=== block 1 ===
$ cat src/rtl/dvi_timing_ctrl.sv
// DVI raster timing: divides the serial bit clock down to a pixel strobe that stays
// aligned to the serializer word load, and sequences h/v counters with registered sync/DE.
module dvi_timing_ctrl #(
  parameter int BIT_DIV   = 10,
  parameter int H_ACTIVE  = 640,
  parameter int H_FP      = 16,
  parameter int H_SYNC    = 96,
  parameter int H_BP      = 48,
  parameter int V_ACTIVE  = 480,
  parameter int V_FP      = 10,
  parameter int V_SYNC    = 2,
  parameter int V_BP      = 33,
  parameter bit HSYNC_POL = 1'b0,
  parameter bit VSYNC_POL = 1'b0,
  parameter int CNT_W     = 12
) (
  input  logic             clk_i,
  input  logic             rst_i,
  input  logic             en_i,
  output logic             pix_stb_o,
  output logic             hsync_o,
  output logic             vsync_o,
  output logic             de_o,
  output logic [CNT_W-1:0] x_o,
  output logic [CNT_W-1:0] y_o,
  output logic             line_start_o,
  output logic             frame_start_o
);

  localparam int H_TOTAL = H_ACTIVE + H_FP + H_SYNC + H_BP;
  localparam int V_TOTAL = V_ACTIVE + V_FP + V_SYNC + V_BP;
  localparam int DIV_W   = (BIT_DIV > 2) ? $clog2(BIT_DIV) : 1;

  localparam logic [DIV_W-1:0] DIV_LAST = DIV_W'(BIT_DIV - 1);
  localparam logic [DIV_W-1:0] DIV_STB  = DIV_W'(BIT_DIV - 2);

  localparam logic [CNT_W-1:0] H_LAST   = CNT_W'(H_TOTAL - 1);
  localparam logic [CNT_W-1:0] V_LAST   = CNT_W'(V_TOTAL - 1);
  localparam logic [CNT_W-1:0] H_ACT    = CNT_W'(H_ACTIVE);
  localparam logic [CNT_W-1:0] V_ACT    = CNT_W'(V_ACTIVE);
  localparam logic [CNT_W-1:0] HS_START = CNT_W'(H_ACTIVE + H_FP);
  localparam logic [CNT_W-1:0] HS_END   = CNT_W'(H_ACTIVE + H_FP + H_SYNC);
  localparam logic [CNT_W-1:0] VS_START = CNT_W'(V_ACTIVE + V_FP);
  localparam logic [CNT_W-1:0] VS_END   = CNT_W'(V_ACTIVE + V_FP + V_SYNC);

  typedef enum logic {
    S_IDLE = 1'b0,
    S_RUN  = 1'b1
  } state_t;

  state_t           r_state;
  logic [DIV_W-1:0] r_div;
  logic [CNT_W-1:0] r_h;
  logic [CNT_W-1:0] r_v;
  logic             r_hsync;
  logic             r_vsync;
  logic             r_de;
  logic             r_line_start;
  logic             r_frame_start;

  logic             w_stb;
  logic             w_h_wrap;
  logic             w_v_wrap;
  logic [CNT_W-1:0] w_h_ld;
  logic [CNT_W-1:0] w_v_ld;
  logic             w_hs_act;
  logic             w_vs_act;
  logic             w_de;

  // The divider never stops outside reset so the strobe phase tracks the serializer.
  always_ff @(posedge clk_i) begin
    if (rst_i) begin
      r_div <= '0;
    end else if (r_div == DIV_LAST) begin
      r_div <= '0;
    end else begin
      r_div <= r_div + DIV_W'(1);
    end
  end

  assign w_stb = !rst_i && (r_div == DIV_STB);

  // Coordinates to present next: (0,0) when starting from IDLE, else the raster successor.
  always_comb begin
    w_h_wrap = (r_h == H_LAST);
    w_v_wrap = (r_v == V_LAST);
    w_h_ld   = '0;
    w_v_ld   = '0;
    if (r_state == S_RUN) begin
      w_h_ld = w_h_wrap ? '0 : r_h + CNT_W'(1);
      if (!w_h_wrap) begin
        w_v_ld = r_v;
      end else begin
        w_v_ld = w_v_wrap ? '0 : r_v + CNT_W'(1);
      end
    end
    w_hs_act = (w_h_ld >= HS_START) && (w_h_ld < HS_END);
    w_vs_act = (w_v_ld >= VS_START) && (w_v_ld < VS_END);
    w_de     = (w_h_ld < H_ACT) && (w_v_ld < V_ACT);
  end

  always_ff @(posedge clk_i) begin
    if (rst_i) begin
      r_state       <= S_IDLE;
      r_h           <= '0;
      r_v           <= '0;
      r_hsync       <= ~HSYNC_POL;
      r_vsync       <= ~VSYNC_POL;
      r_de          <= 1'b0;
      r_line_start  <= 1'b0;
      r_frame_start <= 1'b0;
    end else if (w_stb) begin
      if (en_i) begin
        r_state       <= S_RUN;
        r_h           <= w_h_ld;
        r_v           <= w_v_ld;
        r_hsync       <= w_hs_act ? HSYNC_POL : ~HSYNC_POL;
        r_vsync       <= w_vs_act ? VSYNC_POL : ~VSYNC_POL;
        r_de          <= w_de;
        r_line_start  <= (w_h_ld == '0);
        r_frame_start <= (w_h_ld == '0) && (w_v_ld == '0);
      end else begin
        // Dropping enable abandons the frame; the next start is always at (0,0).
        r_state       <= S_IDLE;
        r_h           <= '0;
        r_v           <= '0;
        r_hsync       <= ~HSYNC_POL;
        r_vsync       <= ~VSYNC_POL;
        r_de          <= 1'b0;
        r_line_start  <= 1'b0;
        r_frame_start <= 1'b0;
      end
    end
  end

  assign pix_stb_o     = w_stb;
  assign hsync_o       = r_hsync;
  assign vsync_o       = r_vsync;
  assign de_o          = r_de;
  assign x_o           = r_h;
  assign y_o           = r_v;
  assign line_start_o  = r_line_start;
  assign frame_start_o = r_frame_start;

endmodule

$ cat config.mk
export PLATFORM = sky130hd
export DESIGN_NAME = dvi_timing_ctrl
export DESIGN_NICKNAME = d
export VERILOG_FILES = /design/src/rtl/dvi_timing_ctrl.sv
export SDC_FILE = /design/constraint.sdc
export NUM_CORES = 1
export LEC_CHECK = 0
export CELL_PAD_IN_SITES_DETAIL_PLACEMENT = 1
export CELL_PAD_IN_SITES_GLOBAL_PLACEMENT = 2
export CORE_MARGIN = 2
export CORE_UTILIZATION = 29
export DETAILED_ROUTE_END_ITERATION = 8
export GPL_ROUTABILITY_DRIVEN = 1
export PLACE_DENSITY = 0.8
export SETUP_SLACK_MARGIN = 0.05
export SYNTH_ARGS = -nofsm -noshare
export SYNTH_HDL_FRONTEND = slang
export SYNTH_SLANG_ARGS = --single-unit
$ cat constraint.sdc
create_clock -name clk_i -period 2.53 [get_ports clk_i]
set_input_delay 0.506 -clock clk_i [delete_from_list [all_inputs] [get_ports clk_i]]
set_output_delay 0.506 -clock clk_i [all_outputs]
set_load 0.1 [all_outputs]
=== block 2 ===
**config.mk**
```make
export PLATFORM = sky130hd
export DESIGN_NAME = ternary_dot_engine_flat
export DESIGN_NICKNAME = d
export VERILOG_FILES = /design/src/rtl/ternary_dot_engine_if.sv /design/src/rtl/ternary_dot_engine.sv /design/src/flat_wrapper.sv
export SDC_FILE = /design/constraint.sdc
export NUM_CORES = 1
export LEC_CHECK = 0
export CORE_UTILIZATION = 25
export DETAILED_ROUTE_END_ITERATION = 8
export PLACE_DENSITY = 0.42
export SETUP_SLACK_MARGIN = 0.1
export SLEW_MARGIN = 20
export SYNTH_ARGS = -nofsm -noshare
export SYNTH_HDL_FRONTEND = slang
export SYNTH_SLANG_ARGS = --single-unit
```
**constraint.sdc**
```tcl
create_clock -name clk -period 12.42 [get_ports clk]
set_input_delay 2.484 -clock clk [delete_from_list [all_inputs] [get_ports clk]]
set_output_delay 2.484 -clock clk [all_outputs]
set_load 0.1 [all_outputs]
```
**src/rtl/ternary_dot_engine_if.sv**
```systemverilog
// ============================================================================
// Module  : ternary_dot_engine_if
// Purpose : Job, operand-stream and result handshake bundle for ternary_dot_engine.
// Revision: 1.0
// ============================================================================
`default_nettype none

interface ternary_dot_engine_if #(
    parameter int LANES = 8,
    parameter int ACT_W = 8,
    parameter int ACC_W = 24,
    parameter int LEN_W = 10
);
    localparam int CNT_W = LEN_W + $clog2(LANES) + 1;

    logic                     start;
    logic [LEN_W-1:0]         len;
    logic                     busy;
    logic                     in_valid;
    logic                     in_ready;
    logic [LANES*ACT_W-1:0]   in_act;
    logic [2*LANES-1:0]       in_wt;
    logic                     result_valid;
    logic                     result_ready;
    logic [ACC_W-1:0]         result;
    logic [CNT_W-1:0]         nnz_count;
    logic                     sat_flag;
    logic                     err_flag;

    modport master (
        output start, len, in_valid, in_act, in_wt, result_ready,
        input  busy, in_ready, result_valid, result, nnz_count, sat_flag, err_flag
    );

    modport slave (
        input  start, len, in_valid, in_act, in_wt, result_ready,
        output busy, in_ready, result_valid, result, nnz_count, sat_flag, err_flag
    );
endinterface

`default_nettype wire

```
**src/rtl/ternary_dot_engine.sv**
```systemverilog
// ============================================================================
// Module  : ternary_dot_engine
// Purpose : Streaming saturating dot product of signed activations with ternary weights.
// Revision: 1.0
// ============================================================================
`default_nettype none

module ternary_dot_engine #(
    parameter int LANES = 8,
    parameter int ACT_W = 8,
    parameter int ACC_W = 24,
    parameter int LEN_W = 10
) (
    input  wire logic             clk,
    input  wire logic             reset_n,
    ternary_dot_engine_if.slave   bus
);
    localparam int CNT_W = LEN_W + $clog2(LANES) + 1;
    localparam int SUM_W = ACT_W + 1 + $clog2(LANES);
    localparam int EXT_W = ((ACC_W > SUM_W) ? ACC_W : SUM_W) + 1;

    localparam logic signed [EXT_W-1:0] c_acc_max = {{(EXT_W-ACC_W+1){1'b0}}, {(ACC_W-1){1'b1}}};
    localparam logic signed [EXT_W-1:0] c_acc_min = ~c_acc_max;

    typedef enum logic [1:0] {S_IDLE = 2'd0, S_RUN = 2'd1, S_DRAIN = 2'd2, S_DONE = 2'd3} state_t;

    state_t                    r_state;
    state_t                    w_next;
    logic [LEN_W-1:0]          r_remain;
    logic                      r_s1_valid;
    logic signed [SUM_W-1:0]   r_sum;
    logic signed [ACC_W-1:0]   r_acc;
    logic [CNT_W-1:0]          r_nnz;
    logic                      r_sat;
    logic                      r_err;

    logic                      w_in_ready;
    logic                      w_beat;
    logic                      w_start_acc;
    logic                      w_busy;
    logic                      w_res_valid;
    logic signed [SUM_W-1:0]   w_act_x [LANES];
    logic signed [SUM_W-1:0]   w_lane_sum;
    logic [CNT_W-1:0]          w_nnz_beat;
    logic                      w_err_beat;
    logic signed [EXT_W-1:0]   w_acc_ext;

    assign w_in_ready  = (r_state == S_RUN) && (r_remain != '0);
    assign w_beat      = bus.in_valid && w_in_ready;
    assign w_start_acc = (r_state == S_IDLE) && bus.start;

    for (genvar g = 0; g < LANES; g++) begin : g_lane
        assign w_act_x[g] = SUM_W'($signed(bus.in_act[g*ACT_W +: ACT_W]));
    end

    // Full-precision lane reduction; an illegal 11 trit contributes nothing.
    always_comb begin
        w_lane_sum = '0;
        w_nnz_beat = '0;
        w_err_beat = 1'b0;
        for (int i = 0; i < LANES; i++) begin
            case (bus.in_wt[2*i +: 2])
                2'b10: begin
                    w_lane_sum = w_lane_sum + w_act_x[i];
                    w_nnz_beat = w_nnz_beat + CNT_W'(1);
                end
                2'b00: begin
                    w_lane_sum = w_lane_sum - w_act_x[i];
                    w_nnz_beat = w_nnz_beat + CNT_W'(1);
                end
                2'b11:   w_err_beat = 1'b1;
                default: ;
            endcase
        end
    end

    assign w_acc_ext = EXT_W'(r_acc) + EXT_W'(r_sum);

    always_ff @(posedge clk) begin
        if (!reset_n) begin
            r_state <= S_IDLE;
        end else begin
            r_state <= w_next;
        end
    end

    always_comb begin
        w_next      = r_state;
        w_busy      = 1'b1;
        w_res_valid = 1'b0;
        case (r_state)
            S_IDLE: begin
                w_busy = 1'b0;
                if (bus.start) begin
                    w_next = (bus.len == '0) ? S_DONE : S_RUN;
                end
            end
            S_RUN: begin
                if (w_beat && (r_remain == LEN_W'(1))) begin
                    w_next = S_DRAIN;
                end
            end
            S_DRAIN: begin
                if (!r_s1_valid) begin
                    w_next = S_DONE;
                end
            end
            S_DONE: begin
                w_res_valid = 1'b1;
                if (bus.result_ready) begin
                    w_next = S_IDLE;
                end
            end
            default: w_next = S_IDLE;
        endcase
    end

    // Result fields persist after the handshake and clear only on the next accepted start.
    always_ff @(posedge clk) begin
        if (!reset_n) begin
            r_remain   <= '0;
            r_s1_valid <= 1'b0;
            r_sum      <= '0;
            r_acc      <= '0;
            r_nnz      <= '0;
            r_sat      <= 1'b0;
            r_err      <= 1'b0;
        end else if (w_start_acc) begin
            r_remain   <= bus.len;
            r_s1_valid <= 1'b0;
            r_sum      <= '0;
            r_acc      <= '0;
            r_nnz      <= '0;
            r_sat      <= 1'b0;
            r_err      <= 1'b0;
        end else begin
            r_s1_valid <= w_beat;
            if (w_beat) begin
                r_sum    <= w_lane_sum;
                r_nnz    <= r_nnz + w_nnz_beat;
                r_err    <= r_err | w_err_beat;
                r_remain <= r_remain - LEN_W'(1);
            end
            if (r_s1_valid) begin
                if (w_acc_ext > c_acc_max) begin
                    r_acc <= c_acc_max[ACC_W-1:0];
                    r_sat <= 1'b1;
                end else if (w_acc_ext < c_acc_min) begin
                    r_acc <= c_acc_min[ACC_W-1:0];
                    r_sat <= 1'b1;
                end else begin
                    r_acc <= w_acc_ext[ACC_W-1:0];
                end
            end
        end
    end

    assign bus.busy         = w_busy;
    assign bus.in_ready     = w_in_ready;
    assign bus.result_valid = w_res_valid;
    assign bus.result       = r_acc;
    assign bus.nnz_count    = r_nnz;
    assign bus.sat_flag     = r_sat;
    assign bus.err_flag     = r_err;

endmodule

`default_nettype wire

```
**src/flat_wrapper.sv**
```systemverilog
// flat-port wrapper written by rule: the top's interface ports become plain ports
module ternary_dot_engine_flat 
#(
    parameter int LANES = 8,
    parameter int ACT_W = 8,
    parameter int ACC_W = 24,
    parameter int LEN_W = 10
)
  (clk, reset_n, bus_start, bus_len, bus_in_valid, bus_in_act, bus_in_wt, bus_result_ready, bus_busy, bus_in_ready, bus_result_valid, bus_result, bus_nnz_count, bus_sat_flag, bus_err_flag);
  ternary_dot_engine_if #(.LANES(LANES), .ACT_W(ACT_W), .ACC_W(ACC_W), .LEN_W(LEN_W)) bus_i ();
  input  wire logic clk;
  input  wire logic reset_n;
  input wire logic [$bits(bus_i.start)-1:0] bus_start;
  input wire logic [$bits(bus_i.len)-1:0] bus_len;
  input wire logic [$bits(bus_i.in_valid)-1:0] bus_in_valid;
  input wire logic [$bits(bus_i.in_act)-1:0] bus_in_act;
  input wire logic [$bits(bus_i.in_wt)-1:0] bus_in_wt;
  input wire logic [$bits(bus_i.result_ready)-1:0] bus_result_ready;
  output wire logic [$bits(bus_i.busy)-1:0] bus_busy;
  output wire logic [$bits(bus_i.in_ready)-1:0] bus_in_ready;
  output wire logic [$bits(bus_i.result_valid)-1:0] bus_result_valid;
  output wire logic [$bits(bus_i.result)-1:0] bus_result;
  output wire logic [$bits(bus_i.nnz_count)-1:0] bus_nnz_count;
  output wire logic [$bits(bus_i.sat_flag)-1:0] bus_sat_flag;
  output wire logic [$bits(bus_i.err_flag)-1:0] bus_err_flag;
  assign bus_i.start = bus_start;
  assign bus_i.len = bus_len;
  assign bus_i.in_valid = bus_in_valid;
  assign bus_i.in_act = bus_in_act;
  assign bus_i.in_wt = bus_in_wt;
  assign bus_i.result_ready = bus_result_ready;
  assign bus_busy = bus_i.busy;
  assign bus_in_ready = bus_i.in_ready;
  assign bus_result_valid = bus_i.result_valid;
  assign bus_result = bus_i.result;
  assign bus_nnz_count = bus_i.nnz_count;
  assign bus_sat_flag = bus_i.sat_flag;
  assign bus_err_flag = bus_i.err_flag;
  ternary_dot_engine #(.LANES(LANES), .ACT_W(ACT_W), .ACC_W(ACC_W), .LEN_W(LEN_W)) u_core (.clk(clk), .reset_n(reset_n), .bus(bus_i));
endmodule
```
block_1/congestion_map.png
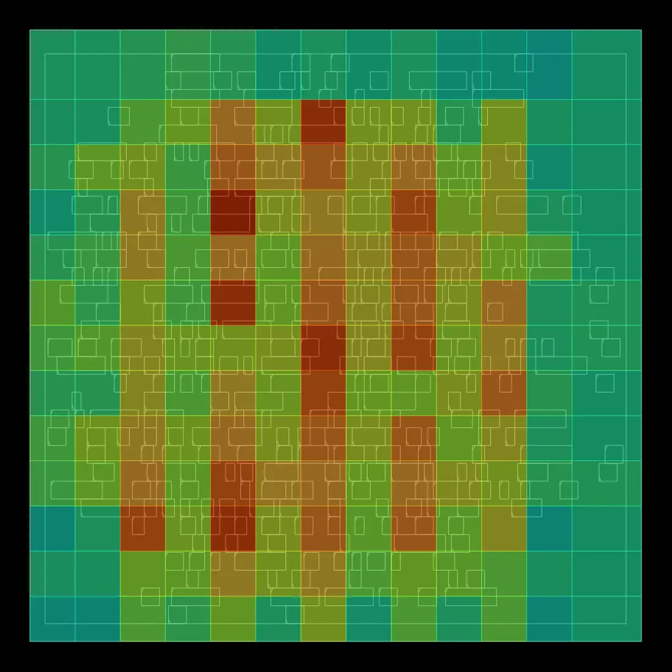
GR peak layer: met2
All-Layer GR Usage: 0.1843
met1 Use GR: 0.2560
grt met3 use: 0.03143
Avg WL per Cell: 17.25 µm

==> out/summary.txt, block 1 <==
Commonest cells post-synth: dfxtp_1 (34), nor2_1 (32), a21oi_1 (26)
Worst Setup Start Kind: flop
nets@finish: 356
Worst Path Required: 2.71 ns
Die Span Y: 93.42 µm
VDD IR max: 0.2029 mV
CTS tree: yes
pre-CTS setup slack: 0.04340 ns
area grow syn2layout: 30.33%
Top cell area share: 0.2936
placed cell area: 2875 µm²
average size of a mapped cell: 7.806 µm²
aoi share: 0.2477
pin count of the biggest net entering global routing: 36
Slew Viols, Final: 0
# DRC: 0
post-route cell area: 3022 µm²
Worst-Margin Slew: 0.4698 ns
Synth area leader: dfxtp_1
Netlist cell types: 61
post-layout util: 0.3910
ys async rst share: 0
WL met1: 3.847 mm
Hold Buf Count CTS: 0
final setup violation count: 0
vias in the first global route: 2,438
number of synthesized flops with an enable pin: 0
Final Power: 981.5 µW
top layer reached by signal wires: met4
maximum level of the CTS H-tree: 2
status: finished clean
Comb group: 32.6 µW
final wirelength: 7.764 mm
CP arrival: 2.59 ns
Reg-to-Reg End: vsync_o
Power Density: 324.8 nW/µm²
Adder Share, Synth: 0.03238
Antenna Cells: 0
post-layout min period: 2.403 ns
clock slew seen by the registers of the worst setup and hold paths: 0.08 ns
root buffer selected by CTS: clkbuf_8
core area: 7727 µm²
share of cells above drive strength 1: 0.3218
routability cong.: 0.8244
Die ar.: 8726 µm²
Hold EP: x_o[11]
min-delay worst type: flop to flop
clk sinks: 34
xor+xnor area frac: 0.03400
total leakage power: 1.094 nW
Sw Ratio: 0.2523
TNS Setup: 0 ns
Gate Count Post-Synth: 297
Max Freq: 416.2 MHz
Worst slew margin: 0.6828
Main logic family: simple AND/OR/NAND/NOR gates
worst r2r path cells: 7
Reg-to-Reg Start: x_o[5]
==> block 1: registers in the layout, summed over array words and instances (netlist names) <==
name           count
de_o               1
r_state            1
hsync_o            1
y_o               12
x_o               12
r_div              4
line_start_o       1
vsync_o            1
frame_start_o      1
==> block 1: final cells by class <==
cell class              count  area [µm²]  share of cell area
well taps                 102       127.6             0.04224
flip-flops and latches     34       718.2              0.2377
clock inverters             3       16.27            0.005383
inverters                   5       18.77            0.006211
multi-input cells         238        1582              0.5234
clock buffers               5       68.82             0.02277
repair buffers             63       490.5              0.1623
==> block 1: placed cells by master, fill, tap and decap left out, types with 5 or more instances in the layout <==
master     n
nor4_1     5
nand2_1   21
and2_1     6
and3_1     6
nor3_1    10
a22oi_1    9
buf_4     60
nand4_1    5
ha_1       5
nor2_1    31
xnor2_1    8
or3_1      6
dfxtp_4    6
clkbuf_8   5
nand3_1   13
o21ai_0   11
a21oi_1   25
dfxtp_1   16
inv_1      5
dfxtp_2   12
==> block 1: critical path, stage by stage (launching register included) <==
cell	delay, ns
dfxtp_4	0.38
or3_4	0.40
or3_4	0.39
or4_4	0.49
a21oi_2	0.17
nand4_1	0.16
nor3b_2	0.22
o21bai_1	0.08
block_2/congestion_map.png
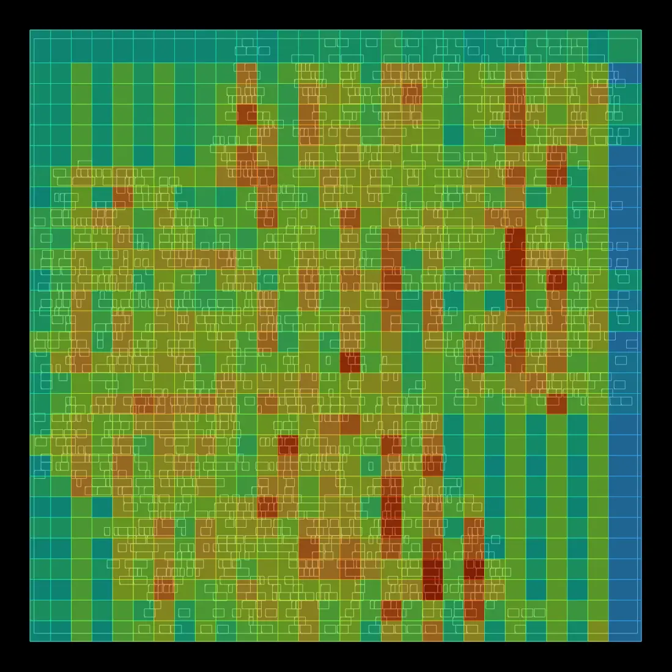
met2 Track Usage GR: 0.2544
post-layout util: 0.3492
met1 Use GR: 0.2052
grt met3 use: 0.01020
All-Layer GR Usage: 0.1488

==> out/summary.txt, block 2 <==
Power Clock: 237 µW
VDD IR max: 0.1056 mV
Via Count: 10,367
root buffer selected by CTS: clkbuf_16
ys cells: 1,375
Netlist cell types: 77
flop count: 65
status: finished clean
hold path cells: 2
Max Cap Viol: 0
maximum level of the CTS H-tree: 3
area grow syn2layout: 36.70%
final setup violation count: 0
post-synthesis cell area: 10,220 µm²
Most used DFF post-synth: dfxtp_1
block 2: flip-flops by register name, indices dropped and copies added (netlist names):
signal	count
u_core.bus.err_flag	1
u_core.bus.nnz_count	14
u_core.bus.result	24
u_core.bus.sat_flag	1
u_core.r_remain	10
u_core.r_s1_valid	1
u_core.r_state	2
u_core.r_sum	12
block 2: timing repair:
item                       4_1_cts  5_1_grt
setup endpoints to repair        1        1
pin swaps                        1       41
resized                          4       70
hold buffers                     0        0
setup buffers                    1       13
block 2: cells in the mapped netlist, types with 37 or more instances:
library cell / count
dfxtp_1: 65
inv_1: 89
ha_1: 129
nor3_1: 52
xnor2_1: 117
clkbuf_1: 42
a21oi_1: 124
xor2_1: 37
a21o_1: 48
o21ai_0: 52
nand2_1: 92
nor2_1: 158
block 2: routing by layer:
metal / share of wire / GRT usage / vias to the layer above
li1: - / - / 5482
met1: 0.50 / 0.2052 / 4763
met2: 0.47 / 0.2544 / 112
met3: 0.018 / 0.01020 / 10
met4: 0.0058 / 0.02612 / 0
met5: 0 / 0 / -

==> gallery <==
Where the registers sit.
Other sequential cells in the stronger grey, the rest of the logic in the fainter grey.
panel A
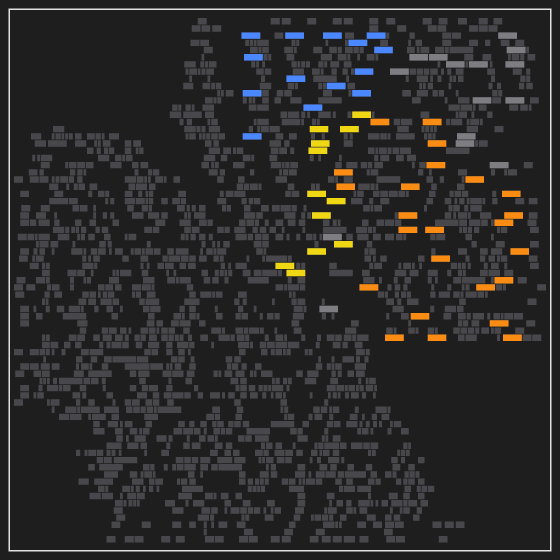
panel B
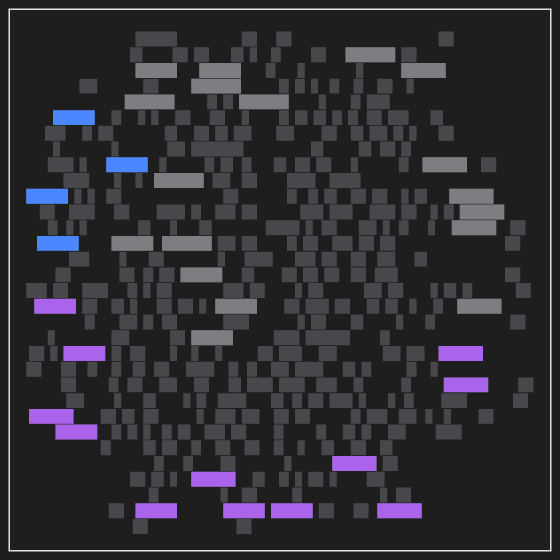
Of these, most sequential cells: panel A
panel B -> block 1
panel A -> block 2


=== block 3 ===
block_3/port_trees.png
Bar = 20 µm.
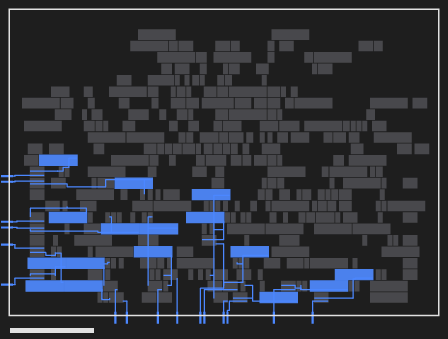

$ cat src/rtl/uart_matrix_loader.sv
// rtl/uart_matrix_loader.sv - framed UART byte stream to matrix operand buffer loader
module uart_matrix_loader #(
    parameter int         N          = 4,
    parameter int         ELEM_BYTES = 2,
    parameter int         ADDR_W     = 4,
    parameter int         TIMEOUT    = 4096,
    parameter logic [7:0] HDR        = 8'hA5
) (
    input  logic                    clk,
    input  logic                    reset,
    input  logic [7:0]              rx_byte,
    input  logic                    rx_status,
    input  logic                    core_busy,
    output logic                    wr_en,
    output logic                    wr_sel,
    output logic [ADDR_W-1:0]       wr_addr,
    output logic [8*ELEM_BYTES-1:0] wr_data,
    output logic                    a_loaded,
    output logic                    b_loaded,
    output logic                    start,
    output logic                    frame_err
);

    localparam int EW   = 8 * ELEM_BYTES;
    localparam int BC_W = (ELEM_BYTES > 1) ? $clog2(ELEM_BYTES) : 1;
    localparam int TC_W = (TIMEOUT > 1) ? $clog2(TIMEOUT) : 1;

    localparam logic [BC_W-1:0]   LAST_BYTE = BC_W'(ELEM_BYTES - 1);
    localparam logic [ADDR_W-1:0] LAST_ELEM = ADDR_W'(N * N - 1);
    localparam logic [TC_W-1:0]   TMO_MAX   = TC_W'(TIMEOUT - 1);

    typedef enum logic [1:0] {IDLE, CMD, DATA, DONE} state_t;

    state_t            state_q, state_d;
    logic              rx_q;
    logic              accept;
    logic              target_q, target_d;
    logic [BC_W-1:0]   byte_cnt_q, byte_cnt_d;
    logic [ADDR_W-1:0] elem_cnt_q, elem_cnt_d;
    logic [EW-1:0]     asm_q, asm_d, merged;
    logic [TC_W-1:0]   tmo_q, tmo_d;
    logic              wr_en_d, wr_sel_d, a_d, b_d, start_d, err_d;
    logic [ADDR_W-1:0] wr_addr_d;
    logic [EW-1:0]     wr_data_d;
    logic              a_next, b_next;

    // A byte is taken only on the rising edge of rx_status so a held level counts once.
    assign accept = rx_status & ~rx_q;

    // Frame parser: next state, counters, write strobe and flag updates.
    always_comb begin
        state_d    = state_q;
        target_d   = target_q;
        byte_cnt_d = byte_cnt_q;
        elem_cnt_d = elem_cnt_q;
        asm_d      = asm_q;
        tmo_d      = tmo_q;
        wr_en_d    = 1'b0;
        wr_sel_d   = wr_sel;
        wr_addr_d  = wr_addr;
        wr_data_d  = wr_data;
        a_d        = a_loaded;
        b_d        = b_loaded;
        start_d    = 1'b0;
        err_d      = frame_err;
        a_next     = a_loaded;
        b_next     = b_loaded;
        merged     = asm_q;
        for (int i = 0; i < ELEM_BYTES; i++) begin
            if (byte_cnt_q == BC_W'(i)) begin
                merged[i*8 +: 8] = rx_byte;
            end
        end

        case (state_q)
            IDLE: begin
                tmo_d = '0;
                if (accept && rx_byte == HDR && !core_busy) begin
                    err_d   = 1'b0;
                    state_d = CMD;
                end
            end
            CMD: begin
                if (accept) begin
                    tmo_d      = '0;
                    byte_cnt_d = '0;
                    elem_cnt_d = '0;
                    if (rx_byte == 8'h01) begin
                        target_d = 1'b0;
                        a_d      = 1'b0;
                        state_d  = DATA;
                    end else if (rx_byte == 8'h02) begin
                        target_d = 1'b1;
                        b_d      = 1'b0;
                        state_d  = DATA;
                    end else begin
                        err_d   = 1'b1;
                        state_d = IDLE;
                    end
                end else if (tmo_q == TMO_MAX) begin
                    err_d   = 1'b1;
                    state_d = IDLE;
                end else begin
                    tmo_d = tmo_q + 1'b1;
                end
            end
            DATA: begin
                if (accept) begin
                    tmo_d = '0;
                    asm_d = merged;
                    if (byte_cnt_q == LAST_BYTE) begin
                        byte_cnt_d = '0;
                        elem_cnt_d = elem_cnt_q + 1'b1;
                        wr_en_d    = 1'b1;
                        wr_sel_d   = target_q;
                        wr_addr_d  = elem_cnt_q;
                        wr_data_d  = merged;
                        if (elem_cnt_q == LAST_ELEM) begin
                            state_d = DONE;
                        end
                    end else begin
                        byte_cnt_d = byte_cnt_q + 1'b1;
                    end
                end else if (tmo_q == TMO_MAX) begin
                    err_d   = 1'b1;
                    state_d = IDLE;
                end else begin
                    tmo_d = tmo_q + 1'b1;
                end
            end
            DONE: begin
                a_next = a_loaded | ~target_q;
                b_next = b_loaded | target_q;
                if (a_next && b_next) begin
                    start_d = 1'b1;
                    a_d     = 1'b0;
                    b_d     = 1'b0;
                end else begin
                    a_d = a_next;
                    b_d = b_next;
                end
                state_d = IDLE;
            end
            default: state_d = IDLE;
        endcase
    end

    // State and registered outputs; async reset returns everything to zero.
    always_ff @(posedge clk or posedge reset) begin
        if (reset) begin
            state_q    <= IDLE;
            rx_q       <= 1'b0;
            target_q   <= 1'b0;
            byte_cnt_q <= '0;
            elem_cnt_q <= '0;
            asm_q      <= '0;
            tmo_q      <= '0;
            wr_en      <= 1'b0;
            wr_sel     <= 1'b0;
            wr_addr    <= '0;
            wr_data    <= '0;
            a_loaded   <= 1'b0;
            b_loaded   <= 1'b0;
            start      <= 1'b0;
            frame_err  <= 1'b0;
        end else begin
            state_q    <= state_d;
            rx_q       <= rx_status;
            target_q   <= target_d;
            byte_cnt_q <= byte_cnt_d;
            elem_cnt_q <= elem_cnt_d;
            asm_q      <= asm_d;
            tmo_q      <= tmo_d;
            wr_en      <= wr_en_d;
            wr_sel     <= wr_sel_d;
            wr_addr    <= wr_addr_d;
            wr_data    <= wr_data_d;
            a_loaded   <= a_d;
            b_loaded   <= b_d;
            start      <= start_d;
            frame_err  <= err_d;
        end
    end

endmodule
$ cat config.mk
export PLATFORM = sky130hd
export DESIGN_NAME = uart_matrix_loader
export DESIGN_NICKNAME = d
export VERILOG_FILES = /design/src/rtl/uart_matrix_loader.sv
export SDC_FILE = /design/constraint.sdc
export NUM_CORES = 1
export LEC_CHECK = 0
export ABC_CLOCK_PERIOD_IN_PS = 5400
export CORE_ASPECT_RATIO = 0.7
export CORE_MARGIN = 2
export CORE_UTILIZATION = 40
export DETAILED_ROUTE_END_ITERATION = 10
export GPL_TIMING_DRIVEN = 0
export PLACE_DENSITY_LB_ADDON = 0.15
export SKIP_LAST_GASP = 1
export SLEW_MARGIN = 20
export SYNTH_ARGS = -nofsm -noshare
export SYNTH_HDL_FRONTEND = slang
export SYNTH_SLANG_ARGS = --single-unit
$ cat constraint.sdc
create_clock -name clk -period 5.4 [get_ports clk]
set_clock_uncertainty 0.1 [all_clocks]
set_input_delay 0.81 -clock clk [delete_from_list [all_inputs] [get_ports clk]]
set_output_delay 0.81 -clock clk [all_outputs]
set_load 0.02 [all_outputs]
=== block 4 ===
[src/rtl/mlp_layer_ctrl_if.sv]
// Control/address bundle between the MLP layer sequencer and its consumers.
// Ports: start/stall in towards the sequencer; busy, in_addr, weight_addr,
//        mac_en, reset_mu, write_neuron, out_neuron_addr, done out of it.
interface mlp_layer_ctrl_if #(
  parameter int IN_ADDR_W = 12,
  parameter int W_ADDR_W  = 16
) ();
  logic                 start;
  logic                 stall;
  logic                 busy;
  logic [IN_ADDR_W-1:0] in_addr;
  logic [W_ADDR_W-1:0]  weight_addr;
  logic                 mac_en;
  logic                 reset_mu;
  logic                 write_neuron;
  logic [11:0]          out_neuron_addr;
  logic                 done;

  // master: the sequencer itself
  modport master (
    input  start, stall,
    output busy, in_addr, weight_addr, mac_en, reset_mu,
           write_neuron, out_neuron_addr, done
  );

  // slave: whoever issues start/stall and consumes the addresses/strobes
  modport slave (
    output start, stall,
    input  busy, in_addr, weight_addr, mac_en, reset_mu,
           write_neuron, out_neuron_addr, done
  );
endinterface

[src/rtl/mlp_layer_ctrl.sv]
// Sequencing FSM for one fully-connected MLP layer: clears the MAC, streams
// N_IN activation/weight address pairs per output neuron, then flags writeback.
// Ports: clk, reset (sync, active-high), bus (mlp_layer_ctrl_if.master).
module mlp_layer_ctrl #(
  parameter int N_IN      = 16,
  parameter int N_OUT     = 8,
  parameter int IN_ADDR_W = 12,
  parameter int W_ADDR_W  = 16,
  parameter int OUT_BASE  = 0
) (
  input logic              clk,
  input logic              reset,
  mlp_layer_ctrl_if.master bus
);

  localparam int OUT_IDX_W = (N_OUT > 1) ? $clog2(N_OUT) : 1;

  typedef enum logic [2:0] {IDLE, CLEAR, ACCUM, WRITE, DONE} state_t;

  state_t               state_q;
  logic [IN_ADDR_W-1:0] in_idx_q;
  logic [OUT_IDX_W-1:0] out_idx_q;
  logic [W_ADDR_W-1:0]  wptr_q;
  logic [W_ADDR_W-1:0]  wlast_q;   // last weight address issued, shown outside ACCUM
  logic [11:0]          out_addr_q;
  logic                 reset_mu_q;
  logic                 write_q;
  logic                 done_q;
  logic                 busy_q;

  logic in_last;
  logic out_last;

  assign in_last  = (in_idx_q == IN_ADDR_W'(N_IN - 1));
  assign out_last = (out_idx_q == OUT_IDX_W'(N_OUT - 1));

  always_ff @(posedge clk) begin
    if (reset) begin
      state_q    <= IDLE;
      in_idx_q   <= '0;
      out_idx_q  <= '0;
      wptr_q     <= '0;
      wlast_q    <= '0;
      out_addr_q <= '0;
      reset_mu_q <= 1'b0;
      write_q    <= 1'b0;
      done_q     <= 1'b0;
      busy_q     <= 1'b0;
    end else begin
      // Strobes are registered against the state being entered, so each
      // one is high for exactly the cycle spent in its state.
      reset_mu_q <= 1'b0;
      write_q    <= 1'b0;
      done_q     <= 1'b0;
      case (state_q)
        IDLE: begin
          if (bus.start) begin
            state_q    <= CLEAR;
            out_idx_q  <= '0;
            wptr_q     <= '0;
            reset_mu_q <= 1'b1;
            busy_q     <= 1'b1;
          end
        end
        CLEAR: begin
          state_q  <= ACCUM;
          in_idx_q <= '0;
        end
        ACCUM: begin
          if (!bus.stall) begin
            // Pointer runs continuously across neurons, giving row-major
            // [out][in] addressing without a multiplier.
            wptr_q  <= wptr_q + W_ADDR_W'(1);
            wlast_q <= wptr_q;
            if (in_last) begin
              state_q    <= WRITE;
              write_q    <= 1'b1;
              out_addr_q <= 12'(OUT_BASE) + 12'(out_idx_q);
            end else begin
              in_idx_q <= in_idx_q + IN_ADDR_W'(1);
            end
          end
        end
        WRITE: begin
          if (out_last) begin
            state_q <= DONE;
            done_q  <= 1'b1;
          end else begin
            state_q    <= CLEAR;
            out_idx_q  <= out_idx_q + OUT_IDX_W'(1);
            reset_mu_q <= 1'b1;
          end
        end
        DONE: begin
          state_q <= IDLE;
          busy_q  <= 1'b0;
        end
        default: begin
          state_q <= IDLE;
          busy_q  <= 1'b0;
        end
      endcase
    end
  end

  assign bus.busy            = busy_q;
  assign bus.reset_mu        = reset_mu_q;
  assign bus.write_neuron    = write_q;
  assign bus.done            = done_q;
  assign bus.out_neuron_addr = out_addr_q;
  assign bus.in_addr         = in_idx_q;
  // While accumulating the live pointer is shown; elsewhere the last issued
  // address is held so the weight memory sees no spurious address change.
  assign bus.weight_addr     = (state_q == ACCUM) ? wptr_q : wlast_q;
  // mac_en is gated by stall in the same cycle: a stalled operand pair must
  // not be accumulated, and the counters hold so it is retried next cycle.
  assign bus.mac_en          = (state_q == ACCUM) && !bus.stall;

endmodule
[src/flat_wrapper.sv]
// flat-port wrapper written by rule: the top's interface ports become plain ports
module mlp_layer_ctrl_flat 
#(
  parameter int N_IN      = 16,
  parameter int N_OUT     = 8,
  parameter int IN_ADDR_W = 12,
  parameter int W_ADDR_W  = 16,
  parameter int OUT_BASE  = 0
)
  (clk, reset, bus_start, bus_stall, bus_busy, bus_in_addr, bus_weight_addr, bus_mac_en, bus_reset_mu, bus_write_neuron, bus_out_neuron_addr, bus_done);
  mlp_layer_ctrl_if #(.IN_ADDR_W(IN_ADDR_W), .W_ADDR_W(W_ADDR_W)) bus_i ();
  input logic clk;
  input logic reset;
  input wire logic [$bits(bus_i.start)-1:0] bus_start;
  input wire logic [$bits(bus_i.stall)-1:0] bus_stall;
  output wire logic [$bits(bus_i.busy)-1:0] bus_busy;
  output wire logic [$bits(bus_i.in_addr)-1:0] bus_in_addr;
  output wire logic [$bits(bus_i.weight_addr)-1:0] bus_weight_addr;
  output wire logic [$bits(bus_i.mac_en)-1:0] bus_mac_en;
  output wire logic [$bits(bus_i.reset_mu)-1:0] bus_reset_mu;
  output wire logic [$bits(bus_i.write_neuron)-1:0] bus_write_neuron;
  output wire logic [$bits(bus_i.out_neuron_addr)-1:0] bus_out_neuron_addr;
  output wire logic [$bits(bus_i.done)-1:0] bus_done;
  assign bus_i.start = bus_start;
  assign bus_i.stall = bus_stall;
  assign bus_busy = bus_i.busy;
  assign bus_in_addr = bus_i.in_addr;
  assign bus_weight_addr = bus_i.weight_addr;
  assign bus_mac_en = bus_i.mac_en;
  assign bus_reset_mu = bus_i.reset_mu;
  assign bus_write_neuron = bus_i.write_neuron;
  assign bus_out_neuron_addr = bus_i.out_neuron_addr;
  assign bus_done = bus_i.done;
  mlp_layer_ctrl #(.N_IN(N_IN), .N_OUT(N_OUT), .IN_ADDR_W(IN_ADDR_W), .W_ADDR_W(W_ADDR_W), .OUT_BASE(OUT_BASE)) u_core (.clk(clk), .reset(reset), .bus(bus_i));
endmodule
[config.mk]
export PLATFORM = sky130hd
export DESIGN_NAME = mlp_layer_ctrl_flat
export DESIGN_NICKNAME = d
export VERILOG_FILES = /design/src/rtl/mlp_layer_ctrl_if.sv /design/src/rtl/mlp_layer_ctrl.sv /design/src/flat_wrapper.sv
export SDC_FILE = /design/constraint.sdc
export NUM_CORES = 1
export LEC_CHECK = 0
export CORE_AREA = 8 8 87 89
export DETAILED_ROUTE_END_ITERATION = 12
export DIE_AREA = 0 0 95 97
export GPL_TIMING_DRIVEN = 0
export HOLD_SLACK_MARGIN = 0.12
export PLACE_DENSITY = 0.7
export SYNTH_ARGS = -nofsm -noshare
export SYNTH_HDL_FRONTEND = slang
export SYNTH_SLANG_ARGS = --single-unit
[constraint.sdc]
create_clock -name clk -period 2.5 [get_ports clk]
set_input_delay 0.5 -clock clk [delete_from_list [all_inputs] [get_ports clk]]
set_output_delay 0.5 -clock clk [all_outputs]
set_load 0.02 [all_outputs]
=== block 5 ===
**config.mk**
```make
export PLATFORM = sky130hd
export DESIGN_NAME = fifo_read_streamer
export DESIGN_NICKNAME = d
export VERILOG_FILES = /design/src/rtl/fifo_read_streamer_pkg.sv /design/src/rtl/fifo_read_streamer_skid_buf2.sv /design/src/rtl/fifo_read_streamer.sv
export SDC_FILE = /design/constraint.sdc
export NUM_CORES = 1
export LEC_CHECK = 0
export CAP_MARGIN = 20
export CELL_PAD_IN_SITES_DETAIL_PLACEMENT = 0
export CELL_PAD_IN_SITES_GLOBAL_PLACEMENT = 1
export CORE_ASPECT_RATIO = 0.8
export CORE_MARGIN = 5
export CORE_UTILIZATION = 43
export DETAILED_ROUTE_END_ITERATION = 6
export GPL_TIMING_DRIVEN = 0
export PLACE_DENSITY_LB_ADDON = 0.1
export SETUP_SLACK_MARGIN = 0.2
export SYNTH_ARGS = -nofsm -noshare
export SYNTH_HDL_FRONTEND = slang
export SYNTH_SLANG_ARGS = --single-unit
```
**constraint.sdc**
```tcl
create_clock -name clk -period 7.3 [get_ports clk]
set_input_delay 1.46 -clock clk [delete_from_list [all_inputs] [get_ports clk]]
set_output_delay 1.46 -clock clk [all_outputs]
set_load 0.1 [all_outputs]
```
**src/rtl/fifo_read_streamer_pkg.sv**
```systemverilog
// Shared FIFO definitions: default word width, word type and skid depth.
package fifo_read_streamer_pkg;

  localparam int unsigned FIFO_DATA_WIDTH = 16;
  localparam int unsigned SKID_DEPTH      = 2;

  typedef logic [FIFO_DATA_WIDTH-1:0] fifo_word_t;

endpackage

```
**src/rtl/fifo_read_streamer_skid_buf2.sv**
```systemverilog
// Two-entry circular skid buffer; head entry is always presented on head_data.
module fifo_skid_buf2
  import fifo_read_streamer_pkg::*;
#(
  parameter int unsigned DATA_WIDTH = FIFO_DATA_WIDTH
) (
  input  logic                  clk,
  input  logic                  rst_n,
  input  logic                  flush,
  input  logic                  push,
  input  logic [DATA_WIDTH-1:0] push_data,
  input  logic                  pop,
  output logic [1:0]            occ,
  output logic [DATA_WIDTH-1:0] head_data
);

  logic [DATA_WIDTH-1:0] mem_q [SKID_DEPTH];
  logic                  head_q, head_d;
  logic                  tail_q, tail_d;
  logic [1:0]            occ_q, occ_d;
  logic [2:0]            occ_sum;

  always_comb begin
    occ_sum = {1'b0, occ_q} + {2'b00, push} - {2'b00, pop};
    occ_d   = occ_sum[1:0];
    head_d  = head_q ^ pop;
    tail_d  = tail_q ^ push;
    if (flush) begin
      occ_d  = 2'd0;
      head_d = 1'b0;
      tail_d = 1'b0;
    end
  end

  always_ff @(posedge clk or negedge rst_n) begin
    if (!rst_n) begin
      occ_q  <= 2'd0;
      head_q <= 1'b0;
      tail_q <= 1'b0;
      for (int unsigned i = 0; i < SKID_DEPTH; i++) begin
        mem_q[i] <= '0;
      end
    end else begin
      occ_q  <= occ_d;
      head_q <= head_d;
      tail_q <= tail_d;
      if (push && !flush) begin
        mem_q[tail_q] <= push_data;
      end
    end
  end

  assign occ       = occ_q;
  assign head_data = mem_q[head_q];

  // The upstream credit rule must keep the buffer from overrunning or underrunning.
  assert property (@(posedge clk) disable iff (!rst_n) occ_sum <= 3'd2);
  assert property (@(posedge clk) disable iff (!rst_n) pop |-> (occ_q != 2'd0));

endmodule

```
**src/rtl/fifo_read_streamer.sv**
```systemverilog
// Pops words from a synchronous FIFO and streams them out on valid/ready at full rate,
// absorbing the FIFO's one-cycle read latency in a 2-entry skid buffer.
module fifo_read_streamer
  import fifo_read_streamer_pkg::*;
#(
  parameter int unsigned DATA_WIDTH = FIFO_DATA_WIDTH,
  parameter int unsigned CNT_W      = 16
) (
  input  logic                  clk,
  input  logic                  rst_n,
  input  logic                  enable,
  input  logic                  flush,
  output logic                  fifo_rd_en,
  input  logic [DATA_WIDTH-1:0] fifo_data_out,
  input  logic                  fifo_empty,
  input  logic                  fifo_underflow,
  output logic                  m_valid,
  input  logic                  m_ready,
  output logic [DATA_WIDTH-1:0] m_data,
  output logic [CNT_W-1:0]      popped_cnt,
  output logic                  underflow_err
);

  logic             inflight_q;
  logic             pop;
  logic             capture;
  logic [1:0]       occ;
  logic [2:0]       credit;
  logic [CNT_W-1:0] popped_cnt_q, popped_cnt_d;
  logic             underflow_err_q, underflow_err_d;

  always_comb begin
    m_valid = (occ != 2'd0);
    pop     = m_valid && m_ready;
    capture = inflight_q && !flush;
    // Words that will occupy the buffer next cycle; a new read needs a free slot for it.
    credit  = {1'b0, occ} + {2'b00, inflight_q} - {2'b00, pop};
    fifo_rd_en = rst_n && enable && !flush && !fifo_empty && (credit <= 3'd1);

    popped_cnt_d    = popped_cnt_q;
    if (pop) begin
      popped_cnt_d = popped_cnt_q + {{(CNT_W-1){1'b0}}, 1'b1};
    end
    underflow_err_d = underflow_err_q || (fifo_underflow && inflight_q);
  end

  always_ff @(posedge clk or negedge rst_n) begin
    if (!rst_n) begin
      inflight_q      <= 1'b0;
      popped_cnt_q    <= '0;
      underflow_err_q <= 1'b0;
    end else begin
      inflight_q      <= fifo_rd_en;
      popped_cnt_q    <= popped_cnt_d;
      underflow_err_q <= underflow_err_d;
    end
  end

  fifo_skid_buf2 #(
    .DATA_WIDTH(DATA_WIDTH)
  ) u_skid (
    .clk      (clk),
    .rst_n    (rst_n),
    .flush    (flush),
    .push     (capture),
    .push_data(fifo_data_out),
    .pop      (pop),
    .occ      (occ),
    .head_data(m_data)
  );

  assign popped_cnt    = popped_cnt_q;
  assign underflow_err = underflow_err_q;

endmodule

```
block_4/clock_wires.png
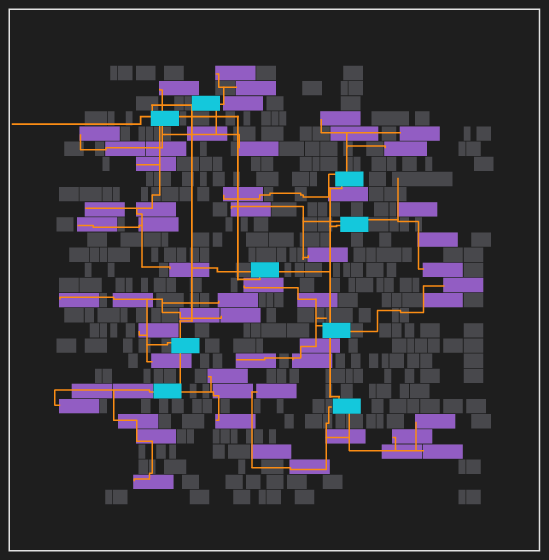
[clock-net drivers] cyan | count: 9
[flip-flops] purple | count: 57
[clock wires] orange | length: 762 µm
routed clock nets	10

block_4/congestion_map.png
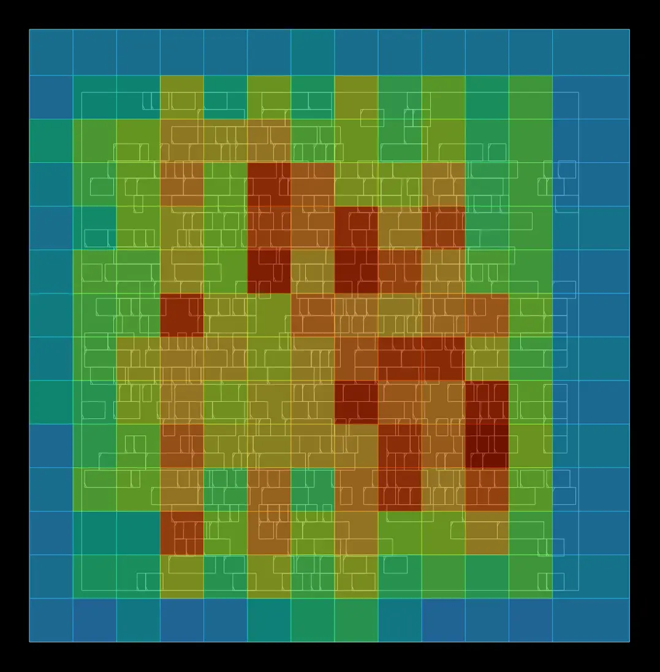
post-layout util: 0.5699
GR peak layer: met2

==> out/summary.txt, block 4 <==
status: finished clean
Max Freq: 410.6 MHz
PnR worst setup slack: 0.06442 ns
worst r2r path cells: 6
Main logic family: simple AND/OR/NAND/NOR gates
combinational share of cell area: 0.4264
dominant logic cell type in the layout: dfxtp_1
Setup CP Type: flop to output pin
Mux area share: 0.07315
pin count of the biggest net entering global routing: 18
OpenROAD warnings: 27
post-layout min period: 2.436 ns
Worst Path Required: 2.00 ns
area grow syn2layout: 28.40%
FF+latch area: 1146 µm²
DIE WIDTH: 95 µm
Simple Share, Synth: 0.2562
final wirelength: 7.228 mm
CP endpoint: bus_weight_addr[12]
final number of hold-violating endpoints: 0
iteration-0 DRC count of the detailed router: 176
Worst Setup Start Kind: flop
Reg-to-Reg Start: u_core.wptr_q[0]
aoi share: 0.1636
fill cell total of the finished layout: 571
vias in the first global route: 2,499
Worst slew margin: 0.5738
Gate Count Post-Synth: 326
sequential power share: 0.429
setup bufs post-CTS: 1
Slew Viols, Final: 0
Hold EP: u_core.wlast_q[12]
maximum level of the CTS H-tree: 3
xor+xnor area frac: 0.01908
signal buffers share of area: 0.1614
GRT Residual Overflow: 0
min-delay worst type: flop to flop
ys cells: 326
CP Buf/Inv Count: 3
==> block 4: cell usage after synthesis, drive strengths merged <==
| cell | number |
|---|---|
| dfxtp | 57 |
| nand2 | 44 |
| a21oi | 34 |
| nor2 | 18 |
| o21ai | 18 |
| mux2 | 17 |
| nand3 | 17 |
| buf | 15 |
| clkbuf | 10 |
| nand4 | 9 |
| or3 | 9 |
| nor3 | 7 |
| a311oi | 5 |
| a32o | 5 |
| nor4 | 5 |
| and4 | 4 |
| ha | 4 |
| nand2b | 4 |
| o31ai | 4 |
| xnor2 | 4 |
| a31oi | 3 |
| and3 | 3 |
| inv | 3 |
| a22oi | 2 |
| nor3b | 2 |
| or2 | 2 |
| or3b | 2 |
| or4 | 2 |
| xor2 | 2 |
| a21boi | 1 |
| a21o | 1 |
| and2 | 1 |
| and4b | 1 |
| and4bb | 1 |
| clkinv | 1 |
| conb | 1 |
| mux2i | 1 |
| nand3b | 1 |
| nand4b | 1 |
| nor2b | 1 |
| nor4b | 1 |
| nor4bb | 1 |
| o21ba | 1 |
| o21bai | 1 |
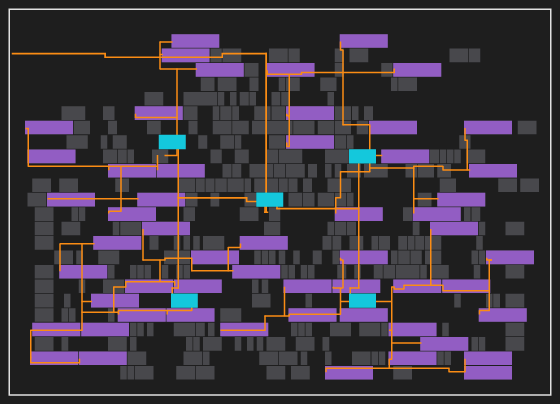
block_3/clock_wires.png
[flip-flops] purple | count: 55
[clock-net drivers] cyan | count: 5
[clock wires] orange | length: 702 µm
routed clock nets	6
flops lie	widely spread
Clock Power Share: 0.195
Latency at later pin: 0.31 ns

About block_3/port_trees.png:
port	colour	direction	edge	end cells	buffers	wire
wr_data	blue	output	10 south, 6 west	16	16	425 µm

==> out/summary.txt, block 3 <==
status: finished clean
Most used DFF post-synth: dfrtp_1
Comb group: 452 µW
YS chip area: 2680 µm²
clk sinks: 55
fin crit share: 0.4703
worst r2r path cells: 6
final wirelength: 6.144 mm
root buffer selected by CTS: clkbuf_8
clock tree buffer depth: 2
area grow syn2layout: 21.85%
pre-CTS setup slack: 2.534 ns
post-layout util: 0.5130
CTS Buf Count: 5
Max Cap Viol: 0
block 3: area by class of cell:
cell class	instances	area (µm²)	area share
Buffer	10	38.79	0.01188
Multi-Input combinational cell	201	1239	0.3793
Timing Repair Buffer	37	370.4	0.1134
Sequential cell	55	1376	0.4215
Clock inverter	2	16.27	0.004981
Clock buffer	6	82.58	0.02529
Inverter	7	28.78	0.008812
Tap cell	91	113.9	0.03487
block 3: cells by family after synthesis:
group           count (synthesis)
compound gates                 46
xor+xnor                        1
fa+ha+maj                       7
buf+inv                        17
flops                          55
mux                            15
simple gates                  132
block 3: cell usage after synthesis, types with 4 or more instances:
master,count
ha_1,7
o21ai_0,7
nor2_1,4
o211ai_1,5
mux2i_1,6
dfrtp_1,55
nand4_1,7
clkbuf_1,9
nor3_1,7
nand2b_1,7
mux2_2,9
nor2b_1,6
inv_1,7
nand3_1,9
a21oi_1,9
a22o_1,4
nand2_1,77
block 3: per-layer routing:
layer  up-vias  GRT usage
li1       1050          -
met1      1022     0.3057
met2        46     0.2471
met3         8    0.03661
met4         0    0.05333
met5         -          0
block 3: worst max-delay path, delay by kind of cell:
family                 cells  cell delay (ns)
muxes                      1             0.40
buffers and inverters      2             0.75
and+or+nand+nor            3             0.69
block_5/port_trees.png
Bar = 20 µm.
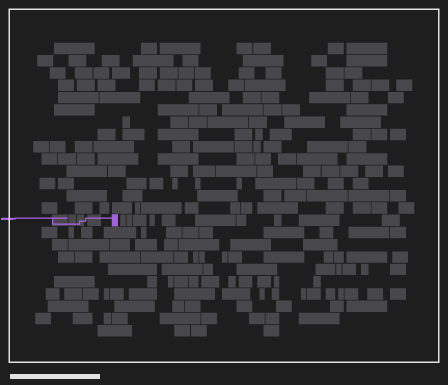
port	colour	direction	edge	end cells	buffers	wire
m_valid	purple	output	west	1	1	28.5 µm
# IOs: 58
PortBufs: 57

==> out/summary.txt, block 5 <==
clock tree buffer depth: 2
Seq. pwr: 418 µW
Max Cap Viol: 0
All-Layer GR Usage: 0.1447
Syn. warnings: 0
clk sinks: 54
Reg-to-Reg End: inflight_q
VDD IR max: 0.3461 mV
met1 Use GR: 0.2007
total leakage power: 1.496 nW
Worst R2R Setup Slack: 5.10 ns
Pre-antenna DRT Iters: 4
Detail Route met2 WL: 2.259 mm
iteration-0 DRC count of the detailed router: 31
Latency at later pin: 0.30 ns
area grow syn2layout: 31.95%
GRT Residual Overflow: 0
sequential power share: 0.284
Simple Share, Synth: 0.09894
Netlist cell types: 29
num rows: 24
Biggest register: u_skid.mem_q
Worst slew margin: 0.3324
CP endpoint: fifo_rd_en
CTS tree: yes
Largest Pwr Group: combinational cells
setup bufs post-CTS: 0
crit-path max cell delay: 1.19 ns
switching power: 755.7 µW
min-delay worst type: flop to flop
first-pass GRT wire length: 8.383 mm
Mux area share: 0.2226
# DRC: 0
dpl cells: 313
CP Buf/Inv Count: 4
Power Clock: 194 µW
routability cong.: 0.7694
Hold Buf Count CTS: 0
Adder Share, Synth: 0.03332
final setup violation count: 0
Main logic family: multiplexers
xor+xnor area frac: 0.06714
status: finished clean
Stages on worst setup path: 11
final number of hold-violating endpoints: 0
CP endpoint kind: output pin
Post-Synthesis Net Count: 206
Clock Power Share: 0.132
Logic pwr share: 0.584
fill cell total of the finished layout: 480
initial antenna violation count: 0
CTS Buf Count: 5
post-layout util: 0.5919
flops out of synthesis: 54
pre-CTS setup slack: 1.178 ns
[block 5: cells in the mapped netlist, types with 2 or more instances]
master | n | area [µm²]
xnor2_1 | 11 | 96.34
xor2_1 | 8 | 70.07
nor4_1 | 2 | 12.51
dfrtp_1 | 54 | 1351
nor2_1 | 7 | 26.28
mux2_2 | 48 | 540.5
nor2b_1 | 2 | 12.51
nand4_1 | 3 | 18.77
nor3_1 | 3 | 15.01
inv_1 | 6 | 22.52
nand3_1 | 3 | 15.01
buf_2 | 2 | 10.01
ha_1 | 5 | 62.56
nand2_1 | 6 | 22.52
buf_6 | 2 | 22.52
nand3_4 | 2 | 35.03
[block 5: area by class of cell]
cell class / count / share of cell area
Inverter: 6 / 0.006886
Timing Repair Buffer: 58 / 0.1790
Clock buffer: 5 / 0.02104
Tap cell: 78 / 0.02984
Clock inverter: 3 / 0.01224
Sequential cell: 54 / 0.4132
Multi-Input combinational cell: 111 / 0.3244
Buffer: 6 / 0.01339
[block 5: logic make-up (layout without fill, tap and decap cells)]
logic type,count (synthesis),in the layout
flip-flops,54,54
AND-OR/OR-AND,2,2
buffers and inverters,12,78
XOR/XNOR,19,19
adder cells (fa/ha/maj),6,6
AND/OR/NAND/NOR,35,35
multiplexers,49,49

==> gallery <==
The metal 1 layer.
Plate I
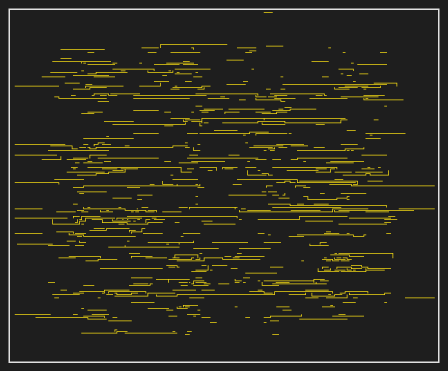
Plate II
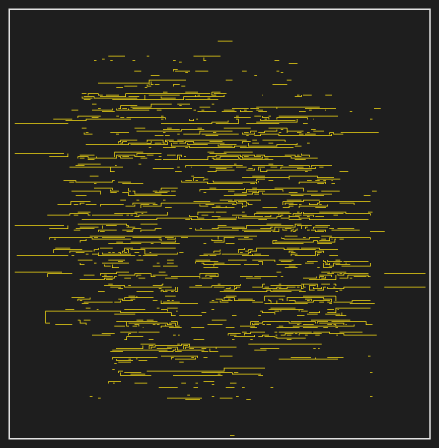
Plate III
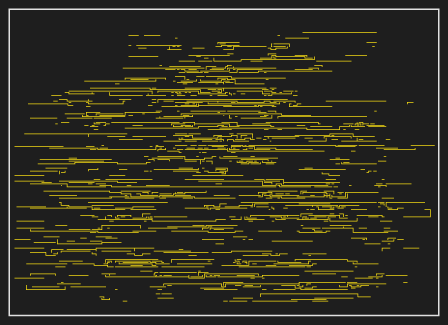
Plate II: block 4
Plate I: block 5
Plate III: block 3


=== block 6 ===
block_6/port_trees.png
Bar = 20 µm.
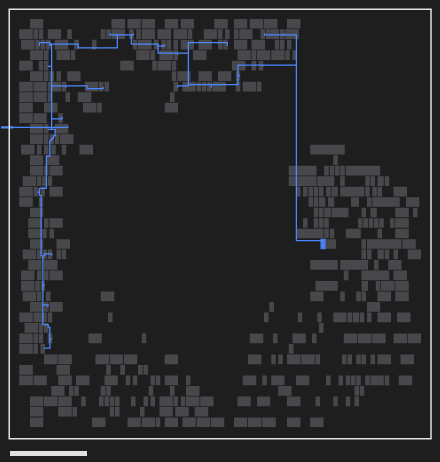

===== src/rtl/sram_arb_pkg.sv =====
// rtl/sram_arb_pkg.sv - shared owner-state enum and starvation counter width for the SRAM port arbiter
package sram_arb_pkg;

  localparam int STARVE_W = 4;

  typedef enum logic [1:0] {
    IDLE    = 2'd0,
    INST_RD = 2'd1,
    DATA_RD = 2'd2,
    DATA_WR = 2'd3
  } owner_e;

endpackage


===== src/rtl/sram_arb_prio.sv =====
// rtl/sram_arb_prio.sv - data-first fixed priority with a force-inst override, purely combinational
module sram_arb_prio (
  input  logic inst_req,
  input  logic data_req,
  input  logic force_inst,
  output logic inst_gnt,
  output logic data_gnt
);

  // Data wins unless fetch has waited long enough and is still asking.
  always_comb begin
    inst_gnt = 1'b0;
    data_gnt = 1'b0;
    if (data_req && !(inst_req && force_inst)) begin
      data_gnt = 1'b1;
    end else if (inst_req) begin
      inst_gnt = 1'b1;
    end
  end

endmodule


===== src/rtl/sram_port_arbiter.sv =====
// rtl/sram_port_arbiter.sv - shares one 1-cycle-latency SRAM between fetch and data ports; SRAM_ARB_PERF_CNT_EN adds perf counters
module sram_port_arbiter
  import sram_arb_pkg::*;
#(
  parameter int ADDR_W       = 32,
  parameter int DATA_W       = 32,
  parameter int STARVE_LIMIT = 4
) (
  input  logic                clk,
  input  logic                rst,
  input  logic                inst_req,
  input  logic [ADDR_W-1:0]   inst_addr,
  output logic                inst_gnt,
  output logic                inst_rvalid,
  output logic [DATA_W-1:0]   inst_rdata,
  input  logic                data_req,
  input  logic [DATA_W/8-1:0] data_wen,
  input  logic [ADDR_W-1:0]   data_addr,
  input  logic [DATA_W-1:0]   data_wdata,
  output logic                data_gnt,
  output logic                data_rvalid,
  output logic [DATA_W-1:0]   data_rdata,
  output logic                mem_en,
  output logic [DATA_W/8-1:0] mem_wen,
  output logic [ADDR_W-1:0]   mem_addr,
  output logic [DATA_W-1:0]   mem_wdata,
  input  logic [DATA_W-1:0]   mem_rdata
`ifdef SRAM_ARB_PERF_CNT_EN
  ,
  output logic [31:0]         perf_inst_gnt,
  output logic [31:0]         perf_data_gnt,
  output logic [31:0]         perf_conflict
`endif
);

  localparam logic [STARVE_W-1:0] LIMIT = STARVE_W'(STARVE_LIMIT);

  owner_e              state_q, state_d;
  logic [STARVE_W-1:0] starve_cnt_q, starve_cnt_d;
  logic                inst_req_v, data_req_v, force_inst;

  // Requests are masked during reset so no grant or SRAM access can leak out.
  assign inst_req_v = inst_req & ~rst;
  assign data_req_v = data_req & ~rst;
  assign force_inst = (starve_cnt_q == LIMIT);

  sram_arb_prio u_prio (
    .inst_req   (inst_req_v),
    .data_req   (data_req_v),
    .force_inst (force_inst),
    .inst_gnt   (inst_gnt),
    .data_gnt   (data_gnt)
  );

  // Drive the SRAM with the winner's fields; write fields only ever come from the data port.
  always_comb begin
    mem_en    = inst_gnt | data_gnt;
    mem_wen   = '0;
    mem_addr  = '0;
    mem_wdata = '0;
    if (inst_gnt) begin
      mem_addr = inst_addr;
    end else if (data_gnt) begin
      mem_addr  = data_addr;
      mem_wen   = data_wen;
      mem_wdata = data_wdata;
    end
  end

  // Count data grants that overtook a waiting fetch; saturate at the limit.
  always_comb begin
    starve_cnt_d = starve_cnt_q;
    if (inst_gnt) begin
      starve_cnt_d = '0;
    end else if (data_gnt && inst_req && (starve_cnt_q != LIMIT)) begin
      starve_cnt_d = starve_cnt_q + STARVE_W'(1);
    end
  end

  // Remember what this cycle's access was so its read data can be routed next cycle.
  always_comb begin
    state_d = IDLE;
    if (inst_gnt) begin
      state_d = INST_RD;
    end else if (data_gnt) begin
      state_d = (data_wen == '0) ? DATA_RD : DATA_WR;
    end
  end

  // Owner state and starvation counter registers.
  always_ff @(posedge clk) begin
    if (rst) begin
      state_q      <= IDLE;
      starve_cnt_q <= '0;
    end else begin
      state_q      <= state_d;
      starve_cnt_q <= starve_cnt_d;
    end
  end

  // A read in flight when reset arrives is dropped rather than returned.
  assign inst_rvalid = (state_q == INST_RD) && !rst;
  assign data_rvalid = (state_q == DATA_RD) && !rst;
  assign inst_rdata  = mem_rdata;
  assign data_rdata  = mem_rdata;

`ifdef SRAM_ARB_PERF_CNT_EN
  logic [31:0] perf_inst_gnt_q, perf_inst_gnt_d;
  logic [31:0] perf_data_gnt_q, perf_data_gnt_d;
  logic [31:0] perf_conflict_q, perf_conflict_d;

  // Free-running event counters that wrap naturally.
  always_comb begin
    perf_inst_gnt_d = perf_inst_gnt_q + {31'd0, inst_gnt};
    perf_data_gnt_d = perf_data_gnt_q + {31'd0, data_gnt};
    perf_conflict_d = perf_conflict_q + {31'd0, inst_req_v & data_req_v};
  end

  // Perf counter registers.
  always_ff @(posedge clk) begin
    if (rst) begin
      perf_inst_gnt_q <= '0;
      perf_data_gnt_q <= '0;
      perf_conflict_q <= '0;
    end else begin
      perf_inst_gnt_q <= perf_inst_gnt_d;
      perf_data_gnt_q <= perf_data_gnt_d;
      perf_conflict_q <= perf_conflict_d;
    end
  end

  assign perf_inst_gnt = perf_inst_gnt_q;
  assign perf_data_gnt = perf_data_gnt_q;
  assign perf_conflict = perf_conflict_q;
`endif

endmodule


===== config.mk =====
export PLATFORM = sky130hd
export DESIGN_NAME = sram_port_arbiter
export DESIGN_NICKNAME = d
export VERILOG_FILES = /design/src/rtl/sram_arb_pkg.sv /design/src/rtl/sram_arb_prio.sv /design/src/rtl/sram_port_arbiter.sv
export SDC_FILE = /design/constraint.sdc
export NUM_CORES = 1
export LEC_CHECK = 0
export ABC_AREA = 1
export CAP_MARGIN = 0
export CORE_AREA = 2 2 107 109
export DETAILED_ROUTE_END_ITERATION = 8
export DIE_AREA = 0 0 109 111
export GPL_ROUTABILITY_DRIVEN = 0
export REMOVE_ABC_BUFFERS = 1
export SLEW_MARGIN = 20
export SYNTH_ARGS = -nofsm -noshare
export SYNTH_HDL_FRONTEND = slang
export SYNTH_SLANG_ARGS = --single-unit

===== constraint.sdc =====
create_clock -name clk -period 4.3 [get_ports clk]
set_clock_uncertainty 0.15 [all_clocks]
set_input_delay 0.86 -clock clk [delete_from_list [all_inputs] [get_ports clk]]
set_output_delay 0.86 -clock clk [all_outputs]
set_load 0.01 [all_outputs]

=== block 7 ===
===== config.mk =====
export PLATFORM = sky130hd
export DESIGN_NAME = br_predictor
export DESIGN_NICKNAME = d
export VERILOG_FILES = /design/src/rtl/br_predictor.sv
export SDC_FILE = /design/constraint.sdc
export NUM_CORES = 2
export LEC_CHECK = 0
export CAP_MARGIN = 15
export CORE_MARGIN = 1
export CORE_UTILIZATION = 40
export CTS_CLUSTER_SIZE = 8
export DETAILED_ROUTE_END_ITERATION = 10
export GPL_ROUTABILITY_DRIVEN = 0
export GPL_TIMING_DRIVEN = 0
export PLACE_DENSITY_LB_ADDON = 0.25
export SYNTH_ARGS = -nofsm -noshare
export SYNTH_HDL_FRONTEND = slang
export SYNTH_SLANG_ARGS = --single-unit

===== constraint.sdc =====
create_clock -name clk -period 15.5 [get_ports clk]
set_clock_uncertainty 0.1 [all_clocks]
set_input_delay 1.55 -clock clk [delete_from_list [all_inputs] [get_ports clk]]
set_output_delay 1.55 -clock clk [all_outputs]
set_load 0.005 [all_outputs]

===== src/rtl/br_predictor.sv =====
// br_predictor: front-end branch predictor.
//
// A bimodal table of 2-bit saturating counters (BHT) combined with a
// direct-mapped branch target buffer (BTB). It gives a zero-latency
// taken/target prediction for the fetch PC. It is trained by branches
// resolved in the branch FU, through a one-entry update stage (U), so a
// resolved branch reaches the tables one edge after it is sampled.
//
// Ports
//   clk, rst        clock (rising edge) / asynchronous active-high reset
//   if_valid_i      fetch lookup request valid
//   if_pc_i         fetch PC to predict
//   pred_taken_o    predicted taken
//   pred_target_o   predicted next PC (BTB target if taken, else PC + 4)
//   pred_hit_o      BTB tag hit for if_pc_i
//   ex_valid_i      resolved-branch pulse from the branch FU
//   ex_pc_i         PC of the resolved branch
//   ex_cond_i       1 = conditional, 0 = unconditional
//   ex_taken_i      resolved direction
//   ex_target_i     resolved taken target
//   upd_busy_o      stage U holds a pending table write
module br_predictor #(
  parameter int BHT_IDX_W = 6,
  parameter int BTB_IDX_W = 4,
  parameter int BTB_TAG_W = 10
) (
  input  logic        clk,
  input  logic        rst,
  input  logic        if_valid_i,
  input  logic [63:0] if_pc_i,
  output logic        pred_taken_o,
  output logic [63:0] pred_target_o,
  output logic        pred_hit_o,
  input  logic        ex_valid_i,
  input  logic [63:0] ex_pc_i,
  input  logic        ex_cond_i,
  input  logic        ex_taken_i,
  input  logic [63:0] ex_target_i,
  output logic        upd_busy_o
);

  localparam int BHT_N = 1 << BHT_IDX_W;
  localparam int BTB_N = 1 << BTB_IDX_W;
  // Highest PC bit that takes part in indexing or tagging.
  localparam int PC_HI = (BHT_IDX_W > BTB_IDX_W + BTB_TAG_W) ?
                         BHT_IDX_W + 1 : BTB_IDX_W + BTB_TAG_W + 1;

  // ---------------------------------------------------------------------
  // Storage
  // ---------------------------------------------------------------------
  logic [1:0]           bht        [BHT_N];
  logic                 btb_valid  [BTB_N];
  logic                 btb_uncond [BTB_N];
  logic [BTB_TAG_W-1:0] btb_tag    [BTB_N];
  logic [63:0]          btb_target [BTB_N];

  // ---------------------------------------------------------------------
  // Lookup path (combinational, reads the tables as they stand this cycle,
  // so a write landing on the coming edge is not yet visible)
  // ---------------------------------------------------------------------
  logic [BHT_IDX_W-1:0] if_bht_idx;
  logic [BTB_IDX_W-1:0] if_btb_idx;
  logic [BTB_TAG_W-1:0] if_tag;

  assign if_bht_idx = if_pc_i[BHT_IDX_W+1:2];
  assign if_btb_idx = if_pc_i[BTB_IDX_W+1:2];
  assign if_tag     = if_pc_i[BTB_IDX_W+BTB_TAG_W+1:BTB_IDX_W+2];

  always_comb begin
    pred_hit_o    = if_valid_i & btb_valid[if_btb_idx] &
                    (btb_tag[if_btb_idx] == if_tag);
    // Unconditional entries predict taken regardless of the counter.
    pred_taken_o  = pred_hit_o &
                    (btb_uncond[if_btb_idx] | bht[if_bht_idx][1]);
    pred_target_o = pred_taken_o ? btb_target[if_btb_idx] : if_pc_i + 64'd4;
  end

  // ---------------------------------------------------------------------
  // Update stage U
  // ---------------------------------------------------------------------
  logic                 u_valid;
  logic                 u_cond;
  logic                 u_taken;
  logic [BHT_IDX_W-1:0] u_bht_idx;
  logic [BTB_IDX_W-1:0] u_btb_idx;
  logic [BTB_TAG_W-1:0] u_tag;
  logic [63:0]          u_target;

  // NOTE: sequential state is assigned with non-blocking (<=) so every
  // register samples its inputs from before the edge; blocking (=) here
  // would make the result depend on process ordering.
  always_ff @(posedge clk or posedge rst) begin
    if (rst) u_valid <= 1'b0;
    else     u_valid <= ex_valid_i;
  end

  // Payload needs no reset: it is only consumed while u_valid is set.
  always_ff @(posedge clk) begin
    if (ex_valid_i) begin
      u_cond    <= ex_cond_i;
      u_taken   <= ex_taken_i;
      u_bht_idx <= ex_pc_i[BHT_IDX_W+1:2];
      u_btb_idx <= ex_pc_i[BTB_IDX_W+1:2];
      u_tag     <= ex_pc_i[BTB_IDX_W+BTB_TAG_W+1:BTB_IDX_W+2];
      u_target  <= ex_target_i;
    end
  end

  assign upd_busy_o = u_valid;

  // Counter read-modify-write: stage U reads the table after any earlier
  // write has landed, so back-to-back updates to one index accumulate.
  logic [1:0] u_cnt;
  logic [1:0] u_cnt_next;

  // NOTE: every always_comb output gets a default first, so no path can
  // leave it unassigned and infer a latch.
  always_comb begin
    u_cnt      = bht[u_bht_idx];
    u_cnt_next = u_cnt;
    if (u_taken) begin
      if (u_cnt != 2'd3) u_cnt_next = u_cnt + 2'd1;
    end else begin
      if (u_cnt != 2'd0) u_cnt_next = u_cnt - 2'd1;
    end
  end

  // NOTE: only the BHT counters and the BTB valid bits are reset -- those
  // are the bits whose reset value is architecturally visible. The BTB
  // tag/target/uncond arrays are plain memory and stay unreset.
  always_ff @(posedge clk or posedge rst) begin
    if (rst) begin
      for (int i = 0; i < BHT_N; i++) bht[i] <= 2'b01;
    end else if (u_valid && u_cond) begin
      bht[u_bht_idx] <= u_cnt_next;
    end
  end

  always_ff @(posedge clk or posedge rst) begin
    if (rst) begin
      for (int i = 0; i < BTB_N; i++) btb_valid[i] <= 1'b0;
    end else if (u_valid && u_taken) begin
      btb_valid[u_btb_idx] <= 1'b1;
    end
  end

  // Taken branches overwrite the indexed entry outright; not-taken ones
  // never touch the BTB, even on a tag hit.
  always_ff @(posedge clk) begin
    if (u_valid && u_taken) begin
      btb_tag[u_btb_idx]    <= u_tag;
      btb_target[u_btb_idx] <= u_target;
      btb_uncond[u_btb_idx] <= ~u_cond;
    end
  end

  // PC bits outside the index/tag fields are deliberately ignored.
  logic unused_pc_bits;
  assign unused_pc_bits = ^{ex_pc_i[63:PC_HI+1], ex_pc_i[1:0]};

endmodule


=== block 8 ===
===== src/rtl/mcyc_ctrl.sv =====
// Multi-cycle IF/ID/EX/MEM/WB control unit for the mips core, with a bounded mem_ack wait.
// Optional feature: define OVERFLOW_FLAG_EN to write the addi overflow bit to the flag register in WB.
module mcyc_ctrl #(
  parameter int MEM_TIMEOUT = 15
) (
  input  logic       clk,
  input  logic       rst,
  input  logic [5:0] op,
  input  logic [5:0] funct,
  input  logic       zero,
  input  logic       overflow,
  input  logic       mem_ack,
  output logic       ir_we,
  output logic       pc_we,
  output logic [1:0] npc_sel,
  output logic       gpr_we,
  output logic [1:0] reg_dst,
  output logic [1:0] wd_sel,
  output logic       alu_src,
  output logic [2:0] alu_op,
  output logic       ext_op,
  output logic       dm_re,
  output logic       dm_we,
  output logic       flag_we,
  output logic       flag_wd,
  output logic [2:0] state,
  output logic       illegal,
  output logic       bus_err
);

  typedef enum logic [2:0] {
    S_IF   = 3'd0,
    S_ID   = 3'd1,
    S_EX   = 3'd2,
    S_MEM  = 3'd3,
    S_WB   = 3'd4,
    S_HALT = 3'd7
  } state_t;

  typedef enum logic [3:0] {
    I_NOP, I_J, I_JAL, I_JR, I_ADDU, I_SUBU, I_SLT, I_ADDI,
    I_ADDIU, I_ORI, I_LUI, I_LW, I_SW, I_BEQ, I_BAD
  } instr_t;

  localparam logic [2:0] ALU_ADD = 3'd0;
  localparam logic [2:0] ALU_SUB = 3'd1;
  localparam logic [2:0] ALU_OR  = 3'd2;
  localparam logic [2:0] ALU_SLT = 3'd3;
  localparam logic [2:0] ALU_LUI = 3'd4;
  localparam int CW = $clog2(MEM_TIMEOUT + 1);

  state_t        state_q, state_d;
  logic [CW-1:0] wait_q, wait_d;
  logic          ovf_q, ovf_d;
  logic          illegal_q, illegal_d;
  logic          bus_err_q, bus_err_d;
  instr_t        instr;

  logic       ir_we_c, pc_we_c, gpr_we_c, alu_src_c, ext_op_c;
  logic       dm_re_c, dm_we_c, flag_we_c, flag_wd_c;
  logic [1:0] npc_sel_c, reg_dst_c, wd_sel_c;
  logic [2:0] alu_op_c;

  always_comb begin
    instr = I_BAD;
    case (op)
      6'h00: begin
        case (funct)
          6'h00:   instr = I_NOP;
          6'h08:   instr = I_JR;
          6'h21:   instr = I_ADDU;
          6'h23:   instr = I_SUBU;
          6'h2a:   instr = I_SLT;
          default: instr = I_BAD;
        endcase
      end
      6'h02:   instr = I_J;
      6'h03:   instr = I_JAL;
      6'h04:   instr = I_BEQ;
      6'h08:   instr = I_ADDI;
      6'h09:   instr = I_ADDIU;
      6'h0d:   instr = I_ORI;
      6'h0f:   instr = I_LUI;
      6'h23:   instr = I_LW;
      6'h2b:   instr = I_SW;
      default: instr = I_BAD;
    endcase
  end

  always_ff @(posedge clk or negedge rst) begin
    if (!rst) begin
      state_q   <= S_IF;
      wait_q    <= '0;
      ovf_q     <= 1'b0;
      illegal_q <= 1'b0;
      bus_err_q <= 1'b0;
    end else begin
      state_q   <= state_d;
      wait_q    <= wait_d;
      ovf_q     <= ovf_d;
      illegal_q <= illegal_d;
      bus_err_q <= bus_err_d;
    end
  end

  always_comb begin
    state_d   = state_q;
    wait_d    = wait_q;
    ovf_d     = ovf_q;
    illegal_d = illegal_q;
    bus_err_d = bus_err_q;
    ir_we_c   = 1'b0;
    pc_we_c   = 1'b0;
    npc_sel_c = 2'd0;
    gpr_we_c  = 1'b0;
    reg_dst_c = 2'd0;
    wd_sel_c  = 2'd0;
    alu_src_c = 1'b0;
    alu_op_c  = ALU_ADD;
    ext_op_c  = 1'b0;
    dm_re_c   = 1'b0;
    dm_we_c   = 1'b0;
    flag_we_c = 1'b0;
    flag_wd_c = 1'b0;

    case (state_q)
      S_IF: begin
        ir_we_c = 1'b1;
        state_d = S_ID;
      end
      S_ID: begin
        state_d = S_EX;
        case (instr)
          I_NOP: begin
            pc_we_c = 1'b1;
            state_d = S_IF;
          end
          I_J: begin
            pc_we_c   = 1'b1;
            npc_sel_c = 2'd2;
            state_d   = S_IF;
          end
          I_JAL: begin
            pc_we_c   = 1'b1;
            npc_sel_c = 2'd2;
            gpr_we_c  = 1'b1;
            reg_dst_c = 2'd2;
            wd_sel_c  = 2'd2;
            state_d   = S_IF;
          end
          I_JR: begin
            pc_we_c   = 1'b1;
            npc_sel_c = 2'd3;
            state_d   = S_IF;
          end
          I_BAD: begin
            illegal_d = 1'b1;
            state_d   = S_HALT;
          end
          default: state_d = S_EX;
        endcase
      end
      S_EX: begin
        ovf_d     = overflow;
        alu_src_c = instr inside {I_ADDI, I_ADDIU, I_ORI, I_LUI, I_LW, I_SW};
        ext_op_c  = instr inside {I_ADDI, I_ADDIU, I_LW, I_SW, I_BEQ};
        case (instr)
          I_SUBU, I_BEQ: alu_op_c = ALU_SUB;
          I_ORI:         alu_op_c = ALU_OR;
          I_SLT:         alu_op_c = ALU_SLT;
          I_LUI:         alu_op_c = ALU_LUI;
          default:       alu_op_c = ALU_ADD;
        endcase
        if (instr == I_BEQ) begin
          pc_we_c   = 1'b1;
          npc_sel_c = zero ? 2'd1 : 2'd0;
          state_d   = S_IF;
        end else if (instr == I_LW || instr == I_SW) begin
          wait_d  = '0;
          state_d = S_MEM;
        end else begin
          state_d = S_WB;
        end
      end
      S_MEM: begin
        dm_re_c = (instr == I_LW);
        dm_we_c = (instr == I_SW);
        if (mem_ack) begin
          if (instr == I_SW) begin
            pc_we_c = 1'b1;
            state_d = S_IF;
          end else begin
            state_d = S_WB;
          end
        end else begin
          if (wait_q != CW'(MEM_TIMEOUT)) wait_d = wait_q + 1'b1;
          // This no-ack cycle is the MEM_TIMEOUT-th one: give up on the bus.
          if (wait_q == CW'(MEM_TIMEOUT - 1)) begin
            bus_err_d = 1'b1;
            state_d   = S_HALT;
          end
        end
      end
      S_WB: begin
        gpr_we_c  = 1'b1;
        pc_we_c   = 1'b1;
        reg_dst_c = (op == 6'h00) ? 2'd1 : 2'd0;
        wd_sel_c  = (instr == I_LW) ? 2'd1 : 2'd0;
`ifdef OVERFLOW_FLAG_EN
        flag_we_c = (instr == I_ADDI);
        flag_wd_c = (instr == I_ADDI) & ovf_q;
`endif
        state_d   = S_IF;
      end
      S_HALT: state_d = S_HALT;
      default: begin
        illegal_d = 1'b1;
        state_d   = S_HALT;
      end
    endcase
  end

`ifndef OVERFLOW_FLAG_EN
  logic unused_ovf;
  assign unused_ovf = ovf_q;
`endif

  // Outputs are gated by rst so nothing (not even ir_we in IF) is asserted during reset.
  assign ir_we   = rst & ir_we_c;
  assign pc_we   = rst & pc_we_c;
  assign npc_sel = rst ? npc_sel_c : 2'd0;
  assign gpr_we  = rst & gpr_we_c;
  assign reg_dst = rst ? reg_dst_c : 2'd0;
  assign wd_sel  = rst ? wd_sel_c : 2'd0;
  assign alu_src = rst & alu_src_c;
  assign alu_op  = rst ? alu_op_c : 3'd0;
  assign ext_op  = rst & ext_op_c;
  assign dm_re   = rst & dm_re_c;
  assign dm_we   = rst & dm_we_c;
  assign flag_we = rst & flag_we_c;
  assign flag_wd = rst & flag_wd_c;
  assign state   = rst ? state_q : 3'd0;
  assign illegal = rst & illegal_q;
  assign bus_err = rst & bus_err_q;

endmodule


===== config.mk =====
export PLATFORM = sky130hd
export DESIGN_NAME = mcyc_ctrl
export DESIGN_NICKNAME = d
export VERILOG_FILES = /design/src/rtl/mcyc_ctrl.sv
export SDC_FILE = /design/constraint.sdc
export NUM_CORES = 1
export LEC_CHECK = 0
export ABC_AREA = 0
export CAP_MARGIN = 20
export CELL_PAD_IN_SITES_DETAIL_PLACEMENT = 1
export CELL_PAD_IN_SITES_GLOBAL_PLACEMENT = 2
export CORE_ASPECT_RATIO = 2
export CORE_UTILIZATION = 25
export DETAILED_ROUTE_END_ITERATION = 7
export PLACE_DENSITY = 0.86
export SLEW_MARGIN = 30
export SYNTH_ARGS = -nofsm -noshare
export SYNTH_HDL_FRONTEND = slang
export SYNTH_SLANG_ARGS = --single-unit
export TNS_END_PERCENT = 10

===== constraint.sdc =====
create_clock -name clk -period 3.3 [get_ports clk]
set_input_delay 0.66 -clock clk [delete_from_list [all_inputs] [get_ports clk]]
set_output_delay 0.66 -clock clk [all_outputs]
set_load 0.01 [all_outputs]

=== block 9 ===
--- config.mk ---
export PLATFORM = sky130hd
export DESIGN_NAME = rect_fill_writer
export DESIGN_NICKNAME = d
export VERILOG_FILES = /design/src/rtl/rect_fill_writer.sv
export SDC_FILE = /design/constraint.sdc
export NUM_CORES = 1
export LEC_CHECK = 0
export CORE_ASPECT_RATIO = 0.7
export CORE_MARGIN = 3
export CORE_UTILIZATION = 55
export DETAILED_ROUTE_END_ITERATION = 16
export GPL_TIMING_DRIVEN = 0
export PLACE_DENSITY = 0.8
export RECOVER_POWER = 50
export SLEW_MARGIN = 10
export SYNTH_ARGS = -nofsm -noshare
export SYNTH_HDL_FRONTEND = slang
export SYNTH_SLANG_ARGS = --single-unit
--- constraint.sdc ---
create_clock -name clk -period 3.7 [get_ports clk]
set_input_delay 0.74 -clock clk [delete_from_list [all_inputs] [get_ports clk]]
set_output_delay 0.74 -clock clk [all_outputs]
set_load 0.01 [all_outputs]
--- src/rtl/rect_fill_writer.sv ---
// Rectangle fill engine: one clipped raster-order pixel write per clock; first write 2 cycles after accept, done 2+w*h after.
// No backpressure on the RAM side; cmd_ready is high only in IDLE, and commands offered while busy wait at the source.
module rect_fill_writer #(
    parameter int AW       = 15,
    parameter int DW       = 3,
    parameter int SCREEN_X = 176,
    parameter int SCREEN_Y = 120,
    parameter int XW       = 8,
    parameter int YW       = 7
) (
    input  logic          clk,
    input  logic          rst,
    input  logic          cmd_valid,
    output logic          cmd_ready,
    input  logic [XW-1:0] cmd_x,
    input  logic [YW-1:0] cmd_y,
    input  logic [XW-1:0] cmd_w,
    input  logic [YW-1:0] cmd_h,
    input  logic [DW-1:0] cmd_color,
    output logic [AW-1:0] mem_px_addr,
    output logic [DW-1:0] mem_px_data,
    output logic          px_wr,
    output logic          busy,
    output logic          done
);

    typedef enum logic [1:0] {S_IDLE, S_CLIP, S_DRAW, S_FIN} state_t;

    localparam logic [XW:0]   SX_W   = (XW+1)'(SCREEN_X);
    localparam logic [YW:0]   SY_W   = (YW+1)'(SCREEN_Y);
    localparam logic [AW-1:0] STRIDE = AW'(SCREEN_X);

    state_t        state_q, state_d;
    logic [XW-1:0] x_q, x_d, w_q, w_d, col_q, col_d;
    logic [YW-1:0] y_q, y_d, h_q, h_d, row_q, row_d;
    logic [DW-1:0] color_q, color_d, data_q, data_d;
    logic [AW-1:0] row_base_q, row_base_d, addr_q, addr_d;
    logic          wr_q, wr_d, busy_q, busy_d, done_q, done_d;

    logic [XW:0]   x_room;
    logic [YW:0]   y_room;
    logic          empty;
    logic [XW-1:0] w_eff;
    logic [YW-1:0] h_eff;

    // Room left to the screen edge; only meaningful when the origin is on screen.
    assign x_room = SX_W - {1'b0, x_q};
    assign y_room = SY_W - {1'b0, y_q};
    assign empty  = ({1'b0, x_q} >= SX_W) || ({1'b0, y_q} >= SY_W) ||
                    (w_q == '0) || (h_q == '0);
    assign w_eff  = ({1'b0, w_q} < x_room) ? w_q : x_room[XW-1:0];
    assign h_eff  = ({1'b0, h_q} < y_room) ? h_q : y_room[YW-1:0];

    always_ff @(posedge clk or negedge rst) begin
        if (!rst) begin
            state_q    <= S_IDLE;
            x_q        <= '0;
            y_q        <= '0;
            w_q        <= '0;
            h_q        <= '0;
            col_q      <= '0;
            row_q      <= '0;
            color_q    <= '0;
            data_q     <= '0;
            row_base_q <= '0;
            addr_q     <= '0;
            wr_q       <= 1'b0;
            busy_q     <= 1'b0;
            done_q     <= 1'b0;
        end else begin
            state_q    <= state_d;
            x_q        <= x_d;
            y_q        <= y_d;
            w_q        <= w_d;
            h_q        <= h_d;
            col_q      <= col_d;
            row_q      <= row_d;
            color_q    <= color_d;
            data_q     <= data_d;
            row_base_q <= row_base_d;
            addr_q     <= addr_d;
            wr_q       <= wr_d;
            busy_q     <= busy_d;
            done_q     <= done_d;
        end
    end

    always_comb begin
        state_d    = state_q;
        x_d        = x_q;
        y_d        = y_q;
        w_d        = w_q;
        h_d        = h_q;
        col_d      = col_q;
        row_d      = row_q;
        color_d    = color_q;
        data_d     = data_q;
        row_base_d = row_base_q;
        addr_d     = addr_q;
        wr_d       = 1'b0;
        busy_d     = busy_q;
        done_d     = 1'b0;
        unique case (state_q)
            S_IDLE: begin
                if (cmd_valid) begin
                    x_d     = cmd_x;
                    y_d     = cmd_y;
                    w_d     = cmd_w;
                    h_d     = cmd_h;
                    color_d = cmd_color;
                    busy_d  = 1'b1;
                    state_d = S_CLIP;
                end
            end
            S_CLIP: begin
                if (empty) begin
                    state_d = S_FIN;
                end else begin
                    // w/h are overwritten with their clipped extents for the draw loop.
                    w_d        = w_eff;
                    h_d        = h_eff;
                    row_base_d = AW'(y_q) * STRIDE;
                    col_d      = '0;
                    row_d      = '0;
                    state_d    = S_DRAW;
                end
            end
            S_DRAW: begin
                wr_d   = 1'b1;
                addr_d = row_base_q + AW'(x_q) + AW'(col_q);
                data_d = color_q;
                if (col_q == w_q - 1'b1) begin
                    col_d      = '0;
                    row_d      = row_q + 1'b1;
                    row_base_d = row_base_q + STRIDE;
                    if (row_q == h_q - 1'b1) state_d = S_FIN;
                end else begin
                    col_d = col_q + 1'b1;
                end
            end
            S_FIN: begin
                done_d  = 1'b1;
                busy_d  = 1'b0;
                state_d = S_IDLE;
            end
            default: state_d = S_IDLE;
        endcase
    end

    assign cmd_ready   = (state_q == S_IDLE);
    assign mem_px_addr = addr_q;
    assign mem_px_data = data_q;
    assign px_wr       = wr_q;
    assign busy        = busy_q;
    assign done        = done_q;

endmodule

block_9/port_trees.png
Bar = 50 µm.
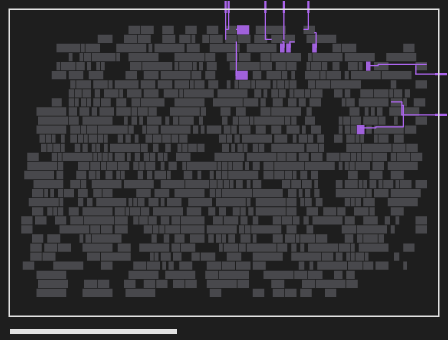
port	colour	direction	edge	end cells	buffers	wire
cmd_h	purple	input	5 north, 2 east	7	7	126 µm
# IOs: 58
PortBufs: 57

==> out/summary.txt, block 9 <==
clock tree buffer depth: 2
PnR worst setup slack: 0.4603 ns
Yosys top cell by instances: dfrtp_1
Top cell area share: 0.3561
first-pass GRT wire length: 23.65 mm
top cells by area: dfrtp_1 (36%), ha_1 (12%), mux2_2 (7.2%)
Reg-to-Reg Start: x_q[2]
YS chip area: 5762 µm²
fill cell total of the finished layout: 773
P_int: 1.388 mW
Antenna Nets Post-Route: 0
DR vias/cell: 5.965
root buffer selected by CTS: clkbuf_16
fin crit share: 0.8756
Setup Skew: 0.004690 ns
CP endpoint kind: flop
setup bufs post-CTS: 0
placed cell area: 6518 µm²
status: finished clean
Syn. warnings: 0
TNS Setup: 0 ns
pre-CTS setup slack: 0.4992 ns
pin count of the biggest net entering global routing: 59
CTS tree: yes
dominant logic cell type in the layout: dfrtp_1
# resized after CTS: 0
Pre-antenna DRT Iters: 5
Netlist cell types: 59
maximum level of the CTS H-tree: 3
Worst Setup Start Kind: flop
Final Power: 1.815 mW
aoi share: 0.1644
All-Layer GR Usage: 0.2518
Synth Seq Share: 0.3561
clock slew seen by the registers of the worst setup and hold paths: 0.07 ns
Antenna Cells: 0
CTS Buf Count: 9
clk sinks: 82
Main logic family: AND-OR/OR-AND gates
Mux area share: 0.09685
switching power: 427.4 µW
# DRC: 0
post-detail-place hpwl: 10.51 mm
Clock Power Share: 0.474
block 9: layer usage:
metal	vias up	wire length [µm]	GRT usage
met5	-	0	0
met4	0	251	0.08481
met3	25	1199	0.07509
met2	162	6333	0.3826
met1	2266	6239	0.3436
li1	2259	-	-
block 9: flip-flops by register name, indices dropped and copies added, names as in the netlist:
signal       cells
w_q              8
done             1
row_base_q      11
px_wr            1
col_q            8
row_q            7
mem_px_data      3
color_q          3
busy             1
state_q          2
y_q              7
h_q              7
x_q              8
mem_px_addr     15
block 9: layout make-up:
class / instances / share of cell area
sequential: 82 / 0.3030
buffer: 17 / 0.01053
clock inverter: 7 / 0.008130
clock buffer: 9 / 0.03326
tap: 128 / 0.02365
multi-input combinational: 451 / 0.5163
inverter: 38 / 0.02106
timing repair buffer: 58 / 0.08407
block 9: power groups by stage:
stage	logic, mW	registers (mW)	clock network (mW)
finish	0.0590	0.896	0.860
global route	0.0659	0.896	0.913
CTS	0.0648	0.896	0.874
detailed placement	0.0643	0.913	0
global placement	0.0596	0.913	0
floorplan	0.00412	0.913	0
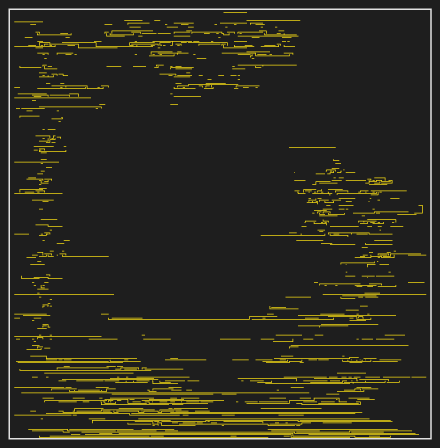
block_6/m1.png
nets with wire on the layer	454
share of all routed wire	39%
main direction	horizontal

Notes on block_6/port_trees.png above:
port	colour	direction	edge	end cells	buffers	wire
data_gnt	blue	output	west	1	1	312 µm

==> out/summary.txt, block 6 <==
Slew Viols, Final: 0
Gate Count Post-Synth: 308
post-route cell area: 3084 µm²
Top cell area share: 0.3052
GRT Residual Overflow: 0
Worst path most repeated cell: nand2_1
DR vias/cell: 3.892
area grow syn2layout: 92.88%
unrepaired setup endpoints after global routing: false
# resized after CTS: 0
Latency at later pin: 0.23 ns
hold path start: starve_cnt_q[1]
Antenna Nets Post-Route: 0
num rows: 39
YS chip area: 1599 µm²
Worst slew margin: 0.6341
TNS Setup: 0 ns
PnR worst setup slack: 0.4176 ns
Hold Buf Count CTS: 0
hold slack final: 0.4165 ns
flops out of synthesis: 6
status: finished clean
fill cell total of the finished layout: 1,222
iteration-0 DRC count of the detailed router: 81
DIE WIDTH: 109 µm
fin crit share: 0.9029
final number of hold-violating endpoints: 0
Worst R2R Setup Slack: 2.54 ns
Worst Setup Start Kind: primary input
pre-CTS setup slack: 0.3907 ns
Final Power: 463.9 µW
combinational share of cell area: 0.2353
Synth Seq Share: 0.07512
invs w/o clock: 52
CP arrival: 2.87 ns
placed cell area: 3009 µm²
post-layout min period: 3.882 ns
worst r2r path cells: 8
Adder Share, Synth: 0.01565
vias in the first global route: 2,230
initial antenna violation count: 0
All-Layer GR Usage: 0.1481
final setup violation count: 0
root buffer selected by CTS: clkbuf_16
core area: 11,080 µm²
Avg WL per Cell: 17.04 µm
VDD IR max: 0.1654 mV
Die ar.: 12,100 µm²
min-delay worst type: flop to flop
fraction of area in registers: 0.03895
share of cells above drive strength 1: 0.02169
aoi share: 0.01643
maximum level of the CTS H-tree: 1
xor+xnor area frac: 0
final wirelength: 9.506 mm
Netlist cell types: 16
-- block 6: layer usage --
| metal | up-vias | routed length [µm] | global-route usage |
|---|---|---|---|
| met1 | 929 | 3682 | 0.1657 |
| met3 | 10 | 2034 | 0.1399 |
| li1 | 1027 | - | - |
| met4 | 4 | 44 | 0.01197 |
| met5 | - | 150 | 0.1071 |
| met2 | 202 | 3593 | 0.2033 |
-- block 6: report_power, final --
group          internal, mW  total, mW  leakage (nW)  switching [mW]
Combinational         0.159      0.254          1.39          0.0954
Sequential           0.0578     0.0588        0.0490        0.000945
Clock                 0.119      0.151        0.0370          0.0317
-- block 6: cell usage after synthesis, drive strengths merged --
| cell type | count |
|---|---|
| a21oi | 1 |
| nand2 | 117 |
| nor3 | 1 |
| dfxtp | 6 |
| nor2 | 45 |
| o21ai | 2 |
| ha | 2 |
| buf | 74 |
| nand4 | 1 |
| inv | 52 |
| nand3 | 7 |
-- block 6: sequential cells by signal, summed over array words and instances (netlist names) --
signal,count
state_q,2
starve_cnt_q,4
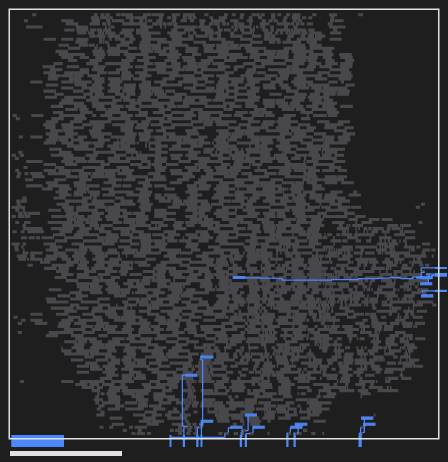
block_7/port_trees.png
Bar = 100 µm.
port	colour	direction	edge	end cells	buffers	wire
ex_pc_i	blue	input	60 south, 4 east	14	14	575 µm
# IOs: 265
PortBufs: 209

==> out/summary.txt, block 7 <==
placed cell area: 63,540 µm²
Worst-Margin Slew: 1.125 ns
P_int: 6.977 mW
post-route insts no fill: 5,279
Worst path most repeated cell: buf_4
top cells by area: edfxtp_1 (67%), mux4_2 (16%), dfrtp_1 (3.5%)
# DRC: 0
Power Density: 130.2 nW/µm²
Max Cap Viol: 0
iteration-0 DRC count of the detailed router: 2,803
WL met1: 63.19 mm
TNS Setup: 0 ns
Worst Setup Start Kind: primary input
nets@finish: 3,527
status: finished clean
CTS Buf Count: 197
min-delay worst type: flop to flop
post-route cell area: 68,980 µm²
core area: 141,900 µm²
Plain + repair buffers: 434
share of cells above drive strength 1: 0.2814
Detail Route met2 WL: 75.81 mm
grt met3 use: 0.03495
MI comb cells: 1,256
switching power: 2.005 mW
met2 Track Usage GR: 0.3481
Syn. warnings: 0
ClkCell Share: 0.07845
post-layout util: 0.4860
Final Power: 8.982 mW
top layer reached by signal wires: met5
GRT Residual Overflow: 0
final setup violation count: 0
Hold Buf Count CTS: 0
Latency at later pin: 0.81 ns
DIE WIDTH: 380.9 µm
setup bufs post-CTS: 0
max FFs per register: 1,024
final number of hold-violating endpoints: 0
final wirelength: 151.0 mm
Biggest register: btb_target
met1 Use GR: 0.2884
Die ar.: 145,100 µm²
clkbuf count: 241
combinational share of cell area: 0.2119
unrepaired setup endpoints after global routing: false
post-layout min period: 8.264 ns
block 7: logic make-up after synthesis:
| kind of cell | share of synthesized area |
|---|---|
| and+or+nand+nor | 0.03854 |
| adders and majority gates | 0.0005882 |
| buffers and inverters | 0.01381 |
| muxes | 0.1846 |
| xor gates and xnor gates | 0.01098 |
| DFF | 0.7339 |
| AOI/OAI and AO/OA | 0.01765 |
block 7: placed cells by master (no fill, tap or decap), types with 52 or more instances in the layout:
cell,count
edfxtp_1,1280
mux4_2,407
o21ai_0,56
dfstp_2,64
nand2_1,167
clkbuf_1,107
dfrtp_1,81
buf_2,52
a21oi_1,68
nor2_1,143
clkbuf_16,197
clkdlybuf4s50_1,208
block 7: final timing paths:
path                         startpoint                 end  depth (start not counted)
min reg2reg                     bht[56]             bht[56]                          2
min                             bht[56]             bht[56]                          2
min in group asynchronous           rst        btb_valid[4]                          2
max reg2reg                u_bht_idx[3]  btb_target[11][39]                          7
max                          if_pc_i[3]   pred_target_o[62]                         11
max in group asynchronous           rst             bht[49]                          3
block 7: critical path, delay by kind of cell:
| family | cells | cell delay (ns) |
|---|---|---|
| buffers and inverters | 8 | 3.79 |
| muxes | 3 | 1.25 |
block_8/port_trees.png
Bar = 20 µm.
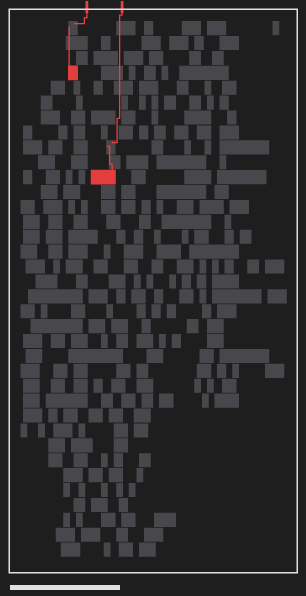
port	colour	direction	edge	end cells	buffers	wire
npc_sel	red	output	north	2	2	43.8 µm

block_8/ff_map.png
Other sequential cells in the stronger grey, the rest of the logic in the fainter grey.
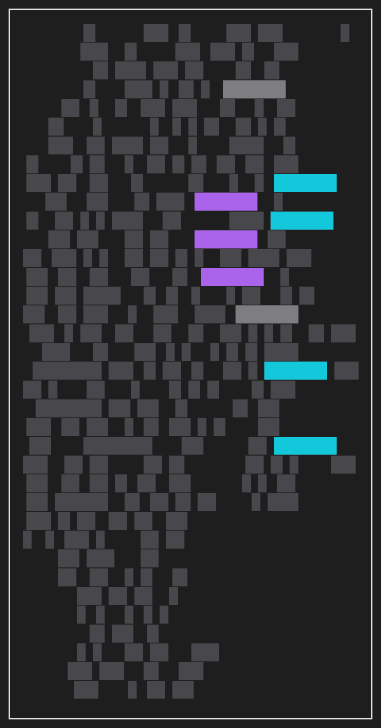
netlist name	colour	flops
wait_q	cyan	4
state_q	purple	3

==> out/summary.txt, block 8 <==
status: finished clean
area grow syn2layout: 63.40%
Simple Share, Synth: 0.3808
Worst Setup Start Kind: primary input
Pre-antenna DRT Iters: 4
maximum level of the CTS H-tree: 1
core area: 4865 µm²
Slew Viols, Final: 0
Setup CP Type: primary input to output pin
Top cell area share: 0.1780
Die Span Y: 102.6 µm
CTS Buf Count: 3
Adder Share, Synth: 0.01978
clock tree buffer depth: 2
DR vias/cell: 5.555
Die ar.: 5366 µm²
Worst-Margin Slew: 0.5740 ns
Commonest cells post-synth: nor2_1 (23), nand2_1 (18), a21oi_1 (12)
Comb group: 134 µW
Latency at later pin: 0.23 ns
Power Density: 182.0 nW/µm²
-- block 8: per-layer routing --
metal | GRT usage | vias up
li1 | - | 810
met1 | 0.1775 | 834
met2 | 0.4236 | 44
met3 | 0.02065 | 23
met4 | 0.1579 | 0
met5 | 0 | -
-- block 8: final timing paths --
| path | cells past startpoint | start | to |
|---|---|---|---|
| min in group asynchronous | 2 | rst | illegal_q |
| hold / removal | 1 | bus_err_q | bus_err_q |
| max in group asynchronous | 2 | rst | wait_q[0] |
| setup / recovery | 9 | op[3] | npc_sel[0] |
| hold reg to reg | 1 | bus_err_q | bus_err_q |
| setup reg to reg | 6 | state_q[0] | wait_q[3] |
-- block 8: layout make-up --
type,count,area [µm²]
sequential,9,225.2
inverter,10,37.54
tap,57,71.32
clock buffer,4,45.04
timing repair buffer,83,686.9
fill,625,2798
multi-input combinational,145,1001
-- block 8: worst max-delay path, delay by kind of cell --
kind	cells	cell delay (ns)
buffers and inverters	5	1.07
AND-OR/OR-AND	3	0.79
AND/OR/NAND/NOR	1	0.11
-- block 8: registers in the layout, indices dropped and copies added (netlist names) --
signal,count
wait_q,4
illegal_q,1
bus_err_q,1
state_q,3

=== block 10 ===
block_10/clock_wires.png
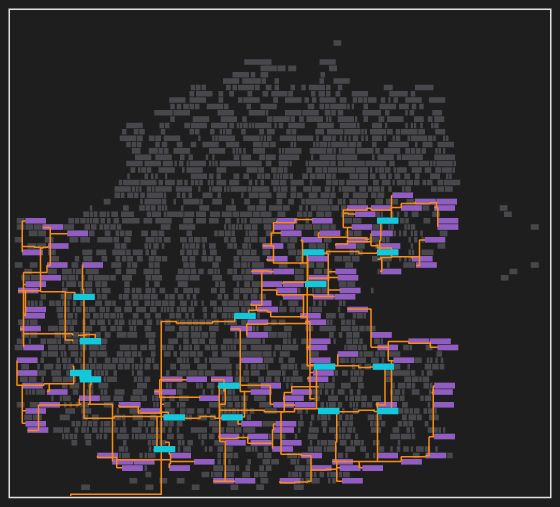

File: src/rtl/threshold_track_pkg.sv
// Shared types and helpers for the sequential height/width threshold tracker.
package threshold_track_pkg;

  typedef enum logic [1:0] {IDLE, CALC, DIV, UPDATE} state_e;

  function automatic int prod_w(input int data_w, input int width_w);
    return data_w + width_w;
  endfunction

  // Clamp a signed value into the range of a w-bit two's-complement number.
  function automatic logic signed [63:0] sat_signed(input logic signed [63:0] x,
                                                    input int unsigned w);
    logic signed [63:0] hi;
    logic signed [63:0] lo;
    hi = (64'sd1 <<< (w - 1)) - 64'sd1;
    lo = -(64'sd1 <<< (w - 1));
    if (x > hi) return hi;
    else if (x < lo) return lo;
    else return x;
  endfunction

endpackage

File: src/rtl/threshold_track_seq_div.sv
// Multi-cycle restoring divider: one quotient bit per clock, MSB first.
module seq_restoring_div #(
  parameter int W = 24
) (
  input  logic         clk_i,
  input  logic         rst_n_i,
  input  logic         load_i,
  input  logic [W-1:0] numer_i,
  input  logic [W-1:0] denom_i,
  output logic [W-1:0] quotient_o,
  output logic         done_o
);

  localparam int CW = $clog2(W + 1);

  logic [W-1:0]  rem_q, rem_d;
  logic [W-1:0]  quo_q, quo_d;
  logic [W-1:0]  den_q, den_d;
  logic [CW-1:0] cnt_q, cnt_d;
  logic [W:0]    shifted;
  logic [W:0]    diff;

  always_comb begin
    rem_d   = rem_q;
    quo_d   = quo_q;
    den_d   = den_q;
    cnt_d   = cnt_q;
    shifted = {rem_q, quo_q[W-1]};
    diff    = shifted - {1'b0, den_q};
    if (load_i) begin
      rem_d = '0;
      quo_d = numer_i;
      den_d = denom_i;
      cnt_d = CW'(W);
    end else if (cnt_q != '0) begin
      // The remainder stays below den, so diff's top bit is a clean borrow flag.
      if (!diff[W]) begin
        rem_d = diff[W-1:0];
        quo_d = {quo_q[W-2:0], 1'b1};
      end else begin
        rem_d = shifted[W-1:0];
        quo_d = {quo_q[W-2:0], 1'b0};
      end
      cnt_d = cnt_q - CW'(1);
    end
  end

  always_ff @(posedge clk_i or negedge rst_n_i) begin
    if (!rst_n_i) begin
      rem_q <= '0;
      quo_q <= '0;
      den_q <= '0;
      cnt_q <= '0;
    end else begin
      rem_q <= rem_d;
      quo_q <= quo_d;
      den_q <= den_d;
      cnt_q <= cnt_d;
    end
  end

  // Marks the final iteration; quotient_o holds the full result from the next cycle.
  assign done_o     = (cnt_q == CW'(1));
  assign quotient_o = quo_q;

endmodule

File: src/rtl/threshold_track_seq.sv
// Sequential height/width threshold tracker updated once per pulse peak.
// Optional build macro THRESH_HIGH_FLOOR_EN clamps the new height to HIGH_FLOOR.
module threshold_track_seq
  import threshold_track_pkg::*;
#(
  parameter int DATA_W     = 16,
  parameter int WIDTH_W    = 8,
  parameter int HIGH_DIV   = 1,
  parameter int WIDTH_DIV  = 2,
  parameter int P_OLD      = 3,
  parameter int P_DIV      = 2,
  parameter int WIDTH_MAX  = 250,
  parameter int WIDTH_SAT  = 200,
  parameter int WIDTH_MIN  = 1,
  parameter int INIT_HIGH  = 400,
  parameter int INIT_WIDTH = 40,
  parameter int HIGH_FLOOR = 64
) (
  input  logic               clk_i,
  input  logic               rst_n_i,
  input  logic               start_i,
  input  logic               clear_i,
  input  logic [DATA_W-1:0]  high_max_i,
  output logic [DATA_W-1:0]  th_high_o,
  output logic [WIDTH_W-1:0] th_width_o,
  output logic               busy_o,
  output logic               done_o,
  output logic               skip_o
);

  localparam int PROD_W = prod_w(DATA_W, WIDTH_W);
  localparam int HW     = DATA_W + 4;
  localparam int DW1    = DATA_W + 1;

  localparam logic signed [DATA_W-1:0] INIT_HIGH_S  = DATA_W'(INIT_HIGH);
  localparam logic [WIDTH_W-1:0]       INIT_WIDTH_U = WIDTH_W'(INIT_WIDTH);
  localparam logic signed [HW-1:0]     P_OLD_S      = HW'(P_OLD);

  state_e                     state_q, state_d;
  logic signed [DATA_W-1:0]   hm_q, hm_d;
  logic signed [DATA_W-1:0]   th_high_q, th_high_d;
  logic [WIDTH_W-1:0]         th_width_q, th_width_d;
  logic signed [DATA_W-1:0]   new_high_q, new_high_d;
  logic                       skip_q, skip_d;
  logic                       done_q, done_d;

  logic signed [HW-1:0]       weighted, expect_t, sum_w;
  logic signed [DATA_W-1:0]   new_high_c;
  logic signed [DW1-1:0]      high_old, high_new_raw, high_new;
  logic [PROD_W-1:0]          product, denom;
  logic [PROD_W-1:0]          quotient, q_shift;
  logic [WIDTH_W-1:0]         width_c;
  logic                       div_load, div_done;

  // Height update and the width-ratio operands, all from the captured peak.
  always_comb begin
    weighted   = (P_OLD_S * HW'(th_high_q)) >>> P_DIV;
    expect_t   = HW'(hm_q) >>> (HIGH_DIV + P_DIV);
    sum_w      = weighted + expect_t;
    new_high_c = DATA_W'(sat_signed(64'(sum_w), DATA_W));
`ifdef THRESH_HIGH_FLOOR_EN
    if (new_high_c < DATA_W'(HIGH_FLOOR)) new_high_c = DATA_W'(HIGH_FLOOR);
`endif
    high_old     = DW1'(hm_q) - DW1'(th_high_q);
    high_new_raw = DW1'(hm_q) - DW1'(new_high_c);
    high_new     = high_new_raw[DW1-1] ? '0 : high_new_raw;
    product      = PROD_W'($unsigned(high_new)) * PROD_W'(th_width_q);
    denom        = PROD_W'($unsigned(high_old));
  end

  always_comb begin
    q_shift = quotient >> WIDTH_DIV;
    if (q_shift > PROD_W'(WIDTH_MAX))      width_c = WIDTH_W'(WIDTH_SAT);
    else if (q_shift < PROD_W'(WIDTH_MIN)) width_c = WIDTH_W'(WIDTH_MIN);
    else                                   width_c = q_shift[WIDTH_W-1:0];
  end

  always_comb begin
    state_d    = state_q;
    hm_d       = hm_q;
    th_high_d  = th_high_q;
    th_width_d = th_width_q;
    new_high_d = new_high_q;
    skip_d     = skip_q;
    done_d     = 1'b0;
    div_load   = 1'b0;
    if (clear_i) begin
      state_d    = IDLE;
      th_high_d  = INIT_HIGH_S;
      th_width_d = INIT_WIDTH_U;
    end else begin
      case (state_q)
        IDLE: begin
          if (start_i) begin
            hm_d    = high_max_i;
            state_d = CALC;
          end
        end
        CALC: begin
          new_high_d = new_high_c;
          // A peak at or below the old threshold gives no usable width ratio.
          if (high_old[DW1-1] || (high_old == '0)) begin
            skip_d  = 1'b1;
            state_d = UPDATE;
          end else begin
            skip_d   = 1'b0;
            div_load = 1'b1;
            state_d  = DIV;
          end
        end
        DIV: begin
          if (div_done) state_d = UPDATE;
        end
        UPDATE: begin
          th_high_d = new_high_q;
          if (!skip_q) th_width_d = width_c;
          done_d  = 1'b1;
          state_d = IDLE;
        end
        default: state_d = IDLE;
      endcase
    end
  end

  always_ff @(posedge clk_i or negedge rst_n_i) begin
    if (!rst_n_i) begin
      state_q    <= IDLE;
      hm_q       <= '0;
      th_high_q  <= INIT_HIGH_S;
      th_width_q <= INIT_WIDTH_U;
      new_high_q <= '0;
      skip_q     <= 1'b0;
      done_q     <= 1'b0;
    end else begin
      state_q    <= state_d;
      hm_q       <= hm_d;
      th_high_q  <= th_high_d;
      th_width_q <= th_width_d;
      new_high_q <= new_high_d;
      skip_q     <= skip_d;
      done_q     <= done_d;
    end
  end

  seq_restoring_div #(
    .W (PROD_W)
  ) u_div (
    .clk_i      (clk_i),
    .rst_n_i    (rst_n_i),
    .load_i     (div_load),
    .numer_i    (product),
    .denom_i    (denom),
    .quotient_o (quotient),
    .done_o     (div_done)
  );

  assign th_high_o  = th_high_q;
  assign th_width_o = th_width_q;
  assign done_o     = done_q;
  assign skip_o     = done_q & skip_q;
  // Busy covers the done cycle so it drops one clock after the pulse.
  assign busy_o     = (state_q != IDLE) | done_q;

endmodule

File: config.mk
export PLATFORM = sky130hd
export DESIGN_NAME = threshold_track_seq
export DESIGN_NICKNAME = d
export VERILOG_FILES = /design/src/rtl/threshold_track_pkg.sv /design/src/rtl/threshold_track_seq_div.sv /design/src/rtl/threshold_track_seq.sv
export SDC_FILE = /design/constraint.sdc
export NUM_CORES = 1
export LEC_CHECK = 0
export ABC_AREA = 0
export CORE_ASPECT_RATIO = 0.9
export CORE_MARGIN = 1.5
export CORE_UTILIZATION = 30
export DETAILED_ROUTE_END_ITERATION = 12
export HOLD_SLACK_MARGIN = 0.15
export SLEW_MARGIN = 20
export SYNTH_ARGS = -nofsm -noshare
export SYNTH_HDL_FRONTEND = slang
export SYNTH_SLANG_ARGS = --single-unit
File: constraint.sdc
create_clock -name clk_i -period 10.15 [get_ports clk_i]
set_input_delay 1.015 -clock clk_i [delete_from_list [all_inputs] [get_ports clk_i]]
set_output_delay 1.015 -clock clk_i [all_outputs]
set_load 0.03 [all_outputs]
=== block 11 ===
File: src/rtl/load_sequencer.sv
// Load-window and ring-address sequencer for the SNN time-step path.
// Produces a periodic en_load window, a one-cycle step event at each window's
// falling edge, and a write/read ring address pair kept DELAY entries apart.
//
// state | meaning
// IDLE  | stopped, waiting for start; outputs hold, en_load low
// RUN   | phase counting, windows and step events generated
// DONE  | TOTAL+1 steps completed (STOP_ON_DONE), frozen until start
module load_sequencer #(
  parameter int ADDR_W       = 4,
  parameter int PERIOD       = 8,
  parameter int LOAD_START   = 2,
  parameter int LOAD_LEN     = 2,
  parameter int DELAY        = 1,
  parameter int WARMUP       = 16,
  parameter int TOTAL        = 320,
  parameter int CNT_W        = 10,
  parameter bit AUTO_START   = 1'b1,
  parameter bit STOP_ON_DONE = 1'b1
) (
  input  logic              clk,
  input  logic              rst,
  input  logic              start,
  input  logic              stop,
  output logic              en_load,
  output logic              step,
  output logic [ADDR_W-1:0] addr_w,
  output logic [ADDR_W-1:0] addr_r,
  output logic [CNT_W-1:0]  step_cnt,
  output logic              warm,
  output logic              done,
  output logic              busy
);

  localparam int PH_W = $clog2(PERIOD);

  typedef enum logic [1:0] {S_IDLE, S_RUN, S_DONE} state_t;

  localparam state_t            RST_STATE = AUTO_START ? S_RUN : S_IDLE;
  localparam logic [PH_W-1:0]   PH_LAST   = PH_W'(PERIOD - 1);
  localparam logic [PH_W-1:0]   WIN_LO    = PH_W'(LOAD_START);
  localparam logic [PH_W-1:0]   WIN_HI    = PH_W'(LOAD_START + LOAD_LEN - 1);
  localparam logic [ADDR_W-1:0] FILL_END  = ADDR_W'(DELAY);
  localparam logic [CNT_W-1:0]  CNT_WARM  = CNT_W'(WARMUP);
  localparam logic [CNT_W-1:0]  CNT_DONE  = CNT_W'(TOTAL);

  state_t            state, state_nx;
  logic [PH_W-1:0]   phase, phase_nx;
  logic [ADDR_W-1:0] fill, fill_nx;
  logic [ADDR_W-1:0] addr_w_nx, addr_r_nx;
  logic [CNT_W-1:0]  step_cnt_nx;
  logic              en_load_nx, step_nx, warm_nx, done_nx, busy_nx;

  // Next-state and next-output computation; every output is registered from
  // these so en_load lines up with the phase it describes.
  always_comb begin
    state_nx    = state;
    phase_nx    = phase;
    fill_nx     = fill;
    addr_w_nx   = addr_w;
    addr_r_nx   = addr_r;
    step_cnt_nx = step_cnt;
    warm_nx     = warm;
    done_nx     = done;
    step_nx     = 1'b0;
    case (state)
      S_RUN: begin
        if (stop) begin
          // stop wins over a coincident step edge: the window is abandoned
          state_nx = S_IDLE;
          phase_nx = '0;
        end else begin
          phase_nx = (phase == PH_LAST) ? '0 : phase + 1'b1;
          if (phase == WIN_HI) begin
            step_nx     = 1'b1;
            step_cnt_nx = step_cnt + 1'b1;
            // read pointer runs ahead alone until the ring holds DELAY entries
            if (fill < FILL_END) begin
              fill_nx   = fill + 1'b1;
              addr_r_nx = addr_r + 1'b1;
            end else begin
              addr_r_nx = addr_r + 1'b1;
              addr_w_nx = addr_w + 1'b1;
            end
            if (step_cnt == CNT_WARM) warm_nx = 1'b1;
            if (step_cnt == CNT_DONE) begin
              done_nx = 1'b1;
              if (STOP_ON_DONE) begin
                state_nx = S_DONE;
                phase_nx = '0;
              end
            end
          end
        end
      end
      default: begin
        phase_nx = '0;
        if (start) begin
          state_nx    = S_RUN;
          fill_nx     = '0;
          addr_w_nx   = '0;
          addr_r_nx   = '0;
          step_cnt_nx = '0;
          warm_nx     = 1'b0;
          done_nx     = 1'b0;
        end
      end
    endcase
    en_load_nx = (state_nx == S_RUN) && (phase_nx >= WIN_LO) && (phase_nx <= WIN_HI);
    busy_nx    = (state_nx == S_RUN);
  end

  // State and output registers with asynchronous active-low reset.
  always_ff @(posedge clk or negedge rst) begin
    if (!rst) begin
      state    <= RST_STATE;
      phase    <= '0;
      fill     <= '0;
      addr_w   <= '0;
      addr_r   <= '0;
      step_cnt <= '0;
      en_load  <= 1'b0;
      step     <= 1'b0;
      warm     <= 1'b0;
      done     <= 1'b0;
      busy     <= 1'b0;
    end else begin
      state    <= state_nx;
      phase    <= phase_nx;
      fill     <= fill_nx;
      addr_w   <= addr_w_nx;
      addr_r   <= addr_r_nx;
      step_cnt <= step_cnt_nx;
      en_load  <= en_load_nx;
      step     <= step_nx;
      warm     <= warm_nx;
      done     <= done_nx;
      busy     <= busy_nx;
    end
  end

endmodule

File: config.mk
export PLATFORM = sky130hd
export DESIGN_NAME = load_sequencer
export DESIGN_NICKNAME = d
export VERILOG_FILES = /design/src/rtl/load_sequencer.sv
export SDC_FILE = /design/constraint.sdc
export NUM_CORES = 1
export LEC_CHECK = 0
export ABC_AREA = 1
export CAP_MARGIN = 20
export CORE_UTILIZATION = 53
export CTS_BUF_LIST = sky130_fd_sc_hd__clkbuf_4 sky130_fd_sc_hd__clkbuf_8 sky130_fd_sc_hd__clkbuf_16
export CTS_CLUSTER_SIZE = 30
export DETAILED_ROUTE_END_ITERATION = 10
export PLACE_DENSITY = 0.75
export SLEW_MARGIN = 20
export SYNTH_ARGS = -nofsm -noshare
export SYNTH_HDL_FRONTEND = slang
export SYNTH_SLANG_ARGS = --single-unit
File: constraint.sdc
create_clock -name clk -period 2.3 [get_ports clk]
set_clock_uncertainty 0.2 [all_clocks]
set_input_delay 0.23 -clock clk [delete_from_list [all_inputs] [get_ports clk]]
set_output_delay 0.23 -clock clk [all_outputs]
set_load 0.05 [all_outputs]
block_10/ff_map.png
Other sequential cells in the stronger grey, the rest of the logic in the fainter grey.
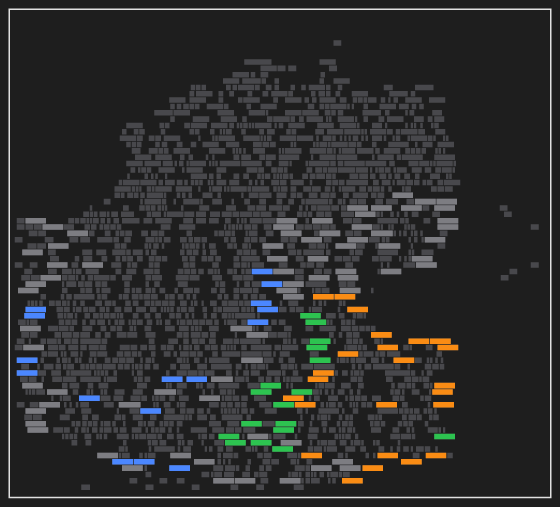
netlist name	colour	flops
new_high_q	blue	16
u_div.rem_q	orange	24
u_div.den_q	green	17
not coloured	73
fraction of area in registers: 0.1782
post-layout util: 0.3943

block_10/congestion_map.png
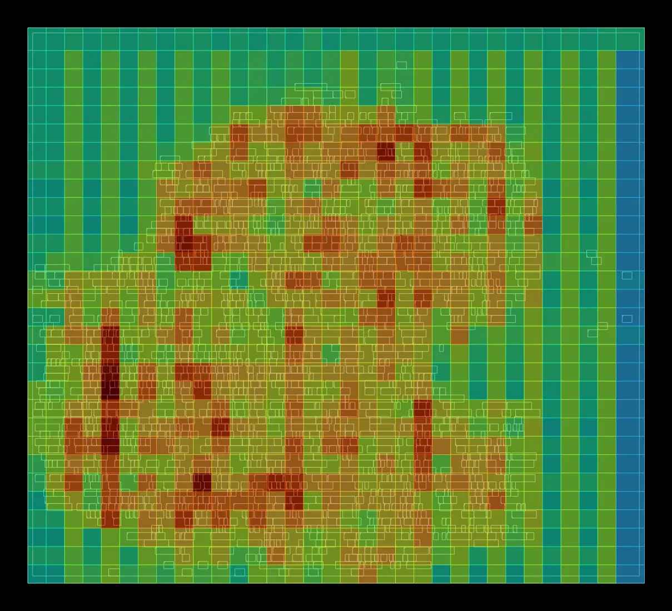
All-Layer GR Usage: 0.1649
met2 Track Usage GR: 0.2740
met1 Use GR: 0.2283
GR peak layer: met2
grt met3 use: 0.02020

Notes on block_10/clock_wires.png above:
[clock wires] orange | length: 2,140 µm
[clock-net drivers] cyan | count: 17
[flip-flops] purple | count: 130
routed clock nets	18
Latency at later pin: 0.44 ns
Setup Skew: 0.01163 ns

==> out/summary.txt, block 10 <==
status: complete, but fails checks
failing checks: setup timing
final setup violation count: 7
PnR worst setup slack: -0.2534 ns
CP endpoint: u_div.quotient_o[21]
flop count: 130
worst r2r path cells: 52
Die Span Y: 208.6 µm
fill cell total of the finished layout: 4,565
CTS Buf Count: 17
post-detail-place hpwl: 29.35 mm
Worst slew margin: 0.2641
Crit Path Max Fanout: 5
combinational gate area: 10,660 µm²
Commonest cells post-synth: inv_1 (176), ha_1 (148), dfrtp_1 (125)
post-route insts no fill: 2,441
share of cells above drive strength 1: 0.2444
## block 10: per-layer routing
metal / vias to the layer above / GRT usage
met5: - / 0
met4: 0 / 0.03629
met3: 35 / 0.02020
met2: 202 / 0.2740
met1: 6015 / 0.2283
li1: 5957 / -
## block 10: cell usage in the layout, fill, tap and decap left out, types with 30 or more instances in the layout
master | Yosys | layout
fa_1 | 89 | 82
xnor2_1 | 51 | 44
clkdlybuf4s50_1 | 0 | 45
o21ai_0 | 54 | 41
ha_1 | 148 | 132
nor2_1 | 108 | 106
and3_1 | 102 | 99
dfrtp_1 | 125 | 122
a21oi_1 | 94 | 85
buf_4 | 0 | 213
nand3_1 | 33 | 30
mux2i_1 | 63 | 63
nand2_1 | 80 | 75
inv_1 | 176 | 168
## block 10: kinds of logic (layout without fill, tap and decap cells)
logic type      Yosys count  after routing  synth area share
compound gates          321            321            0.1505
xor+xnor                 79             79           0.04909
fa+ha+maj               237            237            0.2578
buf+inv                 231            492           0.06285
flops                   130            130            0.2313
mux                      97             97           0.07591
simple gates            469            469            0.1726
block_11/m1.png
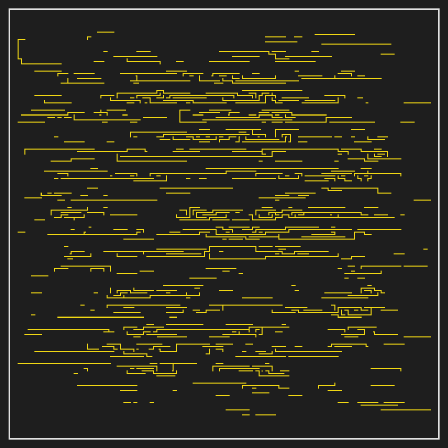
share of all routed wire	46%
wire length on this layer	1,670 µm
main direction	horizontal

==> out/summary.txt, block 11 <==
fin crit share: 0.9293
Post-Synthesis Net Count: 223
aoi share: 0.07163
CP endpoint kind: output pin
Cell Chain, Critical Path: clkdlybuf4s50_1
TNS Setup: 0 ns
crit-path max cell delay: 0.86 ns
clk sinks: 32
status: finished clean
dominant logic cell type in the layout: nand2_1
Most used DFF post-synth: dfrtp_1
pre-CTS setup slack: 0.4985 ns
Met3 Routed Length: 149 µm
CP Buf/Inv Count: 1
initial antenna violation count: 0
CTS Buf Count: 5
WL met1: 1.670 mm
number of synthesized flops with an enable pin: 0
Pre-antenna DRT Iters: 4
GRT Residual Overflow: 0
share of cells above drive strength 1: 0.1317
iteration-0 DRC count of the detailed router: 108
Max Cap Viol: 0
Worst path slowest cell: clkdlybuf4s50_1
largest delay contributor family on the critical path: buffers and inverters
Antenna Nets Post-Route: 0
top cells by area: dfrtp_1 (44%), nand2_1 (9.1%), ha_1 (6.4%)
Synth Seq Share: 0.4546
All-Layer GR Usage: 0.2333
Max Freq: 467.8 MHz
CP arrival: 1.71 ns
post-detail-place hpwl: 2.653 mm
vias in the first global route: 1,393
Slew Viols, Final: 0
Gate Count Post-Synth: 210
core area: 3103 µm²
Hold Buf Count CTS: 0
Netlist cell types: 27
[block 11: final cells by class]
| class | count | area, µm² |
|---|---|---|
| fillers | 289 | 984.7 |
| inverters | 33 | 128.9 |
| clock buffers | 6 | 51.30 |
| repair buffers | 28 | 275.3 |
| multi-input cells | 142 | 795.8 |
| clock inverters | 2 | 10.01 |
| well taps | 44 | 55.05 |
| flip-flops and latches | 32 | 802.0 |
[block 11: state kept, by name, summed over array words and instances (netlist names)]
| signal | flops |
|---|---|
| step_cnt | 10 |
| addr_r | 4 |
| addr_w | 4 |
| fill | 4 |
| phase | 3 |
| state | 2 |
| busy | 1 |
| done | 1 |
| en_load | 1 |
| step | 1 |
| warm | 1 |
[block 11: final timing paths]
kind,cells past startpoint,start,slack [ns],to
setup / recovery,1,step_cnt[4],0.16,step_cnt[4]
hold / removal,2,rst,0.08,step
setup reg to reg,9,phase[0],0.48,fill[0]
hold reg to reg,1,phase[0],0.26,phase[0]
max in group asynchronous,2,rst,1.49,state[0]
min in group clk,1,phase[0],0.26,phase[0]
[block 11: through the flow]
step,area [µm²],cells
detailed placement,2057,279
global route,2118,287
global placement,2057,279
floorplan,1764,210
CTS,2118,287
finish,2118,287


==> notes/layouts.md <==
Pictures saved along the way, in no particular order.

Where the registers sit.
shot_01.png
Other sequential cells in the stronger grey, the rest of the logic in the fainter grey.
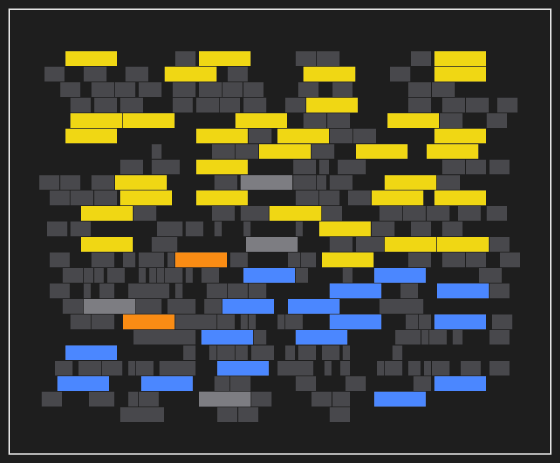
shot_02.png
Other sequential cells in the stronger grey, the rest of the logic in the fainter grey.
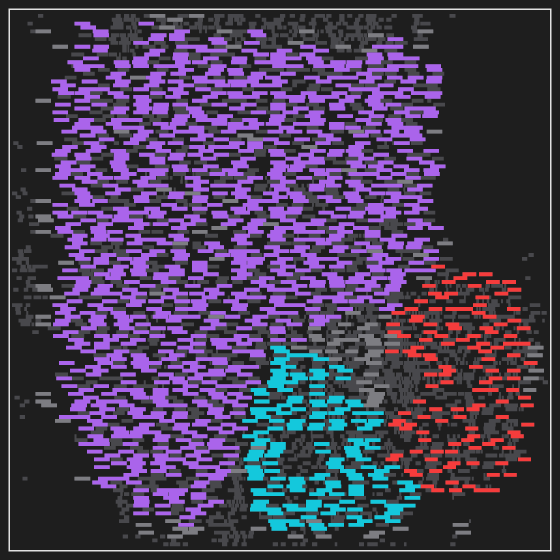
shot_03.png
Other sequential cells in the stronger grey, the rest of the logic in the fainter grey.
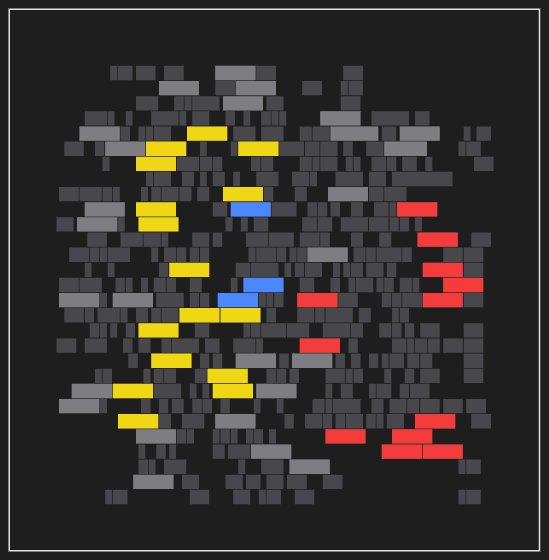
shot_04.png
Other cells in grey.
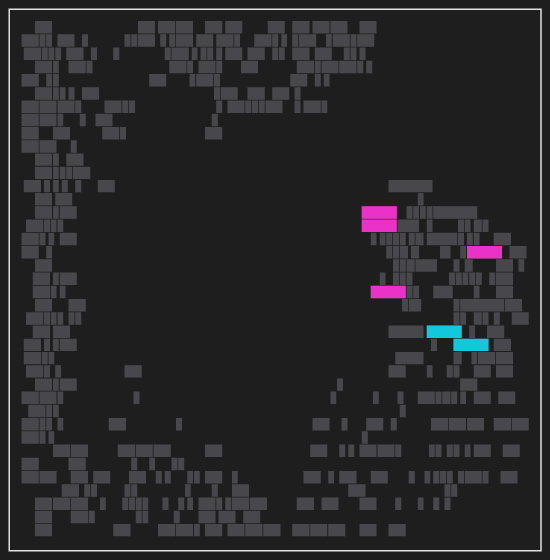
shot_05.png
Other sequential cells in the stronger grey, the rest of the logic in the fainter grey.
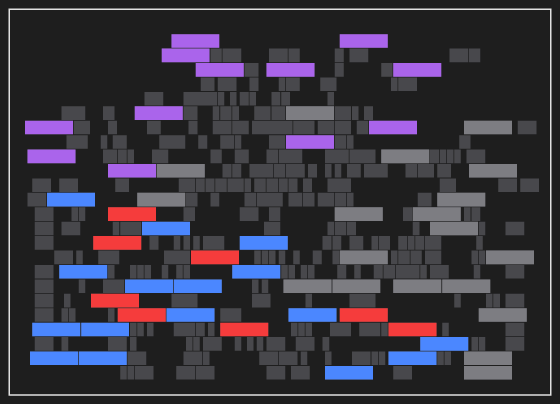
shot_06.png
Other sequential cells in the stronger grey, the rest of the logic in the fainter grey.
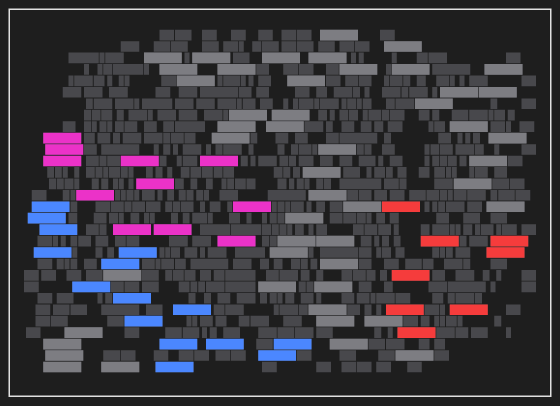
The one with the most sequential cells is shot_02.png.
The one with the fewest sequential cells is shot_04.png.
| from | picture |
|---|---|
| block 3 | shot_05.png |
| block 9 | shot_06.png |
| block 7 | shot_02.png |
| block 5 | shot_01.png |
| block 6 | shot_04.png |
| block 4 | shot_03.png |

Key to shot_03.png:
netlist name	colour	flops
u_core.out_idx_q	blue	3
u_core.wptr_q	yellow	16
u_core.bus.in_addr	red	12


==> screenshots <==
Clock network drawn from the DEF.
image #1
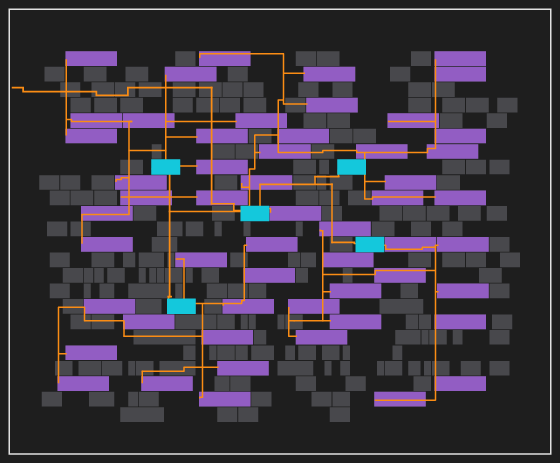
image #2
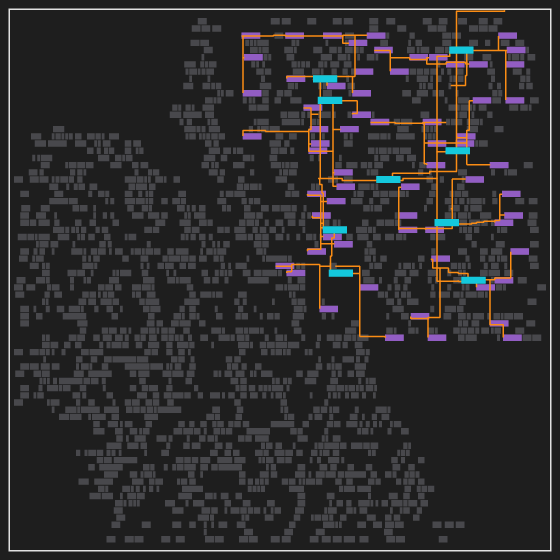
image #3
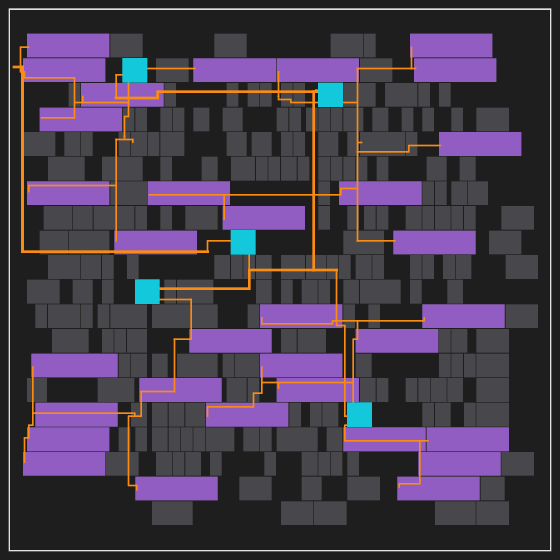
image #4
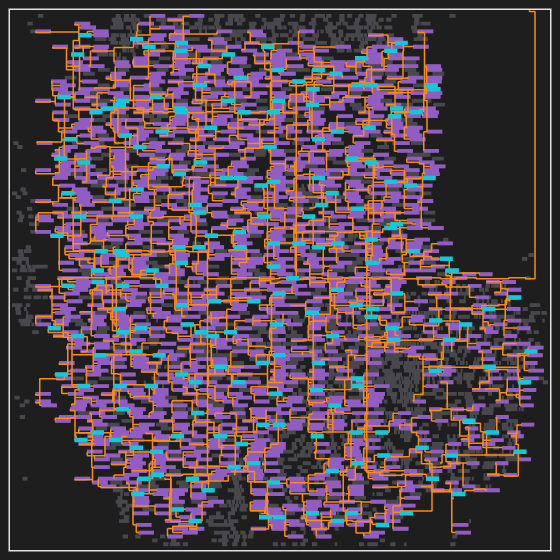
image #5
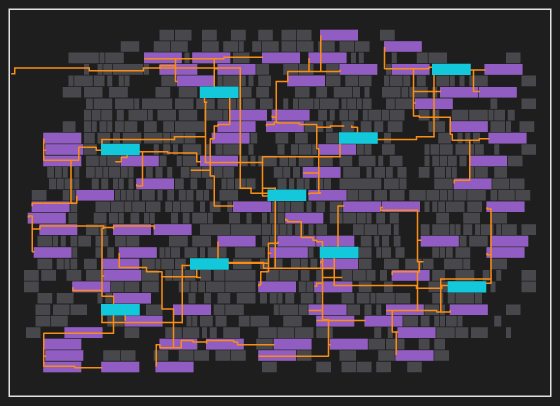
image #6
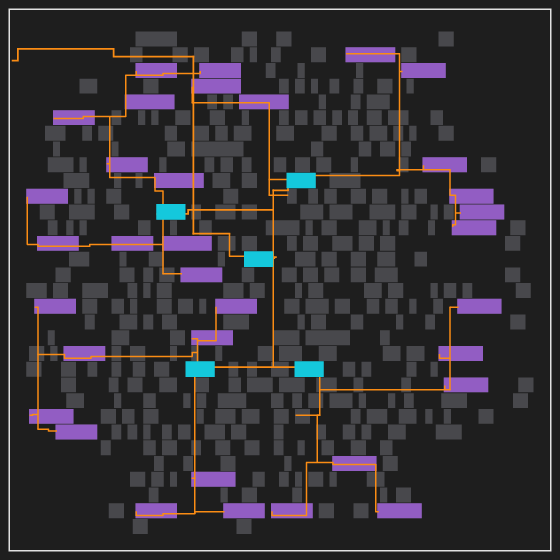
| picture | from |
|---|---|
| image #4 | block 7 |
| image #3 | block 11 |
| image #6 | block 1 |
| image #2 | block 2 |
| image #5 | block 9 |
| image #1 | block 5 |
- most sequential cells: image #4

Key to image #1:
[flip-flops] purple | count: 54
[clock wires] orange | length: 622 µm
[clock-net drivers] cyan | count: 5
routed clock nets	6

Power and IR drop assume default switching activity.
